# ---- box_sum_query ----
**box_sum_query: register map, names as in the netlist**

Bar = 20 um. Other sequential cells in the stronger gray, the rest of the logic in the fainter gray.
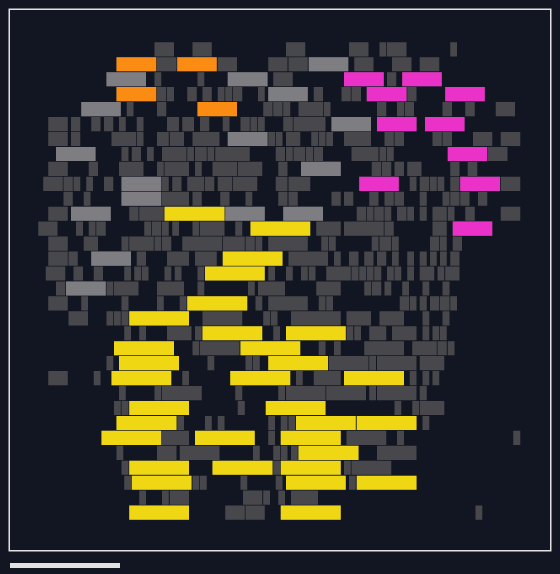

**src/rtl/box_sum_query_pkg.sv**
```systemverilog
// rtl/box_sum_query_pkg.sv - shared FSM/corner types and geometry constants for box_sum_query
package box_sum_query_pkg;

  typedef enum logic [2:0] {
    IDLE,
    ISSUE,
    WAIT,
    CAPTURE,
    COMBINE,
    RESULT
  } state_t;

  typedef enum logic [1:0] {
    CORNER_D,
    CORNER_B,
    CORNER_C,
    CORNER_A
  } corner_t;

  localparam int IMG_W_LOG2 = 2;

  function automatic corner_t next_corner(input corner_t c);
    case (c)
      CORNER_D: next_corner = CORNER_B;
      CORNER_B: next_corner = CORNER_C;
      CORNER_C: next_corner = CORNER_A;
      default:  next_corner = CORNER_D;
    endcase
  endfunction

endpackage

```
**src/rtl/box_corner_addr.sv**
```systemverilog
// rtl/box_corner_addr.sv - maps latched rectangle and corner index to integral-image address
module box_corner_addr
  import box_sum_query_pkg::*;
#(
  parameter int COORD_W = 2,
  parameter int ADDR_W  = 8,
  parameter int SHIFT   = IMG_W_LOG2
) (
  input  logic [COORD_W-1:0] x0,
  input  logic [COORD_W-1:0] y0,
  input  logic [COORD_W-1:0] x1,
  input  logic [COORD_W-1:0] y1,
  input  logic [1:0]         corner,
  output logic [ADDR_W-1:0]  addr,
  output logic               needed
);

  logic [COORD_W-1:0] row;
  logic [COORD_W-1:0] col;

  // Corners on row -1 or column -1 contribute zero and are never read.
  always_comb begin
    row    = y1;
    col    = x1;
    needed = 1'b1;
    case (corner_t'(corner))
      CORNER_B: begin
        row    = y0 - COORD_W'(1);
        needed = (y0 != '0);
      end
      CORNER_C: begin
        col    = x0 - COORD_W'(1);
        needed = (x0 != '0);
      end
      CORNER_A: begin
        row    = y0 - COORD_W'(1);
        col    = x0 - COORD_W'(1);
        needed = (x0 != '0) && (y0 != '0);
      end
      default: ;
    endcase
  end

  assign addr = (ADDR_W'(row) << SHIFT) + ADDR_W'(col);

endmodule

```
**src/rtl/box_sum_query.sv**
```systemverilog
// rtl/box_sum_query.sv - rectangle sum from an integral image held in a 2-cycle M10K
module box_sum_query
  import box_sum_query_pkg::*;
#(
  parameter int IMG_W   = 4,
  parameter int IMG_H   = 4,
  parameter int COORD_W = 2,
  parameter int DATA_W  = 8,
  parameter int ADDR_W  = 8
) (
  input  logic                       clk,
  input  logic                       reset,
  input  logic                       query_valid,
  output logic                       query_ready,
  input  logic [COORD_W-1:0]         x0,
  input  logic [COORD_W-1:0]         y0,
  input  logic [COORD_W-1:0]         x1,
  input  logic [COORD_W-1:0]         y1,
  output logic                       result_valid,
  input  logic                       result_ready,
  output logic signed [DATA_W+1:0]   result_sum,
  output logic                       result_err,
  output logic [ADDR_W-1:0]          M10K_read_address_int,
  input  logic signed [DATA_W-1:0]   M10K_read_data_int
);

  state_t             state;
  state_t             state_next;
  corner_t            corner;
  logic [COORD_W-1:0] lat_x0;
  logic [COORD_W-1:0] lat_y0;
  logic [COORD_W-1:0] lat_x1;
  logic [COORD_W-1:0] lat_y1;
  logic signed [DATA_W+1:0] corner_val [4];
  logic [ADDR_W-1:0]  corner_addr;
  logic               corner_needed;
  logic               coords_ok;
  logic               accept;

  box_corner_addr #(
    .COORD_W (COORD_W),
    .ADDR_W  (ADDR_W),
    .SHIFT   (IMG_W_LOG2)
  ) u_corner_addr (
    .x0     (lat_x0),
    .y0     (lat_y0),
    .x1     (lat_x1),
    .y1     (lat_y1),
    .corner (corner),
    .addr   (corner_addr),
    .needed (corner_needed)
  );

  assign accept    = query_valid && query_ready;
  assign coords_ok = (lat_x0 <= lat_x1) && (lat_y0 <= lat_y1) &&
                     (32'(lat_x1) < IMG_W) && (32'(lat_y1) < IMG_H);

  always_comb begin
    state_next = state;
    case (state)
      IDLE:    if (accept) state_next = ISSUE;
      ISSUE:   state_next = (corner == CORNER_D && !coords_ok) ? RESULT : WAIT;
      WAIT:    state_next = CAPTURE;
      CAPTURE: state_next = (corner == CORNER_A) ? COMBINE : ISSUE;
      COMBINE: state_next = RESULT;
      RESULT:  if (result_ready) state_next = IDLE;
      default: state_next = IDLE;
    endcase
  end

  always_ff @(posedge clk) begin
    if (!reset) begin
      state                 <= IDLE;
      query_ready           <= 1'b0;
      result_valid          <= 1'b0;
      result_err            <= 1'b0;
      result_sum            <= '0;
      M10K_read_address_int <= '0;
      corner                <= CORNER_D;
      lat_x0                <= '0;
      lat_y0                <= '0;
      lat_x1                <= '0;
      lat_y1                <= '0;
      for (int i = 0; i < 4; i++) corner_val[i] <= '0;
    end else begin
      state        <= state_next;
      query_ready  <= (state_next == IDLE);
      result_valid <= (state_next == RESULT);
      case (state)
        IDLE: if (accept) begin
          lat_x0     <= x0;
          lat_y0     <= y0;
          lat_x1     <= x1;
          lat_y1     <= y1;
          corner     <= CORNER_D;
          result_err <= 1'b0;
        end
        ISSUE: begin
          // Validity is judged on the first corner so a bad query never reads.
          if (corner == CORNER_D && !coords_ok) begin
            result_err <= 1'b1;
            result_sum <= '0;
          end else if (corner_needed) begin
            M10K_read_address_int <= corner_addr;
          end
        end
        CAPTURE: begin
          corner_val[corner] <= corner_needed ?
            {{2{M10K_read_data_int[DATA_W-1]}}, M10K_read_data_int} : '0;
          corner <= next_corner(corner);
        end
        COMBINE: result_sum <= corner_val[CORNER_D] - corner_val[CORNER_B]
                               - corner_val[CORNER_C] + corner_val[CORNER_A];
        default: ;
      endcase
    end
  end

endmodule

```
**config.mk**
```make
export PLATFORM = sky130hd
export DESIGN_NAME = box_sum_query
export DESIGN_NICKNAME = d
export VERILOG_FILES = /design/src/rtl/box_sum_query_pkg.sv /design/src/rtl/box_corner_addr.sv /design/src/rtl/box_sum_query.sv
export SDC_FILE = /design/constraint.sdc
export NUM_CORES = 1
export LEC_CHECK = 0
export ABC_AREA = 1
export CORE_MARGIN = 5
export CORE_UTILIZATION = 45
export DETAILED_ROUTE_END_ITERATION = 8
export HOLD_SLACK_MARGIN = 0.02
export PLACE_DENSITY = 0.66
export SLEW_MARGIN = 20
export SYNTH_ARGS = -nofsm -noshare
export SYNTH_HDL_FRONTEND = slang
export SYNTH_SLANG_ARGS = --single-unit
```
**constraint.sdc**
```tcl
create_clock -name clk -period 3.2 [get_ports clk]
set_input_delay 0.32 -clock clk [delete_from_list [all_inputs] [get_ports clk]]
set_output_delay 0.32 -clock clk [all_outputs]
set_load 0.01 [all_outputs]
```
# ---- regfile_writeback ----
`config.mk`:
```
export PLATFORM = sky130hd
export DESIGN_NAME = regfile_writeback
export DESIGN_NICKNAME = d
export VERILOG_FILES = /design/src/rtl/regfile_writeback_pkg.sv /design/src/rtl/stage_reg_pkg.sv /design/src/rtl/reg_scoreboard.sv /design/src/rtl/regfile_writeback.sv
export SDC_FILE = /design/constraint.sdc
export NUM_CORES = 2
export LEC_CHECK = 0
export ABC_AREA = 1
export CAP_MARGIN = 20
export CORE_MARGIN = 2
export CORE_UTILIZATION = 40
export CTS_BUF_LIST = sky130_fd_sc_hd__clkbuf_2 sky130_fd_sc_hd__clkbuf_4 sky130_fd_sc_hd__clkbuf_8
export CTS_CLUSTER_DIAMETER = 200
export DETAILED_ROUTE_END_ITERATION = 16
export GPL_ROUTABILITY_DRIVEN = 0
export PLACE_DENSITY = 0.6
export SYNTH_ARGS = -nofsm -noshare
export SYNTH_HDL_FRONTEND = slang
export SYNTH_SLANG_ARGS = --single-unit
```
`constraint.sdc`:
```
create_clock -name clk -period 4.7 [get_ports clk]
set_input_delay 0.47 -clock clk [delete_from_list [all_inputs] [get_ports clk]]
set_output_delay 0.47 -clock clk [all_outputs]
set_load 0.03 [all_outputs]
```
`src/rtl/regfile_writeback_pkg.sv`:
```
// Shared register-file constants and the architectural register index type.
package regfile_writeback_pkg;

    localparam int unsigned XLEN     = 32;
    localparam int unsigned NUM_REGS = 32;

    typedef logic [4:0] reg_idx_t;

endpackage

```
`src/rtl/stage_reg_pkg.sv`:
```
// Pipeline stage register types passed between execute and writeback.
package stage_reg_pkg;

    import regfile_writeback_pkg::*;

    typedef struct packed {
        logic [XLEN-1:0] alu_result;
        logic            alu_result_ready;
        reg_idx_t        reg_wr_addr;
        logic            reg_wr_en;
    } EX_WB;

endpackage

```
`src/rtl/reg_scoreboard.sv`:
```
// Per-register pending-write counters with source-busy and saturation stall logic.
module reg_scoreboard
    import regfile_writeback_pkg::reg_idx_t;
#(
    parameter int unsigned NUM_REGS = 32
) (
    input  logic     clk,
    input  logic     reset_n,
    input  reg_idx_t rs1_addr,
    input  reg_idx_t rs2_addr,
    input  logic     issue_valid,
    input  reg_idx_t issue_rd,
    input  logic     issue_wr_en,
    input  logic     retire_valid,
    input  reg_idx_t retire_addr,
    output logic     hazard_stall
);

    logic [1:0] pend_q [NUM_REGS];
    logic [1:0] pend_d [NUM_REGS];

    logic [1:0] rs1_cnt;
    logic [1:0] rs2_cnt;
    logic [1:0] rd_cnt;
    logic       rs1_busy;
    logic       rs2_busy;
    logic       rd_sat;
    logic       issue_req;
    logic       issue_accept;

    // Entry 0 is never looked up, so x0 always reports a zero count.
    always_comb begin
        rs1_cnt = '0;
        rs2_cnt = '0;
        rd_cnt  = '0;
        for (int i = 1; i < NUM_REGS; i++) begin
            if (rs1_addr == reg_idx_t'(i)) rs1_cnt = pend_q[i];
            if (rs2_addr == reg_idx_t'(i)) rs2_cnt = pend_q[i];
            if (issue_rd == reg_idx_t'(i)) rd_cnt = pend_q[i];
        end
    end

    always_comb begin
        issue_req = issue_valid && issue_wr_en && (issue_rd != '0);
        // The last outstanding write resolving this cycle is covered by the bypass.
        rs1_busy  = (rs1_cnt != 2'd0) &&
                    !((rs1_cnt == 2'd1) && retire_valid && (retire_addr == rs1_addr));
        rs2_busy  = (rs2_cnt != 2'd0) &&
                    !((rs2_cnt == 2'd1) && retire_valid && (retire_addr == rs2_addr));
        rd_sat    = issue_valid && issue_wr_en && (rd_cnt == 2'd3) &&
                    !(retire_valid && (retire_addr == issue_rd));
        hazard_stall = reset_n && (rs1_busy || rs2_busy || rd_sat);
        issue_accept = issue_req && !hazard_stall;
    end

    always_comb begin
        for (int i = 0; i < NUM_REGS; i++) begin
            pend_d[i] = pend_q[i];
        end
        for (int i = 1; i < NUM_REGS; i++) begin
            if (issue_accept && (issue_rd == reg_idx_t'(i)) &&
                !(retire_valid && (retire_addr == reg_idx_t'(i)) && (pend_q[i] != 2'd0))) begin
                pend_d[i] = pend_q[i] + 2'd1;
            end else if (!(issue_accept && (issue_rd == reg_idx_t'(i))) &&
                         retire_valid && (retire_addr == reg_idx_t'(i)) &&
                         (pend_q[i] != 2'd0)) begin
                pend_d[i] = pend_q[i] - 2'd1;
            end
        end
    end

    always_ff @(posedge clk) begin
        if (!reset_n) begin
            for (int i = 0; i < NUM_REGS; i++) begin
                pend_q[i] <= '0;
            end
        end else begin
            for (int i = 0; i < NUM_REGS; i++) begin
                pend_q[i] <= pend_d[i];
            end
        end
    end

endmodule

```
`src/rtl/regfile_writeback.sv`:
```
// Writeback register file with same-cycle bypass, retire counter and issue scoreboard.
module regfile_writeback
    import regfile_writeback_pkg::reg_idx_t;
    import stage_reg_pkg::EX_WB;
#(
    parameter int unsigned XLEN     = regfile_writeback_pkg::XLEN,
    parameter int unsigned NUM_REGS = regfile_writeback_pkg::NUM_REGS
) (
    input  logic            clk,
    input  logic            reset_n,
    input  EX_WB            ex_wb_reg,
    input  reg_idx_t        rs1_addr,
    input  reg_idx_t        rs2_addr,
    output logic [XLEN-1:0] alu_reg_input_a,
    output logic [XLEN-1:0] alu_reg_input_b,
    input  logic            issue_valid,
    input  reg_idx_t        issue_rd,
    input  logic            issue_wr_en,
    output logic            hazard_stall,
    output logic [31:0]     retire_count
);

    logic [XLEN-1:0] regs_q [NUM_REGS];
    logic [31:0]     retire_count_q;
    logic [XLEN-1:0] wb_data;
    reg_idx_t        wb_addr;
    logic            retire;
    logic [XLEN-1:0] arr_a;
    logic [XLEN-1:0] arr_b;

    assign wb_data = XLEN'(ex_wb_reg.alu_result);
    assign wb_addr = ex_wb_reg.reg_wr_addr;
    // Writes to x0 and anything presented during reset are not retires.
    assign retire  = reset_n && ex_wb_reg.alu_result_ready && ex_wb_reg.reg_wr_en &&
                     (wb_addr != '0);

    always_ff @(posedge clk) begin
        if (!reset_n) begin
            for (int i = 0; i < NUM_REGS; i++) begin
                regs_q[i] <= '0;
            end
            retire_count_q <= '0;
        end else if (retire) begin
            for (int i = 1; i < NUM_REGS; i++) begin
                if (wb_addr == reg_idx_t'(i)) regs_q[i] <= wb_data;
            end
            retire_count_q <= retire_count_q + 32'd1;
        end
    end

    always_comb begin
        arr_a = '0;
        arr_b = '0;
        for (int i = 1; i < NUM_REGS; i++) begin
            if (rs1_addr == reg_idx_t'(i)) arr_a = regs_q[i];
            if (rs2_addr == reg_idx_t'(i)) arr_b = regs_q[i];
        end
        alu_reg_input_a = arr_a;
        alu_reg_input_b = arr_b;
        if (retire && (rs1_addr == wb_addr)) alu_reg_input_a = wb_data;
        if (retire && (rs2_addr == wb_addr)) alu_reg_input_b = wb_data;
    end

    assign retire_count = retire_count_q;

    reg_scoreboard #(
        .NUM_REGS (NUM_REGS)
    ) u_scoreboard (
        .clk          (clk),
        .reset_n      (reset_n),
        .rs1_addr     (rs1_addr),
        .rs2_addr     (rs2_addr),
        .issue_valid  (issue_valid),
        .issue_rd     (issue_rd),
        .issue_wr_en  (issue_wr_en),
        .retire_valid (retire),
        .retire_addr  (wb_addr),
        .hazard_stall (hazard_stall)
    );

endmodule

```
# ---- mod_dds ----
==> config.mk <==
export PLATFORM = sky130hd
export DESIGN_NAME = mod_dds
export DESIGN_NICKNAME = d
export VERILOG_FILES = /design/src/rtl/mod_dds_pkg.sv /design/src/rtl/dds_quarter_sine_lut.sv /design/src/rtl/mod_dds.sv
export SDC_FILE = /design/constraint.sdc
export NUM_CORES = 1
export LEC_CHECK = 0
export CAP_MARGIN = 20
export CELL_PAD_IN_SITES_DETAIL_PLACEMENT = 0
export CELL_PAD_IN_SITES_GLOBAL_PLACEMENT = 1
export CORE_AREA = 4 4 205 107
export DETAILED_ROUTE_END_ITERATION = 10
export DIE_AREA = 0 0 209 111
export HOLD_SLACK_MARGIN = 0.03
export PLACE_DENSITY = 0.88
export SLEW_MARGIN = 25
export SYNTH_ARGS = -nofsm -noshare
export SYNTH_HDL_FRONTEND = slang
export SYNTH_SLANG_ARGS = --single-unit
==> constraint.sdc <==
create_clock -name clk -period 4.65 [get_ports clk]
set_input_delay 1.395 -clock clk [delete_from_list [all_inputs] [get_ports clk]]
set_output_delay 1.395 -clock clk [all_outputs]
set_load 0.05 [all_outputs]
==> src/rtl/mod_dds_pkg.sv <==
`default_nettype none
// ============================================================================
// Module   : mod_dds_pkg
// Brief    : Shared mode encodings, quadrant type and midscale helper for the
//            multi-mode DDS.
// Revision : 1.0
// ============================================================================
package mod_dds_pkg;

  localparam logic [1:0] MODE_OOK  = 2'd0;
  localparam logic [1:0] MODE_BFSK = 2'd1;
  localparam logic [1:0] MODE_BPSK = 2'd2;
  localparam logic [1:0] MODE_CW   = 2'd3;

  typedef enum logic [1:0] {
    QUAD_0 = 2'd0,
    QUAD_1 = 2'd1,
    QUAD_2 = 2'd2,
    QUAD_3 = 2'd3
  } quad_e;

  function automatic int midscale(input int dac_w);
    return 1 << (dac_w - 1);
  endfunction

endpackage : mod_dds_pkg
`default_nettype wire

==> src/rtl/dds_quarter_sine_lut.sv <==
`default_nettype none
// ============================================================================
// Module   : dds_quarter_sine_lut
// Brief    : Combinational quarter-wave sine table, lut[k] =
//            round(M + M*sin(pi/2 * k/Q)), built at elaboration.
// Revision : 1.0
// ============================================================================
module dds_quarter_sine_lut #(
  parameter int PHASE_W = 8,
  parameter int DAC_W   = 8
) (
  input  logic [PHASE_W-3:0] idx_i,
  output logic [DAC_W-1:0]   val_o
);

  localparam int  c_Q       = 2 ** (PHASE_W - 2);
  localparam real c_M       = real'((2 ** (DAC_W - 1)) - 1);
  localparam real c_HALF_PI = 1.5707963267948966;

  // Taylor series keeps the table independent of simulator math builtins.
  function automatic real f_sin(input real x);
    real term;
    real sum;
    term = x;
    sum  = x;
    for (int n = 1; n < 12; n++) begin
      term = -term * x * x / real'((2 * n) * (2 * n + 1));
      sum  = sum + term;
    end
    return sum;
  endfunction

  logic [DAC_W-1:0] tbl [c_Q];

  for (genvar k = 0; k < c_Q; k++) begin : g_entry
    localparam real c_ANG = c_HALF_PI * real'(k) / real'(c_Q);
    localparam int  c_VAL = $rtoi(c_M + c_M * f_sin(c_ANG) + 0.5);
    assign tbl[k] = DAC_W'(c_VAL);
  end

  assign val_o = tbl[idx_i];

endmodule : dds_quarter_sine_lut
`default_nettype wire

==> src/rtl/mod_dds.sv <==
`default_nettype none
// ============================================================================
// Module   : mod_dds
// Brief    : OOK/BFSK/BPSK/CW direct digital synthesiser with double-buffered
//            frequency words committed at accumulator wrap.
//            Optional amplitude ramp: define MOD_DDS_AMP_RAMP_EN.
// Revision : 1.0
// ============================================================================
module mod_dds
  import mod_dds_pkg::*;
#(
  parameter int               ACC_W       = 32,
  parameter int               PHASE_W     = 8,
  parameter int               DAC_W       = 8,
  parameter logic [ACC_W-1:0] FTW_DEFAULT = ACC_W'(32'h0100_0000),
  parameter int               RAMP_W      = 4
) (
  input  logic             clk,
  input  logic             rst,
  input  logic             ftw_wr_i,
  input  logic             ftw_sel_i,
  input  logic [ACC_W-1:0] ftw_data_i,
  input  logic [1:0]       mode_i,
  input  logic             data_in_i,
  output logic             ftw_pending_o,
  output logic [DAC_W-1:0] dac_o,
  output logic             dac_valid_o
);

  localparam int               c_IDX_W = PHASE_W - 2;
  localparam logic [DAC_W-1:0] c_MID   = DAC_W'(midscale(DAC_W));
`ifdef MOD_DDS_AMP_RAMP_EN
  localparam int c_LAT = 3;
`else
  localparam int c_LAT = 2 + 0 * RAMP_W;
`endif

  logic [ACC_W-1:0] acc_q, acc_d, inc;
  logic [ACC_W-1:0] act0_q, act1_q, sh0_q, sh1_q;
  logic             wrap, pend_q, data_q;

  always_comb begin
    inc = (mode_i == MODE_BFSK && data_q) ? act1_q : act0_q;
    {wrap, acc_d} = {1'b0, acc_q} + {1'b0, inc};
  end

  // Shadows written at an edge are not visible to a commit at the same edge.
  always_ff @(posedge clk) begin
    if (rst) begin
      acc_q  <= '0;
      act0_q <= FTW_DEFAULT;
      act1_q <= FTW_DEFAULT;
      sh0_q  <= FTW_DEFAULT;
      sh1_q  <= FTW_DEFAULT;
      pend_q <= 1'b0;
      data_q <= 1'b0;
    end else begin
      acc_q  <= acc_d;
      data_q <= data_in_i;
      if (wrap) begin
        act0_q <= sh0_q;
        act1_q <= sh1_q;
      end
      if (ftw_wr_i) begin
        if (ftw_sel_i) sh1_q <= ftw_data_i;
        else           sh0_q <= ftw_data_i;
      end
      if (ftw_wr_i)  pend_q <= 1'b1;
      else if (wrap) pend_q <= 1'b0;
    end
  end

  // Stage 1: truncated phase, BPSK inversion, quadrant split, OOK gate.
  logic [PHASE_W-1:0] phase;
  quad_e              quad_q;
  logic [c_IDX_W-1:0] idx_q;
  logic               gate_q;
  logic               ook_q;

  always_comb begin
    phase = acc_q[ACC_W-1 -: PHASE_W];
    if (mode_i == MODE_BPSK && data_q) phase[PHASE_W-1] = ~phase[PHASE_W-1];
  end

  always_ff @(posedge clk) begin
    if (rst) begin
      quad_q <= QUAD_0;
      idx_q  <= '0;
      gate_q <= 1'b0;
      ook_q  <= 1'b0;
    end else begin
      quad_q <= quad_e'(phase[PHASE_W-1 -: 2]);
      idx_q  <= phase[c_IDX_W-1:0];
      gate_q <= !(mode_i == MODE_OOK && !data_q);
      ook_q  <= (mode_i == MODE_OOK);
    end
  end

  // Stage 2: fold into the quarter table; ~x equals (all-ones - x).
  logic [c_IDX_W-1:0] fold_idx;
  logic [DAC_W-1:0]   lut_val, s_d;

  always_comb begin
    fold_idx = (quad_q == QUAD_1 || quad_q == QUAD_3) ? ~idx_q : idx_q;
    s_d      = (quad_q == QUAD_2 || quad_q == QUAD_3) ? ~lut_val : lut_val;
  end

  dds_quarter_sine_lut #(
    .PHASE_W (PHASE_W),
    .DAC_W   (DAC_W)
  ) u_lut (
    .idx_i (fold_idx),
    .val_o (lut_val)
  );

  logic [DAC_W-1:0] dac_q;

`ifdef MOD_DDS_AMP_RAMP_EN
  localparam int               c_FULL_I = 2 ** RAMP_W;
  localparam logic [RAMP_W:0]  c_FULL   = c_FULL_I[RAMP_W:0];
  localparam int               c_PW     = DAC_W + RAMP_W + 3;

  logic [DAC_W-1:0]        s2_q;
  logic [RAMP_W:0]         amp_q, amp_d;
  logic signed [DAC_W:0]   diff;
  logic signed [c_PW-1:0]  prod;
  logic [DAC_W-1:0]        ramp_out;

  always_comb begin
    amp_d = amp_q;
    if (!ook_q)                          amp_d = c_FULL;
    else if (gate_q && amp_q != c_FULL)  amp_d = amp_q + 1'b1;
    else if (!gate_q && amp_q != '0)     amp_d = amp_q - 1'b1;
  end

  always_comb begin
    diff     = $signed({1'b0, s2_q}) - $signed({1'b0, c_MID});
    prod     = c_PW'(diff) * c_PW'($signed({1'b0, amp_q}));
    ramp_out = c_MID + DAC_W'(prod >>> RAMP_W);
  end

  always_ff @(posedge clk) begin
    if (rst) begin
      s2_q  <= c_MID;
      amp_q <= '0;
      dac_q <= c_MID;
    end else begin
      s2_q  <= s_d;
      amp_q <= amp_d;
      dac_q <= ramp_out;
    end
  end
`else
  always_ff @(posedge clk) begin
    if (rst) dac_q <= c_MID;
    else     dac_q <= gate_q ? s_d : c_MID;
  end
`endif

  logic [c_LAT-1:0] vld_q;

  always_ff @(posedge clk) begin
    if (rst) vld_q <= '0;
    else     vld_q <= {vld_q[c_LAT-2:0], 1'b1};
  end

  assign dac_o         = dac_q;
  assign dac_valid_o   = vld_q[c_LAT-1];
  assign ftw_pending_o = pend_q;

endmodule : mod_dds
`default_nettype wire

# ---- pga_spi_responder ----
**src/rtl/pga_spi_pkg.sv**
```systemverilog
// pga_spi_pkg: shared definitions for the PGA SPI control link.
//  - MCP6S91 command / address field encodings
//  - error code and responder state enumerations
//  - nominal frame length
package pga_spi_pkg;

  localparam int unsigned PGA_FRAME_BITS = 16;

  localparam logic [2:0] CMD_NOP   = 3'b000;
  localparam logic [2:0] CMD_WRITE = 3'b010;
  localparam logic [2:0] CMD_SHDN  = 3'b001;

  localparam logic ADDR_GAIN = 1'b0;
  localparam logic ADDR_CHAN = 1'b1;

  typedef enum logic [1:0] {
    ERR_NONE  = 2'b00,
    ERR_COUNT = 2'b01,
    ERR_CMD   = 2'b10
  } err_code_e;

  typedef enum logic [1:0] {
    ARM,
    IDLE,
    SHIFT,
    DECODE
  } state_e;

endpackage

```
**src/rtl/spi_pin_sync.sv**
```systemverilog
// spi_pin_sync: synchroniser for one asynchronous SPI pin into the clk domain.
//  clk   in  system clock
//  pin   in  asynchronous pin
//  level out synchronised level (after Stages flops)
//  rise  out one-cycle pulse on a synchronised 0->1 transition
//  fall  out one-cycle pulse on a synchronised 1->0 transition
// The chain is deliberately not reset: it must keep tracking the real pin
// level through a reset so the responder can tell a frame already in flight.
module spi_pin_sync #(
  parameter int unsigned Stages = 2
) (
  input  logic clk,
  input  logic pin,
  output logic level,
  output logic rise,
  output logic fall
);

  logic [Stages-1:0] sync_q, sync_d;
  logic              hist_q, hist_d;

  always_comb begin
    sync_d = {sync_q[Stages-2:0], pin};
    hist_d = sync_q[Stages-1];
  end

  always_ff @(posedge clk) begin
    sync_q <= sync_d;
    hist_q <= hist_d;
  end

  assign level = sync_q[Stages-1];
  assign rise  = level & ~hist_q;
  assign fall  = ~level & hist_q;

endmodule

```
**src/rtl/pga_spi_responder.sv**
```systemverilog
// pga_spi_responder: SPI mode 0,0 slave decoding MCP6S91 16-bit command frames
// into gain / channel / shutdown state.
//  Clk       in   system clock
//  Reset     in   synchronous active-high reset
//  SPI_nCS   in   chip select, active low (async)
//  SPI_SI    in   serial data, MSB first (async)
//  SPI_SCK   in   serial clock (async), sampled on rising edge
//  Gain      out  current gain code
//  Channel   out  current input channel code
//  Shutdown  out  shutdown mode latched
//  Update    out  one-cycle pulse: valid frame applied
//  Err       out  one-cycle pulse: frame rejected
//  ErrCode   out  reason while Err=1 (01 bit count, 10 unknown command)
module pga_spi_responder
  import pga_spi_pkg::*;
#(
  parameter int unsigned FrameBits  = PGA_FRAME_BITS,
  parameter int unsigned SyncStages = 2,
  parameter logic [2:0]  GainInit   = 3'd0
) (
  input  logic       Clk,
  input  logic       Reset,
  input  logic       SPI_nCS,
  input  logic       SPI_SI,
  input  logic       SPI_SCK,
  output logic [2:0] Gain,
  output logic [2:0] Channel,
  output logic       Shutdown,
  output logic       Update,
  output logic       Err,
  output logic [1:0] ErrCode
);

  localparam int unsigned   CntW     = $clog2(FrameBits + 2);
  localparam logic [CntW-1:0] CntFrame = CntW'(FrameBits);
  localparam logic [CntW-1:0] CntMax   = CntW'(FrameBits + 1);

  logic ncs_level, ncs_rise, ncs_fall_unused;
  logic sck_level_unused, sck_rise, sck_fall_unused;
  logic si_level, si_rise_unused, si_fall_unused;

  spi_pin_sync #(.Stages(SyncStages)) u_sync_ncs (
    .clk   (Clk),
    .pin   (SPI_nCS),
    .level (ncs_level),
    .rise  (ncs_rise),
    .fall  (ncs_fall_unused)
  );

  spi_pin_sync #(.Stages(SyncStages)) u_sync_sck (
    .clk   (Clk),
    .pin   (SPI_SCK),
    .level (sck_level_unused),
    .rise  (sck_rise),
    .fall  (sck_fall_unused)
  );

  spi_pin_sync #(.Stages(SyncStages)) u_sync_si (
    .clk   (Clk),
    .pin   (SPI_SI),
    .level (si_level),
    .rise  (si_rise_unused),
    .fall  (si_fall_unused)
  );

  state_e               state_q, state_d;
  logic [FrameBits-1:0] sr_q, sr_d;
  logic [CntW-1:0]      cnt_q, cnt_d;
  logic [2:0]           gain_q, gain_d;
  logic [2:0]           chan_q, chan_d;
  logic                 shdn_q, shdn_d;
  logic                 update_q, update_d;
  logic                 err_q, err_d;
  err_code_e            err_code_q, err_code_d;

  // Decode is evaluated on the SHIFT->DECODE transition from the next-state
  // shift register and count, so a final SCK rise coinciding with the nCS rise
  // is included and the registered pulses are high during the DECODE cycle.
  always_comb begin
    state_d    = state_q;
    sr_d       = sr_q;
    cnt_d      = cnt_q;
    gain_d     = gain_q;
    chan_d     = chan_q;
    shdn_d     = shdn_q;
    update_d   = 1'b0;
    err_d      = 1'b0;
    err_code_d = ERR_NONE;

    case (state_q)
      ARM: begin
        if (ncs_level) state_d = IDLE;
      end
      IDLE: begin
        // Level, not edge: a fall that landed during DECODE still starts a frame.
        if (!ncs_level) begin
          sr_d    = '0;
          cnt_d   = '0;
          state_d = SHIFT;
        end
      end
      SHIFT: begin
        if (sck_rise) begin
          sr_d = {sr_q[FrameBits-2:0], si_level};
          if (cnt_q != CntMax) cnt_d = cnt_q + CntW'(1);
        end
        if (ncs_rise) begin
          state_d = DECODE;
          if (cnt_d != CntFrame) begin
            err_d      = 1'b1;
            err_code_d = ERR_COUNT;
          end else begin
            case (sr_d[15:13])
              CMD_NOP: ;
              CMD_WRITE: begin
                if (sr_d[8] == ADDR_GAIN) gain_d = sr_d[2:0];
                else                      chan_d = sr_d[2:0];
                shdn_d   = 1'b0;
                update_d = 1'b1;
              end
              CMD_SHDN: begin
                shdn_d   = 1'b1;
                update_d = 1'b1;
              end
              default: begin
                err_d      = 1'b1;
                err_code_d = ERR_CMD;
              end
            endcase
          end
        end
      end
      DECODE: begin
        state_d = IDLE;
      end
      default: state_d = ARM;
    endcase
  end

  always_ff @(posedge Clk) begin
    if (Reset) begin
      state_q    <= ARM;
      sr_q       <= '0;
      cnt_q      <= '0;
      gain_q     <= GainInit;
      chan_q     <= '0;
      shdn_q     <= 1'b0;
      update_q   <= 1'b0;
      err_q      <= 1'b0;
      err_code_q <= ERR_NONE;
    end else begin
      state_q    <= state_d;
      sr_q       <= sr_d;
      cnt_q      <= cnt_d;
      gain_q     <= gain_d;
      chan_q     <= chan_d;
      shdn_q     <= shdn_d;
      update_q   <= update_d;
      err_q      <= err_d;
      err_code_q <= err_code_d;
    end
  end

  assign Gain     = gain_q;
  assign Channel  = chan_q;
  assign Shutdown = shdn_q;
  assign Update   = update_q;
  assign Err      = err_q;
  assign ErrCode  = err_code_q;

endmodule

```
**config.mk**
```make
export PLATFORM = sky130hd
export DESIGN_NAME = pga_spi_responder
export DESIGN_NICKNAME = d
export VERILOG_FILES = /design/src/rtl/pga_spi_pkg.sv /design/src/rtl/spi_pin_sync.sv /design/src/rtl/pga_spi_responder.sv
export SDC_FILE = /design/constraint.sdc
export NUM_CORES = 1
export LEC_CHECK = 0
export CAP_MARGIN = 15
export CORE_MARGIN = 5
export CORE_UTILIZATION = 56
export DETAILED_ROUTE_END_ITERATION = 6
export GPL_ROUTABILITY_DRIVEN = 0
export PLACE_DENSITY = 0.82
export SYNTH_ARGS = -nofsm -noshare
export SYNTH_HDL_FRONTEND = slang
export SYNTH_SLANG_ARGS = --single-unit
```
**constraint.sdc**
```tcl
create_clock -name Clk -period 2.4 [get_ports Clk]
set_input_delay 0.24 -clock Clk [delete_from_list [all_inputs] [get_ports Clk]]
set_output_delay 0.24 -clock Clk [all_outputs]
set_load 0.02 [all_outputs]
```
**regfile_writeback: I/O nets highlighted**

Bar = 100 um.
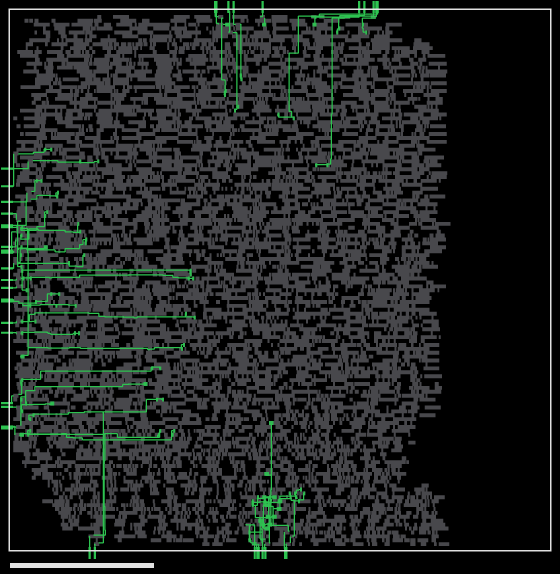
- ex_wb_reg: green (direction input; edge 20 west, 10 north, 9 south; end cells 120; buffers 41; wire 3,210 um)

==> flow_summary.yaml, regfile_writeback <==
# generated from flow reports
power_and_ir_drop:
  p_total_uw: 22380
  pwr-share-comb_pct: 11.5
  ir_worst_vdd_mv: 0.2870
placed_design:
  post-place-ws_ns: -0.6413
cts:
  clockBufferDepth: 3
  cts.sinks: 1086
global_route:
  met1_usage_pct: 35.67
outcome:
  status: "complete, no violations"
layout:
  final_layout_size_suffix_gt1_share_pct: 13.77
  area_dominant_class: "flip-flops and latches"
setup_path:
  crit_arrival_ns: 4.13
  r2r_end: "u_scoreboard.pend_q[5][1]"
yosys:
  edf_count: 992
final_timing:
  slew_headroom_pct: 30.28
  post-route-min-period_ns: 4.604
floorplan:
  core_sq_um: 137500
**box_sum_query: clock nets**

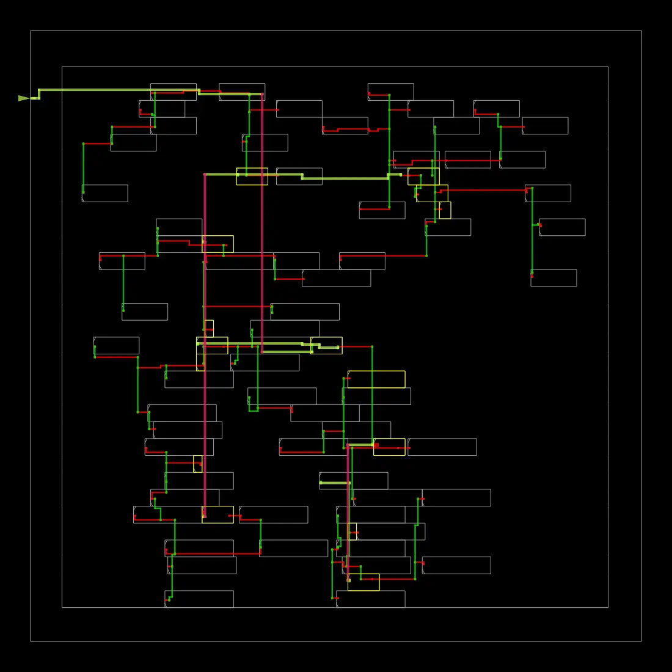
clk_buf instances: 14
P_clk: 609 uW

Notes on 'register map, names as in the netlist' of box_sum_query above:
- M10K_read_address_int: orange (placed flops 4)
- result_sum: magenta (placed flops 10; where north-east)
- corner_val: yellow (placed flops 32)
- not colored: 16

==> flow_summary.yaml, box_sum_query <==
# generated from flow reports
outcome:
  status: "complete, no violations"
final_timing:
  finalHoldViolCount: 0
  slew_headroom_pct: 58.54
setup_path:
  crit_family: "adder cells"
  start_kind: "flip-flop"
  slowest_delay_ns: 0.54
  worstPathRequired_ns: 3.46
global_route:
  grt_pass1_vias: 2674
  met1_usage_pct: 18.97
cts:
  clk_pin_slew_worst_paths_ns: 0.07
floorplan:
  std_cell_rows: 32
  io_pins: 41
  fp.dieArea_sq_um: 9659
yosys:
  synthTopLogicFamily: "simple AND/OR/NAND/NOR gates"
  yosys-stat-area_sq_um: 3507
  ys.flops: 62
  ys_cells: 386
  netlist_area_sq_um: 3507
  mux_share_pct: 0
layout:
  logic_area_sq_um: 1662
  fillCellCount: 706
  buf_share_pct: 8.944
  areaGrowthSynthToFinish_pct: 17.27
placed_design:
  gp_congestion: 0.8535
power_and_ir_drop:
  power.switching_uw: 837.7
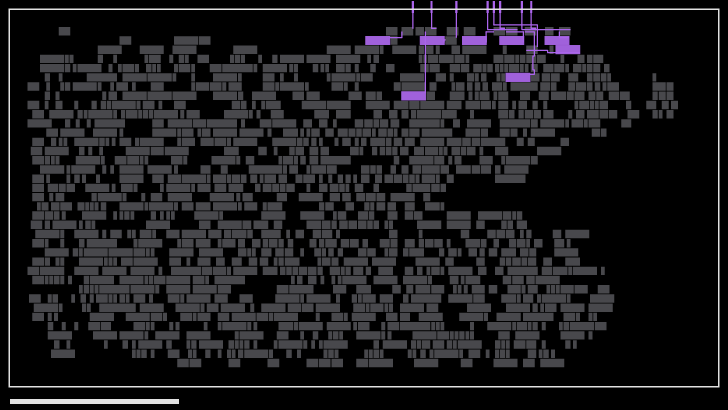
**Above:** mod_dds (I/O nets highlighted).
Bar = 50 um.
- dac_o: purple (direction output; edge north; end cells 8; buffers 8; wire 167 um)
Top Ports: 49
Port Buffer Count: 48

**mod_dds: zoomed window**

Window x 32 to 72, y 63 to 103 um. Cells in gray, sequential cells in the stronger gray; small squares are vias.
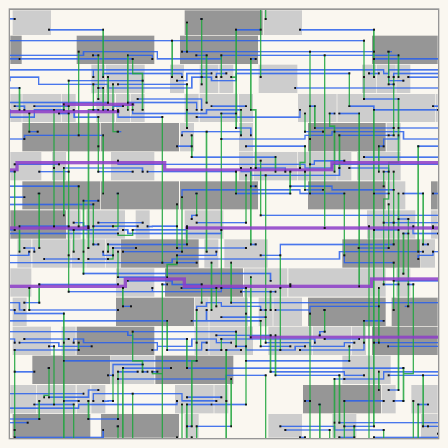
- M1: blue
- M2: green
- M3: purple
- netlist names of flops here include: act0_q (8), act1_q (8), sh0_q (5)
- cells with their middle in the window: 103
- sequential cells in the window: 25
- most frequent: nand2_1 (37), dfxtp_1 (25), mux2i_1 (16)

==> flow_summary.yaml, mod_dds <==
# generated from flow reports
outcome:
  status: "complete, no violations"
final_timing:
  slew_headroom_pct: 35.32
  post-route-min-period_ns: 4.420
  fin_crit_sh_pct: 95.05
  drv_slew: 0
power_and_ir_drop:
  intPower_uw: 2420
  powerDensity_nw_per_um2: 296.0
floorplan:
  core_sq_um: 20180
yosys:
  async_flop_share_pct: 0
  adder_share_pct: 5.434
  ys.flop_type: "dfxtp_1"
  yosysSeqAreaShare_pct: 39.74
cts:
  clock_latency_ns: 0.44
placed_design:
  gp_congestion: 0.9169
  placed_area_sq_um: 10340
route:
  wl_met1_um: 12530
layout:
  layout_top_cell: "nand2_1"
  buf_share_pct: 10.90
setup_path:
  cp_max_fo: 12
global_route:
  use_met2_pct: 25.19
  grtUsageTotal_pct: 19.69
**pga_spi_responder: register map, names as in the netlist**

Bar = 20 um. Other sequential cells in the stronger gray, the rest of the logic in the fainter gray.
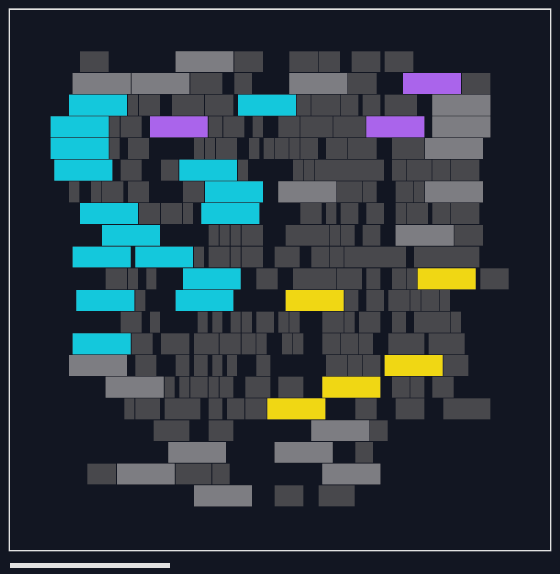
- cnt_q: yellow (placed flops 5)
- Gain: purple (placed flops 3)
- sr_q: cyan (placed flops 16)

==> flow_summary.yaml, pga_spi_responder <==
# generated from flow reports
outcome:
  status: "complete, no violations"
yosys:
  top_cell: "dfxtp_1"
  topCellsByArea: "dfxtp_1, a22oi_1, nor2_1"
  netlist_area_sq_um: 1863
  ys_cells: 197
  synthCells: 197
  netlist-cell-type-count: 42
hold_path:
  hold_path_startpoint: "SPI_SI"
setup_path:
  start_kind: "flip-flop"
  crit_buf_inv: 0
  r2r_start: "u_sync_sck.hist_q"
power_and_ir_drop:
  p_total_uw: 1452
  intPower_uw: 956.1
  maxPowerGroup: "registers"
  power_combinational_uw: 341
  pwr-share-comb_pct: 23.5
global_route:
  grtUsageTotal_pct: 17.54
  grt_pass1_vias: 1350
  use_met2_pct: 28.07
  antenna_found_initial: 0
placed_design:
  dp.cells: 251
layout:
  largest_reg_flops: 16
  regArea_sq_um: 840.8
run:
  warnings: 29
final_timing:
  holdWs_ns: 0.3081
  clock_skew_ns: 0.009577
route:
  routed.top_layer: "met4"
cts:
  clockBufferDepth: 2
  post-cts-setup-buffers: 0

==> layout pictures side by side <==
Routed metal, one color a layer.
Two of the layers only.
picture 1
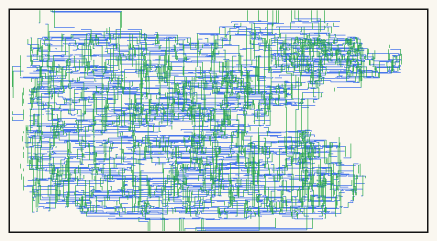
picture 2
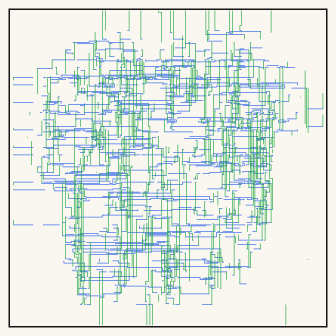
picture 3
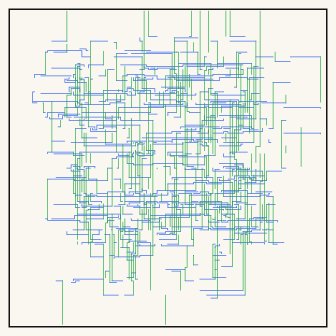
picture 4
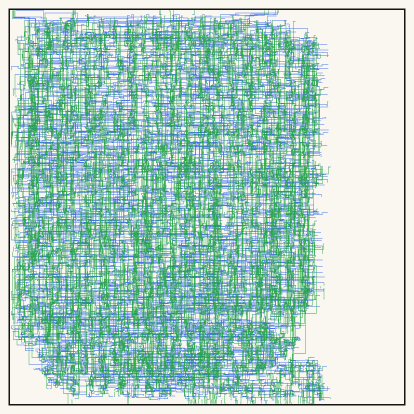
mod_dds -> picture 1
pga_spi_responder -> picture 3
regfile_writeback -> picture 4
box_sum_query -> picture 2
The one with the most wire is picture 4.
The one with the least wire is picture 3.


# ---- hdb3_decoder ----
**hdb3_decoder: I/O nets highlighted**

Bar = 20 um.
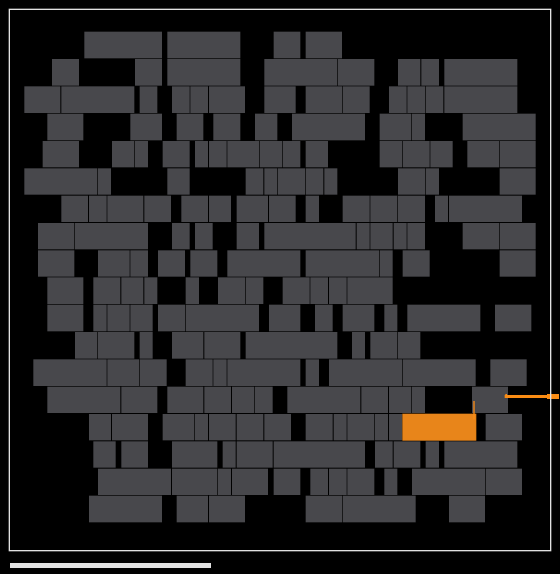

$ cat src/rtl/hdb3_pkg.sv
// Shared constants for the dual-rail HDB3/AMI line decoder.
package hdb3_pkg;

    // Symbol classes as {p, n} rail pairs
    localparam logic [1:0] SYM_SPACE = 2'b00;
    localparam logic [1:0] SYM_POS   = 2'b10;
    localparam logic [1:0] SYM_NEG   = 2'b01;
    localparam logic [1:0] SYM_ILL   = 2'b11;

    localparam logic MODE_HDB3 = 1'b0;
    localparam logic MODE_AMI  = 1'b1;

    localparam int RUN_LEN_MIN = 3;
    localparam int RUN_LEN_MAX = 8;

endpackage

$ cat src/rtl/hdb3_decoder_sat_counter.sv
// Saturating event counter with a synchronous clear; clear plus event loads 1.
module sat_counter #(
    parameter int CNT_W = 16
) (
    input  logic             clk,
    input  logic             rst_n,
    input  logic             inc,
    input  logic             clr,
    output logic [CNT_W-1:0] count
);

    always_ff @(posedge clk) begin
        if (!rst_n) begin
            count <= '0;
        end else if (clr) begin
            count <= inc ? CNT_W'(1) : '0;
        end else if (inc && (count != '1)) begin
            count <= count + CNT_W'(1);
        end
    end

endmodule

$ cat src/rtl/hdb3_decoder.sv
// Dual-rail ternary to NRZ decoder: removes B..V substitution groups in HDB3
// mode, plain AMI otherwise, and counts line-code errors.
module hdb3_decoder
    import hdb3_pkg::*;
#(
    parameter int RUN_LEN = 4,
    parameter int CNT_W   = 16
) (
    input  logic             clk,
    input  logic             rst_n,
    input  logic             in_valid,
    input  logic             in_p,
    input  logic             in_n,
    input  logic             mode,
    input  logic             err_clr,
    output logic             out_valid,
    output logic             out_data,
    output logic             v_flag,
    output logic             code_err,
    output logic [CNT_W-1:0] err_cnt
);

    if (RUN_LEN < RUN_LEN_MIN || RUN_LEN > RUN_LEN_MAX) begin : g_bad_run_len
        $error("hdb3_decoder: RUN_LEN out of range");
    end

    logic [RUN_LEN-2:0] sr;
    logic               last_pol;
    logic               have_mark;
    logic               last_vpol;
    logic               have_v;

    logic [1:0] sym;
    logic       is_pos;
    logic       is_mark;
    logic       is_ill;
    logic       same_pol;
    logic       viol;
    logic       err_fill;
    logic       err_vpol;
    logic       err_ami;
    logic       sym_err;

    assign sym     = {in_p, in_n};
    assign is_pos  = (sym == SYM_POS);
    assign is_mark = (sym == SYM_POS) || (sym == SYM_NEG);
    assign is_ill  = (sym == SYM_ILL);

    // A repeated polarity is a violation in HDB3 and a coding error in AMI
    assign same_pol = is_mark && have_mark && (is_pos == last_pol);
    assign viol     = same_pol && (mode == MODE_HDB3);
    assign err_fill = viol && (|sr[RUN_LEN-3:0]);
    assign err_vpol = viol && have_v && (is_pos == last_vpol);
    assign err_ami  = same_pol && (mode == MODE_AMI);
    assign sym_err  = is_ill || err_fill || err_vpol || err_ami;

    always_ff @(posedge clk) begin
        if (!rst_n) begin
            out_valid <= 1'b0;
            out_data  <= 1'b0;
            v_flag    <= 1'b0;
            code_err  <= 1'b0;
            sr        <= '0;
            last_pol  <= 1'b0;
            have_mark <= 1'b0;
            last_vpol <= 1'b0;
            have_v    <= 1'b0;
        end else begin
            out_valid <= in_valid;
            v_flag    <= in_valid && viol;
            code_err  <= in_valid && sym_err;
            if (in_valid) begin
                if (viol) begin
                    // Drop the whole pending group: B (or leading zero) through V
                    out_data  <= 1'b0;
                    sr        <= '0;
                    last_vpol <= is_pos;
                    have_v    <= 1'b1;
                end else begin
                    out_data <= sr[RUN_LEN-2];
                    sr       <= {sr[RUN_LEN-3:0], is_mark};
                end
                if (is_mark) begin
                    last_pol  <= is_pos;
                    have_mark <= 1'b1;
                end
            end
        end
    end

    sat_counter #(.CNT_W(CNT_W)) u_err_cnt (
        .clk   (clk),
        .rst_n (rst_n),
        .inc   (in_valid && sym_err),
        .clr   (err_clr),
        .count (err_cnt)
    );

endmodule

$ cat config.mk
export PLATFORM = sky130hd
export DESIGN_NAME = hdb3_decoder
export DESIGN_NICKNAME = d
export VERILOG_FILES = /design/src/rtl/hdb3_pkg.sv /design/src/rtl/hdb3_decoder_sat_counter.sv /design/src/rtl/hdb3_decoder.sv
export SDC_FILE = /design/constraint.sdc
export NUM_CORES = 1
export LEC_CHECK = 0
export CORE_UTILIZATION = 50
export CTS_BUF_LIST = sky130_fd_sc_hd__clkbuf_16
export DETAILED_ROUTE_END_ITERATION = 8
export GPL_ROUTABILITY_DRIVEN = 0
export HOLD_SLACK_MARGIN = 0.15
export PLACE_DENSITY = 0.78
export SLEW_MARGIN = 10
export SYNTH_ARGS = -nofsm -noshare
export SYNTH_HDL_FRONTEND = slang
export SYNTH_SLANG_ARGS = --single-unit
$ cat constraint.sdc
create_clock -name clk -period 2.6 [get_ports clk]
set_input_delay 0.52 -clock clk [delete_from_list [all_inputs] [get_ports clk]]
set_output_delay 0.52 -clock clk [all_outputs]
set_load 0.05 [all_outputs]
# ---- op_mode_ctrl ----
### src/rtl/op_mode_ctrl.sv
// op_mode_ctrl: UART frame parser that sets the signal-generator mode/factor and returns an ACK/NAK/status byte
module op_mode_ctrl #(
  parameter int          TIMEOUT_CYC = 100000,
  parameter int          FLAG_W      = 4,
  parameter logic [15:0] FACTOR_RST  = 16'd2
) (
  input  logic        i_clk,
  input  logic        i_rst_n,
  input  logic [7:0]  i_rx_data,
  input  logic        i_rx_valid,
  output logic [7:0]  o_tx_data,
  output logic        o_tx_valid,
  input  logic        i_tx_ready,
  output logic [2:0]  o_mode,
  output logic [15:0] o_factor,
  output logic        o_flag,
  output logic        o_busy,
  output logic        o_timeout_err
);
  localparam int TW = $clog2(TIMEOUT_CYC);
  localparam int FW = $clog2(FLAG_W + 1);
  localparam logic [7:0] SOF = 8'hA5;
  localparam logic [7:0] ACK = 8'h06;
  localparam logic [7:0] NAK = 8'h15;
  typedef enum logic [2:0] {S_IDLE, S_CMD, S_DHI, S_DLO, S_CHK, S_EXEC, S_RESP} state_t;
  state_t        r_state, w_next;
  logic [7:0]    r_cmd, r_dhi, r_dlo, r_chk, r_tx_data;
  logic [TW-1:0] r_tcnt;
  logic [FW-1:0] r_fcnt;
  logic          r_tx_valid, r_terr, r_fstart;
  logic [2:0]    r_mode;
  logic [15:0]   r_factor;
  logic          w_in_frame, w_abort, w_exec, w_chk_ok, w_set_mode, w_set_fac, w_status;
  logic [15:0]   w_d;
  logic [7:0]    w_reply;
  assign w_d        = {r_dhi, r_dlo};
  assign w_in_frame = r_state inside {S_CMD, S_DHI, S_DLO, S_CHK};
  assign w_exec     = r_state == S_EXEC;
  assign w_chk_ok   = r_chk == (r_cmd ^ r_dhi ^ r_dlo);
  assign w_set_mode = w_chk_ok && r_cmd == 8'h01 && w_d < 16'd3;
  assign w_set_fac  = w_chk_ok && r_cmd == 8'h02 && w_d != 16'd0;
  assign w_status   = w_chk_ok && r_cmd == 8'h03;
  assign w_reply    = w_status ? {5'b0, r_mode} : (w_set_mode || w_set_fac) ? ACK : NAK;
  assign o_tx_data     = r_tx_data;
  assign o_tx_valid    = r_tx_valid;
  assign o_mode        = r_mode;
  assign o_factor      = r_factor;
  assign o_flag        = r_fcnt != '0;
  assign o_busy        = r_state != S_IDLE;
  assign o_timeout_err = r_terr;
  // Next state: one byte per rx_valid; an idle terminal-count cycle aborts, but a byte on that cycle wins
  always_comb begin
    w_next  = r_state;
    w_abort = 1'b0;
    case (r_state)
      S_IDLE:  w_next = (i_rx_valid && i_rx_data == SOF) ? S_CMD : S_IDLE;
      S_CMD:   w_next = i_rx_valid ? S_DHI : S_CMD;
      S_DHI:   w_next = i_rx_valid ? S_DLO : S_DHI;
      S_DLO:   w_next = i_rx_valid ? S_CHK : S_DLO;
      S_CHK:   w_next = i_rx_valid ? S_EXEC : S_CHK;
      S_EXEC:  w_next = S_RESP;
      S_RESP:  w_next = (r_tx_valid && i_tx_ready) ? S_IDLE : S_RESP;
      default: w_next = S_IDLE;
    endcase
    if (w_in_frame && !i_rx_valid && r_tcnt == TW'(TIMEOUT_CYC - 1)) begin
      w_next  = S_IDLE;
      w_abort = 1'b1;
    end
  end
  // State register
  always_ff @(posedge i_clk or negedge i_rst_n)
    if (!i_rst_n) r_state <= S_IDLE;
    else          r_state <= w_next;
  // Inter-byte timeout counter, cleared by any accepted byte and outside the frame-collecting states
  always_ff @(posedge i_clk or negedge i_rst_n)
    if (!i_rst_n) begin
      r_tcnt <= '0;
      r_terr <= 1'b0;
    end else begin
      r_tcnt <= (w_in_frame && !i_rx_valid && !w_abort) ? r_tcnt + TW'(1) : '0;
      r_terr <= w_abort;
    end
  // Frame field capture
  always_ff @(posedge i_clk or negedge i_rst_n)
    if (!i_rst_n) begin
      r_cmd <= '0;
      r_dhi <= '0;
      r_dlo <= '0;
      r_chk <= '0;
    end else if (i_rx_valid) begin
      r_cmd <= r_state == S_CMD ? i_rx_data : r_cmd;
      r_dhi <= r_state == S_DHI ? i_rx_data : r_dhi;
      r_dlo <= r_state == S_DLO ? i_rx_data : r_dlo;
      r_chk <= r_state == S_CHK ? i_rx_data : r_chk;
    end
  // Mode and factor change only in the single EXEC cycle
  always_ff @(posedge i_clk or negedge i_rst_n)
    if (!i_rst_n) begin
      r_mode   <= 3'b000;
      r_factor <= FACTOR_RST;
    end else if (w_exec) begin
      r_mode   <= w_set_mode ? w_d[2:0] : r_mode;
      r_factor <= w_set_fac ? w_d : r_factor;
    end
  // Reply byte registered on entry to RESP and held until the transmitter takes it
  always_ff @(posedge i_clk or negedge i_rst_n)
    if (!i_rst_n) begin
      r_tx_data  <= '0;
      r_tx_valid <= 1'b0;
    end else if (w_exec) begin
      r_tx_data  <= w_reply;
      r_tx_valid <= 1'b1;
    end else if (r_tx_valid && i_tx_ready) begin
      r_tx_valid <= 1'b0;
    end
  // Flag pulse starts one cycle after the factor update so the factor is settled first; a running pulse is never restarted
  always_ff @(posedge i_clk or negedge i_rst_n)
    if (!i_rst_n) begin
      r_fstart <= 1'b0;
      r_fcnt   <= '0;
    end else begin
      r_fstart <= w_exec && w_set_fac;
      r_fcnt   <= (r_fstart && r_fcnt == '0) ? FW'(FLAG_W) : (r_fcnt != '0) ? r_fcnt - FW'(1) : r_fcnt;
    end
endmodule

### config.mk
export PLATFORM = sky130hd
export DESIGN_NAME = op_mode_ctrl
export DESIGN_NICKNAME = d
export VERILOG_FILES = /design/src/rtl/op_mode_ctrl.sv
export SDC_FILE = /design/constraint.sdc
export NUM_CORES = 1
export LEC_CHECK = 0
export CAP_MARGIN = 20
export CORE_UTILIZATION = 60
export CTS_CLUSTER_SIZE = 8
export DETAILED_ROUTE_END_ITERATION = 12
export PLACE_DENSITY_LB_ADDON = 0.15
export SYNTH_ARGS = -nofsm -noshare
export SYNTH_HDL_FRONTEND = slang
export SYNTH_SLANG_ARGS = --single-unit
### constraint.sdc
create_clock -name i_clk -period 3.3 [get_ports i_clk]
set_input_delay 0.825 -clock i_clk [delete_from_list [all_inputs] [get_ports i_clk]]
set_output_delay 0.825 -clock i_clk [all_outputs]
set_load 0.01 [all_outputs]
# ---- fft_peak_detect ----
File: config.mk
export PLATFORM = sky130hd
export DESIGN_NAME = fft_peak_detect
export DESIGN_NICKNAME = d
export VERILOG_FILES = /design/src/rtl/fft_pkg.sv /design/src/rtl/fft_mag_sq.sv /design/src/rtl/fft_peak_detect.sv
export SDC_FILE = /design/constraint.sdc
export NUM_CORES = 2
export LEC_CHECK = 0
export CAP_MARGIN = 10
export CORE_MARGIN = 5
export CORE_UTILIZATION = 40
export DETAILED_ROUTE_END_ITERATION = 16
export PLACE_DENSITY = 0.61
export SLEW_MARGIN = 20
export SYNTH_ARGS = -nofsm -noshare
export SYNTH_HDL_FRONTEND = slang
export SYNTH_SLANG_ARGS = --single-unit
export TNS_END_PERCENT = 30
File: constraint.sdc
create_clock -name clk -period 7.27 [get_ports clk]
set_input_delay 1.0905 -clock clk [delete_from_list [all_inputs] [get_ports clk]]
set_output_delay 1.0905 -clock clk [all_outputs]
set_load 0.03 [all_outputs]
File: src/rtl/fft_pkg.sv
// Shared definitions for the fft_burst datapath: default frame geometry and
// the peak-detector FSM state encoding.
package fft_pkg;

    localparam int FFT_DATA_W    = 16;
    localparam int FFT_FRAME_LEN = 1024;

    typedef enum logic [1:0] {
        IDLE   = 2'd0,
        RUN    = 2'd1,
        REPORT = 2'd2
    } fft_state_t;

endpackage

File: src/rtl/fft_mag_sq.sv
// Two-stage registered squared magnitude (re^2 + im^2) with a valid bit and
// an opaque sideband that travels alongside the data.
module fft_mag_sq #(
    parameter int DATA_W = 16,
    parameter int SB_W   = 12
) (
    input  logic                       clk,
    input  logic                       rst_n,
    input  logic                       in_valid,
    input  logic signed [DATA_W-1:0]   in_real,
    input  logic signed [DATA_W-1:0]   in_imag,
    input  logic [SB_W-1:0]            in_sb,
    output logic                       out_valid,
    output logic [2*DATA_W:0]          out_mag,
    output logic [SB_W-1:0]            out_sb
);

    // Full-width signed products so that (-2^(DATA_W-1))^2 is exact
    logic signed [2*DATA_W-1:0] re_prod;
    logic signed [2*DATA_W-1:0] im_prod;

    logic                  s1_valid;
    logic [2*DATA_W-1:0]   s1_re_sq;
    logic [2*DATA_W-1:0]   s1_im_sq;
    logic [SB_W-1:0]       s1_sb;

    assign re_prod = in_real * in_real;
    assign im_prod = in_imag * in_imag;

    always_ff @(posedge clk or negedge rst_n) begin
        if (!rst_n) begin
            s1_valid  <= 1'b0;
            s1_re_sq  <= '0;
            s1_im_sq  <= '0;
            s1_sb     <= '0;
            out_valid <= 1'b0;
            out_mag   <= '0;
            out_sb    <= '0;
        end else begin
            s1_valid  <= in_valid;
            s1_re_sq  <= re_prod;
            s1_im_sq  <= im_prod;
            s1_sb     <= in_sb;
            out_valid <= s1_valid;
            out_mag   <= {1'b0, s1_re_sq} + {1'b0, s1_im_sq};
            out_sb    <= s1_sb;
        end
    end

endmodule

File: src/rtl/fft_peak_detect.sv
// Frames the FFT source stream, squares each bin and reports the largest bin
// in the search window after every well-formed frame.
module fft_peak_detect
    import fft_pkg::*;
#(
    parameter int DATA_W    = FFT_DATA_W,
    parameter int FRAME_LEN = FFT_FRAME_LEN,
    parameter int IDX_W     = $clog2(FRAME_LEN),
    parameter int SEARCH_LO = 1,
    parameter int SEARCH_HI = FRAME_LEN/2-1
) (
    input  logic                     clk,
    input  logic                     rst_n,
    input  logic                     source_valid,
    input  logic                     source_sop,
    input  logic                     source_eop,
    input  logic signed [DATA_W-1:0] source_real,
    input  logic signed [DATA_W-1:0] source_imag,
    output logic                     source_ready,
    output logic [IDX_W-1:0]         peak_idx,
    output logic [2*DATA_W:0]        peak_mag,
    output logic                     peak_valid,
    output logic                     frame_err
);

    localparam int MAG_W = 2*DATA_W+1;
    localparam int SB_W  = IDX_W+2;
    localparam logic [IDX_W-1:0] LAST_BIN = IDX_W'(FRAME_LEN-1);
    localparam logic [IDX_W-1:0] LO_BIN   = IDX_W'(SEARCH_LO);
    localparam logic [IDX_W-1:0] HI_BIN   = IDX_W'(SEARCH_HI);

    fft_state_t        state, state_n;
    logic [IDX_W-1:0]  cnt, cnt_n;
    logic              pending, pend_n;
    logic              ready_r;

    logic              beat, active, drop;
    logic              accept, first_c, last_c, err_c;
    logic [IDX_W-1:0]  bin_c;

    logic                     in_valid_r;
    logic signed [DATA_W-1:0] in_real_r;
    logic signed [DATA_W-1:0] in_imag_r;
    logic [SB_W-1:0]          in_sb_r;

    logic              mq_valid;
    logic [MAG_W-1:0]  mq_mag;
    logic [SB_W-1:0]   mq_sb;
    logic              mq_first, mq_last;
    logic [IDX_W-1:0]  mq_idx;

    logic [MAG_W-1:0]  max_mag, base_mag, cand_mag;
    logic [IDX_W-1:0]  max_idx, base_idx, cand_idx;
    logic              last_r;

    assign source_ready = ready_r;
    assign beat         = source_valid && ready_r;

    // A sop seen in REPORT opens the next frame early (pending) so that the
    // frame tracker keeps counting while the previous result drains.
    always_comb begin
        state_n = state;
        cnt_n   = cnt;
        pend_n  = pending;
        accept  = 1'b0;
        first_c = 1'b0;
        last_c  = 1'b0;
        err_c   = 1'b0;
        drop    = 1'b0;
        bin_c   = cnt;
        active  = (state == RUN) || ((state == REPORT) && pending);
        if (beat) begin
            if (source_sop) begin
                accept  = 1'b1;
                first_c = 1'b1;
                bin_c   = '0;
                cnt_n   = IDX_W'(1);
                err_c   = active;
                if (state == REPORT) pend_n = 1'b1;
                else                 state_n = RUN;
            end else if (active) begin
                accept = 1'b1;
                cnt_n  = cnt + 1'b1;
                if (source_eop && (cnt == LAST_BIN)) begin
                    last_c  = 1'b1;
                    cnt_n   = '0;
                    state_n = REPORT;
                    pend_n  = 1'b0;
                end else if (source_eop || (cnt == LAST_BIN)) begin
                    err_c = 1'b1;
                    cnt_n = '0;
                    drop  = 1'b1;
                end
            end
        end
        if (drop) begin
            if (state == REPORT) pend_n = 1'b0;
            else                 state_n = IDLE;
        end
        if ((state == REPORT) && last_r) state_n = pend_n ? RUN : IDLE;
    end

    always_ff @(posedge clk or negedge rst_n) begin
        if (!rst_n) begin
            state      <= IDLE;
            cnt        <= '0;
            pending    <= 1'b0;
            ready_r    <= 1'b0;
            frame_err  <= 1'b0;
            in_valid_r <= 1'b0;
            in_real_r  <= '0;
            in_imag_r  <= '0;
            in_sb_r    <= '0;
        end else begin
            state      <= state_n;
            cnt        <= cnt_n;
            pending    <= pend_n;
            ready_r    <= 1'b1;
            frame_err  <= err_c;
            in_valid_r <= accept;
            in_real_r  <= source_real;
            in_imag_r  <= source_imag;
            in_sb_r    <= {first_c, last_c, bin_c};
        end
    end

    fft_mag_sq #(
        .DATA_W (DATA_W),
        .SB_W   (SB_W)
    ) u_mag_sq (
        .clk       (clk),
        .rst_n     (rst_n),
        .in_valid  (in_valid_r),
        .in_real   (in_real_r),
        .in_imag   (in_imag_r),
        .in_sb     (in_sb_r),
        .out_valid (mq_valid),
        .out_mag   (mq_mag),
        .out_sb    (mq_sb)
    );

    assign mq_first = mq_sb[IDX_W+1];
    assign mq_last  = mq_sb[IDX_W];
    assign mq_idx   = mq_sb[IDX_W-1:0];

    // Bin 0 of a frame restarts the search, so bins of a following frame
    // never mix into the result still waiting to be reported.
    always_comb begin
        if (mq_first) begin
            base_mag = '0;
            base_idx = LO_BIN;
        end else begin
            base_mag = max_mag;
            base_idx = max_idx;
        end
        cand_mag = base_mag;
        cand_idx = base_idx;
        if ((mq_idx >= LO_BIN) && (mq_idx <= HI_BIN) && (mq_mag > base_mag)) begin
            cand_mag = mq_mag;
            cand_idx = mq_idx;
        end
    end

    always_ff @(posedge clk or negedge rst_n) begin
        if (!rst_n) begin
            max_mag    <= '0;
            max_idx    <= LO_BIN;
            last_r     <= 1'b0;
            peak_valid <= 1'b0;
            peak_idx   <= '0;
            peak_mag   <= '0;
        end else begin
            if (mq_valid) begin
                max_mag <= cand_mag;
                max_idx <= cand_idx;
            end
            last_r     <= mq_valid && mq_last;
            peak_valid <= last_r;
            if (last_r) begin
                peak_idx <= max_idx;
                peak_mag <= max_mag;
            end
        end
    end

endmodule

# ---- pl_mem_lsu ----
## config.mk

```make
export PLATFORM = sky130hd
export DESIGN_NAME = pl_mem_lsu
export DESIGN_NICKNAME = d
export VERILOG_FILES = /design/src/rtl/pl_mem_lsu_pkg.sv /design/src/rtl/pl_mem_lsu_load_align.sv /design/src/rtl/pl_mem_lsu.sv
export SDC_FILE = /design/constraint.sdc
export NUM_CORES = 1
export LEC_CHECK = 0
export CELL_PAD_IN_SITES_DETAIL_PLACEMENT = 0
export CELL_PAD_IN_SITES_GLOBAL_PLACEMENT = 1
export CORE_ASPECT_RATIO = 1.5
export CORE_UTILIZATION = 37
export CTS_CLUSTER_SIZE = 25
export DETAILED_ROUTE_END_ITERATION = 10
export PLACE_DENSITY_LB_ADDON = 0.05
export SLEW_MARGIN = 5
export SYNTH_ARGS = -nofsm -noshare
export SYNTH_HDL_FRONTEND = slang
export SYNTH_HIERARCHICAL = 1
export SYNTH_SLANG_ARGS = --single-unit
```

## constraint.sdc

```tcl
create_clock -name clk -period 4.45 [get_ports clk]
set_input_delay 0.445 -clock clk [delete_from_list [all_inputs] [get_ports clk]]
set_output_delay 0.445 -clock clk [all_outputs]
set_load 0.03 [all_outputs]
```

## src/rtl/pl_mem_lsu_pkg.sv

```systemverilog
// Shared encodings for the M-stage load/store unit: funct3 sizes, FSM states,
// access-size classification and the bus timeout limit.
package pl_mem_lsu_pkg;

    localparam logic [2:0] F3_B  = 3'b000;  // LB / SB
    localparam logic [2:0] F3_H  = 3'b001;  // LH / SH
    localparam logic [2:0] F3_W  = 3'b010;  // LW / SW
    localparam logic [2:0] F3_BU = 3'b100;  // LBU
    localparam logic [2:0] F3_HU = 3'b101;  // LHU

    localparam logic [7:0] TIMEOUT_MAX = 8'd255;

    typedef enum logic {
        ST_IDLE,
        ST_WAIT
    } lsu_state_e;

    typedef enum logic [1:0] {
        SZ_BYTE,
        SZ_HALF,
        SZ_WORD
    } lsu_size_e;

    // Unlisted funct3 codes fall back to a full-word access.
    function automatic lsu_size_e access_size(input logic [2:0] f3, input logic is_store);
        lsu_size_e sz;
        sz = SZ_WORD;
        if (is_store) begin
            case (f3)
                F3_B:    sz = SZ_BYTE;
                F3_H:    sz = SZ_HALF;
                default: sz = SZ_WORD;
            endcase
        end else begin
            case (f3)
                F3_B, F3_BU: sz = SZ_BYTE;
                F3_H, F3_HU: sz = SZ_HALF;
                default:     sz = SZ_WORD;
            endcase
        end
        return sz;
    endfunction

endpackage

```

## src/rtl/pl_mem_lsu_load_align.sv

```systemverilog
// Combinational load lane selection and sign/zero extension of the bus read word.
module lsu_load_align
    import pl_mem_lsu_pkg::*;
(
    input  logic [31:0] i_rdata,
    input  logic [1:0]  i_byte_off,
    input  logic [2:0]  i_funct3,
    output logic [31:0] o_data
);

    logic [7:0]  w_byte;
    logic [15:0] w_half;

    always_comb begin
        case (i_byte_off)
            2'd0:    w_byte = i_rdata[7:0];
            2'd1:    w_byte = i_rdata[15:8];
            2'd2:    w_byte = i_rdata[23:16];
            default: w_byte = i_rdata[31:24];
        endcase
        w_half = i_byte_off[1] ? i_rdata[31:16] : i_rdata[15:0];

        case (i_funct3)
            F3_B:    o_data = {{24{w_byte[7]}}, w_byte};
            F3_BU:   o_data = {24'd0, w_byte};
            F3_H:    o_data = {{16{w_half[15]}}, w_half};
            F3_HU:   o_data = {16'd0, w_half};
            default: o_data = i_rdata;
        endcase
    end

endmodule

```

## src/rtl/pl_mem_lsu.sv

```systemverilog
// M-stage load/store unit: single-outstanding bus access with stall, timeout and lane steering.
// Build option: LSU_MISALIGN_TRAP_EN adds MisalignM and suppresses misaligned accesses.
module pl_mem_lsu
    import pl_mem_lsu_pkg::*;
(
    input  logic        clk,
    input  logic        reset_n,
    input  logic        MemReadM,
    input  logic        MemWriteM,
    input  logic [2:0]  funct3M,
    input  logic [31:0] ALUResultM,
    input  logic [31:0] WriteDataM,
    output logic        mem_req,
    output logic        mem_we,
    output logic [31:0] mem_addr,
    output logic [31:0] mem_wdata,
    output logic [3:0]  mem_wstrb,
    input  logic [31:0] mem_rdata,
    input  logic        mem_ready,
    output logic [31:0] ReadDataM,
    output logic        StallM,
    output logic        BusErrM
`ifdef LSU_MISALIGN_TRAP_EN
    ,
    output logic        MisalignM
`endif
);

    lsu_state_e r_state, w_state_nxt;
    logic        r_active;
    logic [7:0]  r_wait_cnt;
    logic [31:0] r_addr;
    logic [31:0] r_wdata;
    logic [3:0]  r_wstrb;
    logic        r_we;
    logic [2:0]  r_f3;

    logic        w_access;
    logic        w_trap;
    logic        w_latch;
    logic        w_zero_rd;
    lsu_size_e   w_size;
    logic [31:0] w_addr_eff;
    logic [31:0] w_wdata;
    logic [3:0]  w_wstrb;
    logic [1:0]  w_sel_off;
    logic [2:0]  w_sel_f3;
    logic [31:0] w_load_data;

    assign w_access = MemReadM | MemWriteM;
    assign w_size   = access_size(funct3M, MemWriteM);

`ifdef LSU_MISALIGN_TRAP_EN
    assign w_trap = ((w_size == SZ_HALF) && ALUResultM[0]) ||
                    ((w_size == SZ_WORD) && (ALUResultM[1:0] != 2'b00));
    assign MisalignM = r_active && (r_state == ST_IDLE) && w_access && w_trap;
`else
    assign w_trap = 1'b0;
`endif

    // Low address bits below the access size are dropped, so a misaligned access lands aligned-down.
    always_comb begin
        w_addr_eff = ALUResultM;
        w_wdata    = WriteDataM;
        w_wstrb    = 4'b1111;
        case (w_size)
            SZ_BYTE: begin
                w_wdata = {4{WriteDataM[7:0]}};
                w_wstrb = 4'b0001 << ALUResultM[1:0];
            end
            SZ_HALF: begin
                w_addr_eff[0] = 1'b0;
                w_wdata       = {2{WriteDataM[15:0]}};
                w_wstrb       = 4'b0011 << {ALUResultM[1], 1'b0};
            end
            default: w_addr_eff[1:0] = 2'b00;
        endcase
        if (!MemWriteM) w_wstrb = '0;
    end

    always_comb begin
        w_state_nxt = r_state;
        mem_req     = 1'b0;
        mem_we      = 1'b0;
        mem_addr    = '0;
        mem_wdata   = '0;
        mem_wstrb   = '0;
        StallM      = 1'b0;
        BusErrM     = 1'b0;
        w_latch     = 1'b0;
        w_zero_rd   = 1'b0;
        w_sel_off   = w_addr_eff[1:0];
        w_sel_f3    = funct3M;

        if (r_active) begin
            case (r_state)
                ST_IDLE: begin
                    if (w_access && w_trap) begin
                        w_zero_rd = 1'b1;
                    end else if (w_access) begin
                        mem_req   = 1'b1;
                        mem_we    = MemWriteM;
                        mem_addr  = {w_addr_eff[31:2], 2'b00};
                        mem_wdata = w_wdata;
                        mem_wstrb = w_wstrb;
                        if (!mem_ready) begin
                            StallM      = 1'b1;
                            w_latch     = 1'b1;
                            w_state_nxt = ST_WAIT;
                        end
                    end
                end
                ST_WAIT: begin
                    w_sel_off = r_addr[1:0];
                    w_sel_f3  = r_f3;
                    if (!mem_ready && (r_wait_cnt == TIMEOUT_MAX)) begin
                        BusErrM     = 1'b1;
                        w_zero_rd   = 1'b1;
                        w_state_nxt = ST_IDLE;
                    end else begin
                        mem_req   = 1'b1;
                        mem_we    = r_we;
                        mem_addr  = {r_addr[31:2], 2'b00};
                        mem_wdata = r_wdata;
                        mem_wstrb = r_wstrb;
                        StallM    = !mem_ready;
                        if (mem_ready) w_state_nxt = ST_IDLE;
                    end
                end
                default: w_state_nxt = ST_IDLE;
            endcase
        end
    end

    // r_active holds the outputs quiet until the first clock edge after reset release.
    always_ff @(posedge clk or negedge reset_n) begin
        if (!reset_n) begin
            r_active   <= 1'b0;
            r_state    <= ST_IDLE;
            r_wait_cnt <= '0;
            r_addr     <= '0;
            r_wdata    <= '0;
            r_wstrb    <= '0;
            r_we       <= 1'b0;
            r_f3       <= '0;
        end else begin
            r_active <= 1'b1;
            r_state  <= w_state_nxt;
            if (w_latch) begin
                r_wait_cnt <= '0;
                r_addr     <= w_addr_eff;
                r_wdata    <= w_wdata;
                r_wstrb    <= w_wstrb;
                r_we       <= MemWriteM;
                r_f3       <= funct3M;
            end else if (r_state == ST_WAIT) begin
                r_wait_cnt <= r_wait_cnt + 8'd1;
            end
        end
    end

    lsu_load_align u_load_align (
        .i_rdata    (mem_rdata),
        .i_byte_off (w_sel_off),
        .i_funct3   (w_sel_f3),
        .o_data     (w_load_data)
    );

    assign ReadDataM = w_zero_rd ? '0 : w_load_data;

endmodule

```

**hdb3_decoder: wire density map**

11 x 11 tiles, from dark blue (low) to red (high), scaled to the fullest tile. Values are wire area over tile area, all layers added.
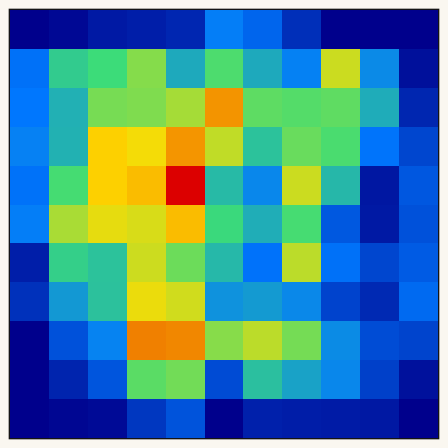
- mean over tiles: 0.19
- fullest tile: 0.55
- nearly empty tiles: 9.1%
- emptiest ninth of the die: south-east

About 'I/O nets highlighted' of hdb3_decoder:
- v_flag: orange (direction output; edge east; end cells 1; buffers 1; wire 5.80 um)

==> flow_summary.yaml, hdb3_decoder <==
# generated from flow reports
yosys:
  floorplan.nets: 165
  top_cells_by_count: "dfxtp_1, nand2_1, a21oi_1"
  netlist-cell-type-count: 41
  yosysWarnings: 0
  synthTopLogicFamily: "simple AND/OR/NAND/NOR gates"
layout:
  seq_cell_count: 27
  comb_area_share_pct: 42.12
floorplan:
  std_cell_rows: 18
  fp.dieArea_sq_um: 2896
  core_sq_um: 2500
  tap_cells: 30
setup_path:
  crit_slowest_cell: "clkdlybuf4s50_1"
  crit_path_end: "u_err_cnt.count[12]"
  crit_family: "buffers and inverters"
  crit_buf_inv: 3
  path_depth: 9
global_route:
  grt_pass1_vias: 1197
outcome:
  status: "complete, no violations"
**fft_peak_detect: zoomed window**

Window x 49 to 89, y 188 to 228 um. Cells in gray, sequential cells in the stronger gray; small squares are vias.
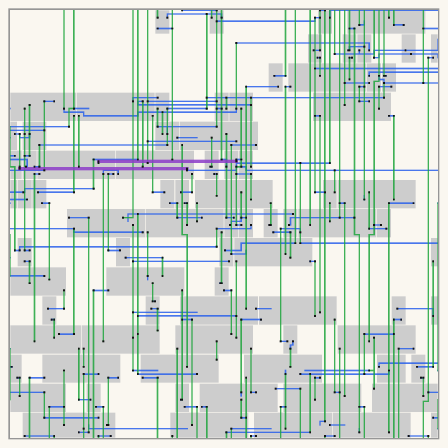
- M3: purple
- M2: green
- M1: blue
- sequential cells in the window: 0
- most frequent: fa_1 (33), inv_1 (26)
- cells with their middle in the window: 77

==> flow_summary.yaml, fft_peak_detect <==
# generated from flow reports
yosys:
  top_cells_by_count: "inv_1, fa_1, dfrtp_1"
  top_cell: "inv_1"
  edf_count: 0
  yosysWarnings: 0
  ys.flops: 269
  synthCells: 2786
layout:
  regArea_sq_um: 6734
  n_all_inverters: 692
  num_antenna_cells: 0
  seq_cell_count: 269
  clock_area_share_pct: 3.577
  layout_top_cell: "inv_1"
setup_path:
  crit_path_end: "u_mag_sq.s1_im_sq[28]"
placed_design:
  post-place-ws_ns: 0.4759
final_timing:
  fmax_mhz: 147.8
  finalSetupViolations: 0
  post-route-min-period_ns: 6.764
  slew_headroom_pct: 29.84
cts:
  clockBufferDepth: 3
  cts.sinks: 269
route:
  wl_met2_um: 30660
global_route:
  met1_usage_pct: 20.40
  busiest_layer: "met2"
hold_path:
  hold_path_startpoint: "in_sb_r[9]"
outcome:
  status: "complete, no violations"
run:
  max_cap_violations: 0
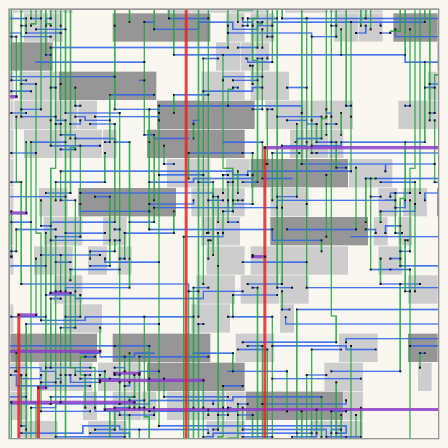
**Above:** pl_mem_lsu (zoomed window).
Window x 7 to 47, y 99 to 139 um. Cells in gray, sequential cells in the stronger gray; small squares are vias.
- M2: green
- M1: blue
- M3: purple
- M4: red
- sequential cells in the window: 11
- most frequent: mux2i_1 (18), a31oi_1 (12), dfrtp_1 (11)
- cells with their middle in the window: 87
- netlist names of flops here include: r_wdata (11)

==> flow_summary.yaml, pl_mem_lsu <==
# generated from flow reports
outcome:
  status: "complete, no violations"
yosys:
  top_cell: "dfrtp_1"
  ys_cells: 631
  edf_count: 0
placed_design:
  placed_area_sq_um: 8199
global_route:
  grt_pass1_vias: 5698
  busiest_layer: "met2"
  use_met2_pct: 44.00
setup_path:
  crit_slowest_cell: "clkdlybuf4s50_1"
run:
  warnings: 26
layout:
  fillCellCount: 1501
  n_all_inverters: 21
route:
  wl_met2_um: 10520
final_timing:
  rsz0062_at_grt: "false"
  finalSetupViolations: 0
floorplan:
  fp.dieArea_sq_um: 16820
  io_pins: 208
**op_mode_ctrl: routed metal, one color a layer**

Two of the layers only.
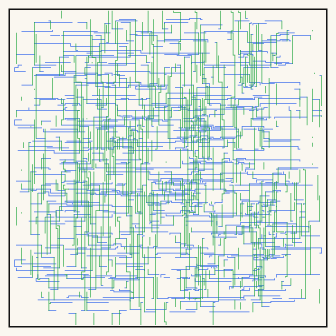
- M2: green (wire length 3,320 um)
- M1: blue (wire length 3,100 um)
DRT Wirelength: 6764 um
GRT Overall Usage: 23.17%
WL/cell: 15.92 um

==> flow_summary.yaml, op_mode_ctrl <==
# generated from flow reports
layout:
  regArea_sq_um: 2028
  comb_area_share_pct: 36.31
  num-clock-buffers: 11
  areaGrowthSynthToFinish_pct: 17.30
  logic_area_sq_um: 1574
  layout_top_cell: "dfrtp_1"
route:
  drc: 0
  wl_met1_um: 3100
  drt_iter0_markers: 143
  vias_per_cell: 5.661
yosys:
  topCellsByArea: "dfrtp_1, mux2_2, xnor2_1"
  top_cells_by_count: "dfrtp_1, mux2_2, nor2_1"
  ys_sh_simple_pct: 13.57
setup_path:
  r2r_start: "r_cmd[2]"
  startpoint: "r_state[1]"
  crit_arrival_ns: 1.85
  start_kind: "flip-flop"
  crit_chain: "or3_1, clkdlybuf4s50_1"
  worstPathRequired_ns: 2.47
placed_design:
  placed_area_sq_um: 4126
floorplan:
  fp.dieArea_sq_um: 6478
  die_x_um: 80.49
outcome:
  status: "complete, no violations"
final_timing:
  post-route-min-period_ns: 2.672
cts:
  cts_tree: "built"
global_route:
  grt_max_degree: 82


==> screenshots <==
Routed metal, one color a layer.
Two of the layers only.
Plate I
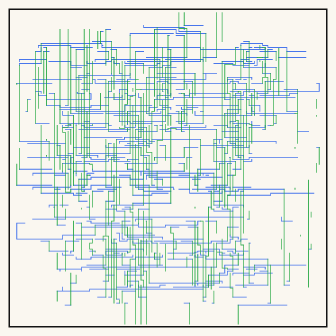
Plate II
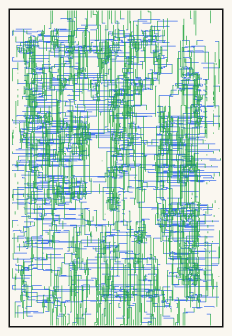
Plate III
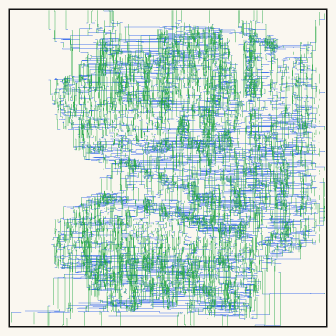
The one with the most wire is Plate III.
The one with the least wire is Plate I.
pl_mem_lsu is Plate II.
hdb3_decoder is Plate I.
fft_peak_detect is Plate III.

Key to Plate II:
- M2: green (wire length 10,500 um)
- M1: blue (wire length 7,600 um)


==> screenshots <==
Clock nets.
image #1
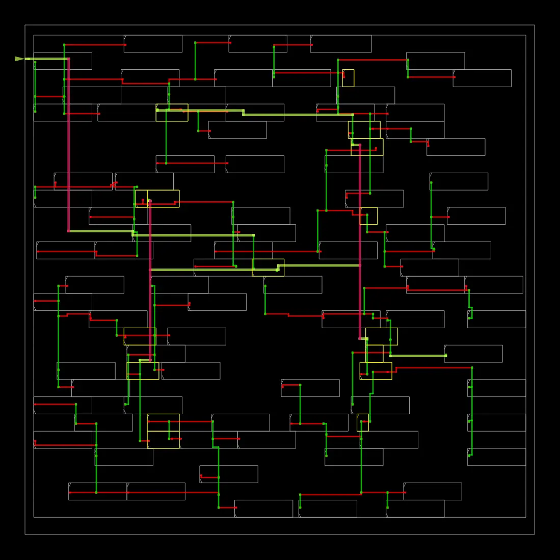
image #2
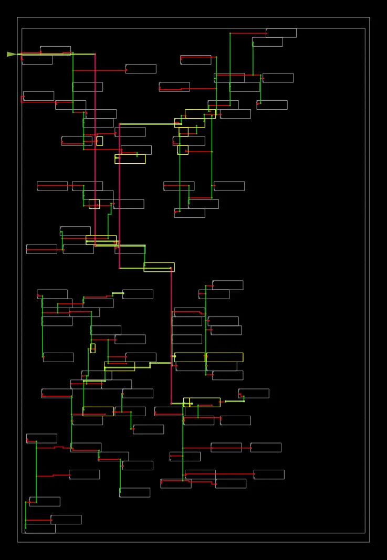
image #3
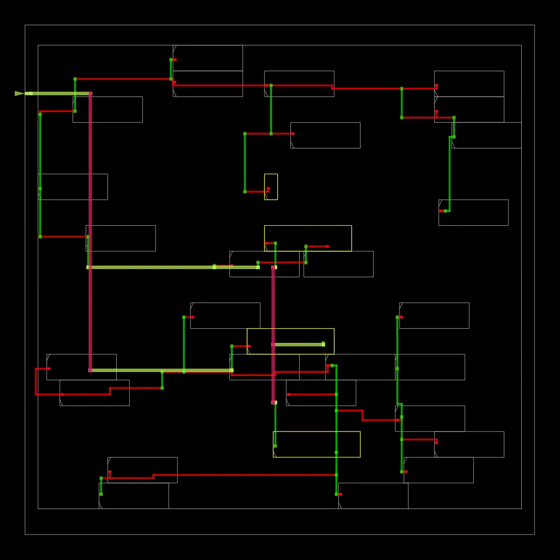
image #4
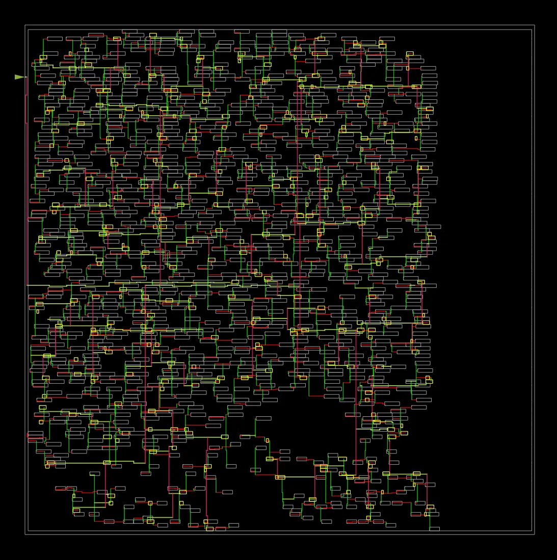
image #5
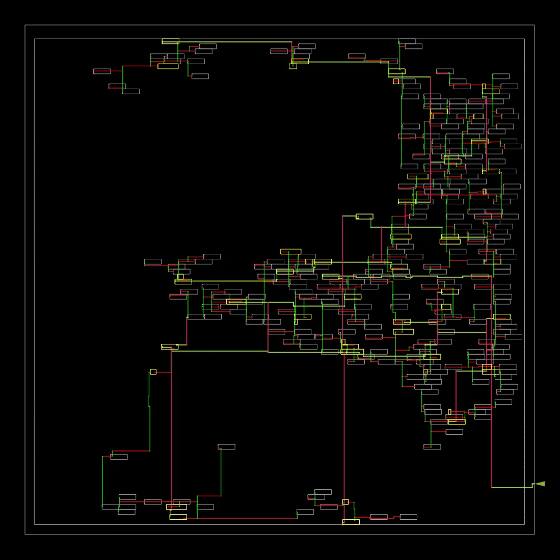
| picture | from |
|---|---|
| image #5 | fft_peak_detect |
| image #1 | op_mode_ctrl |
| image #3 | hdb3_decoder |
| image #2 | pl_mem_lsu |
| image #4 | regfile_writeback |
Of these, most sequential cells: image #4

No activity file was given, so power comes from the tool's default toggle rates.
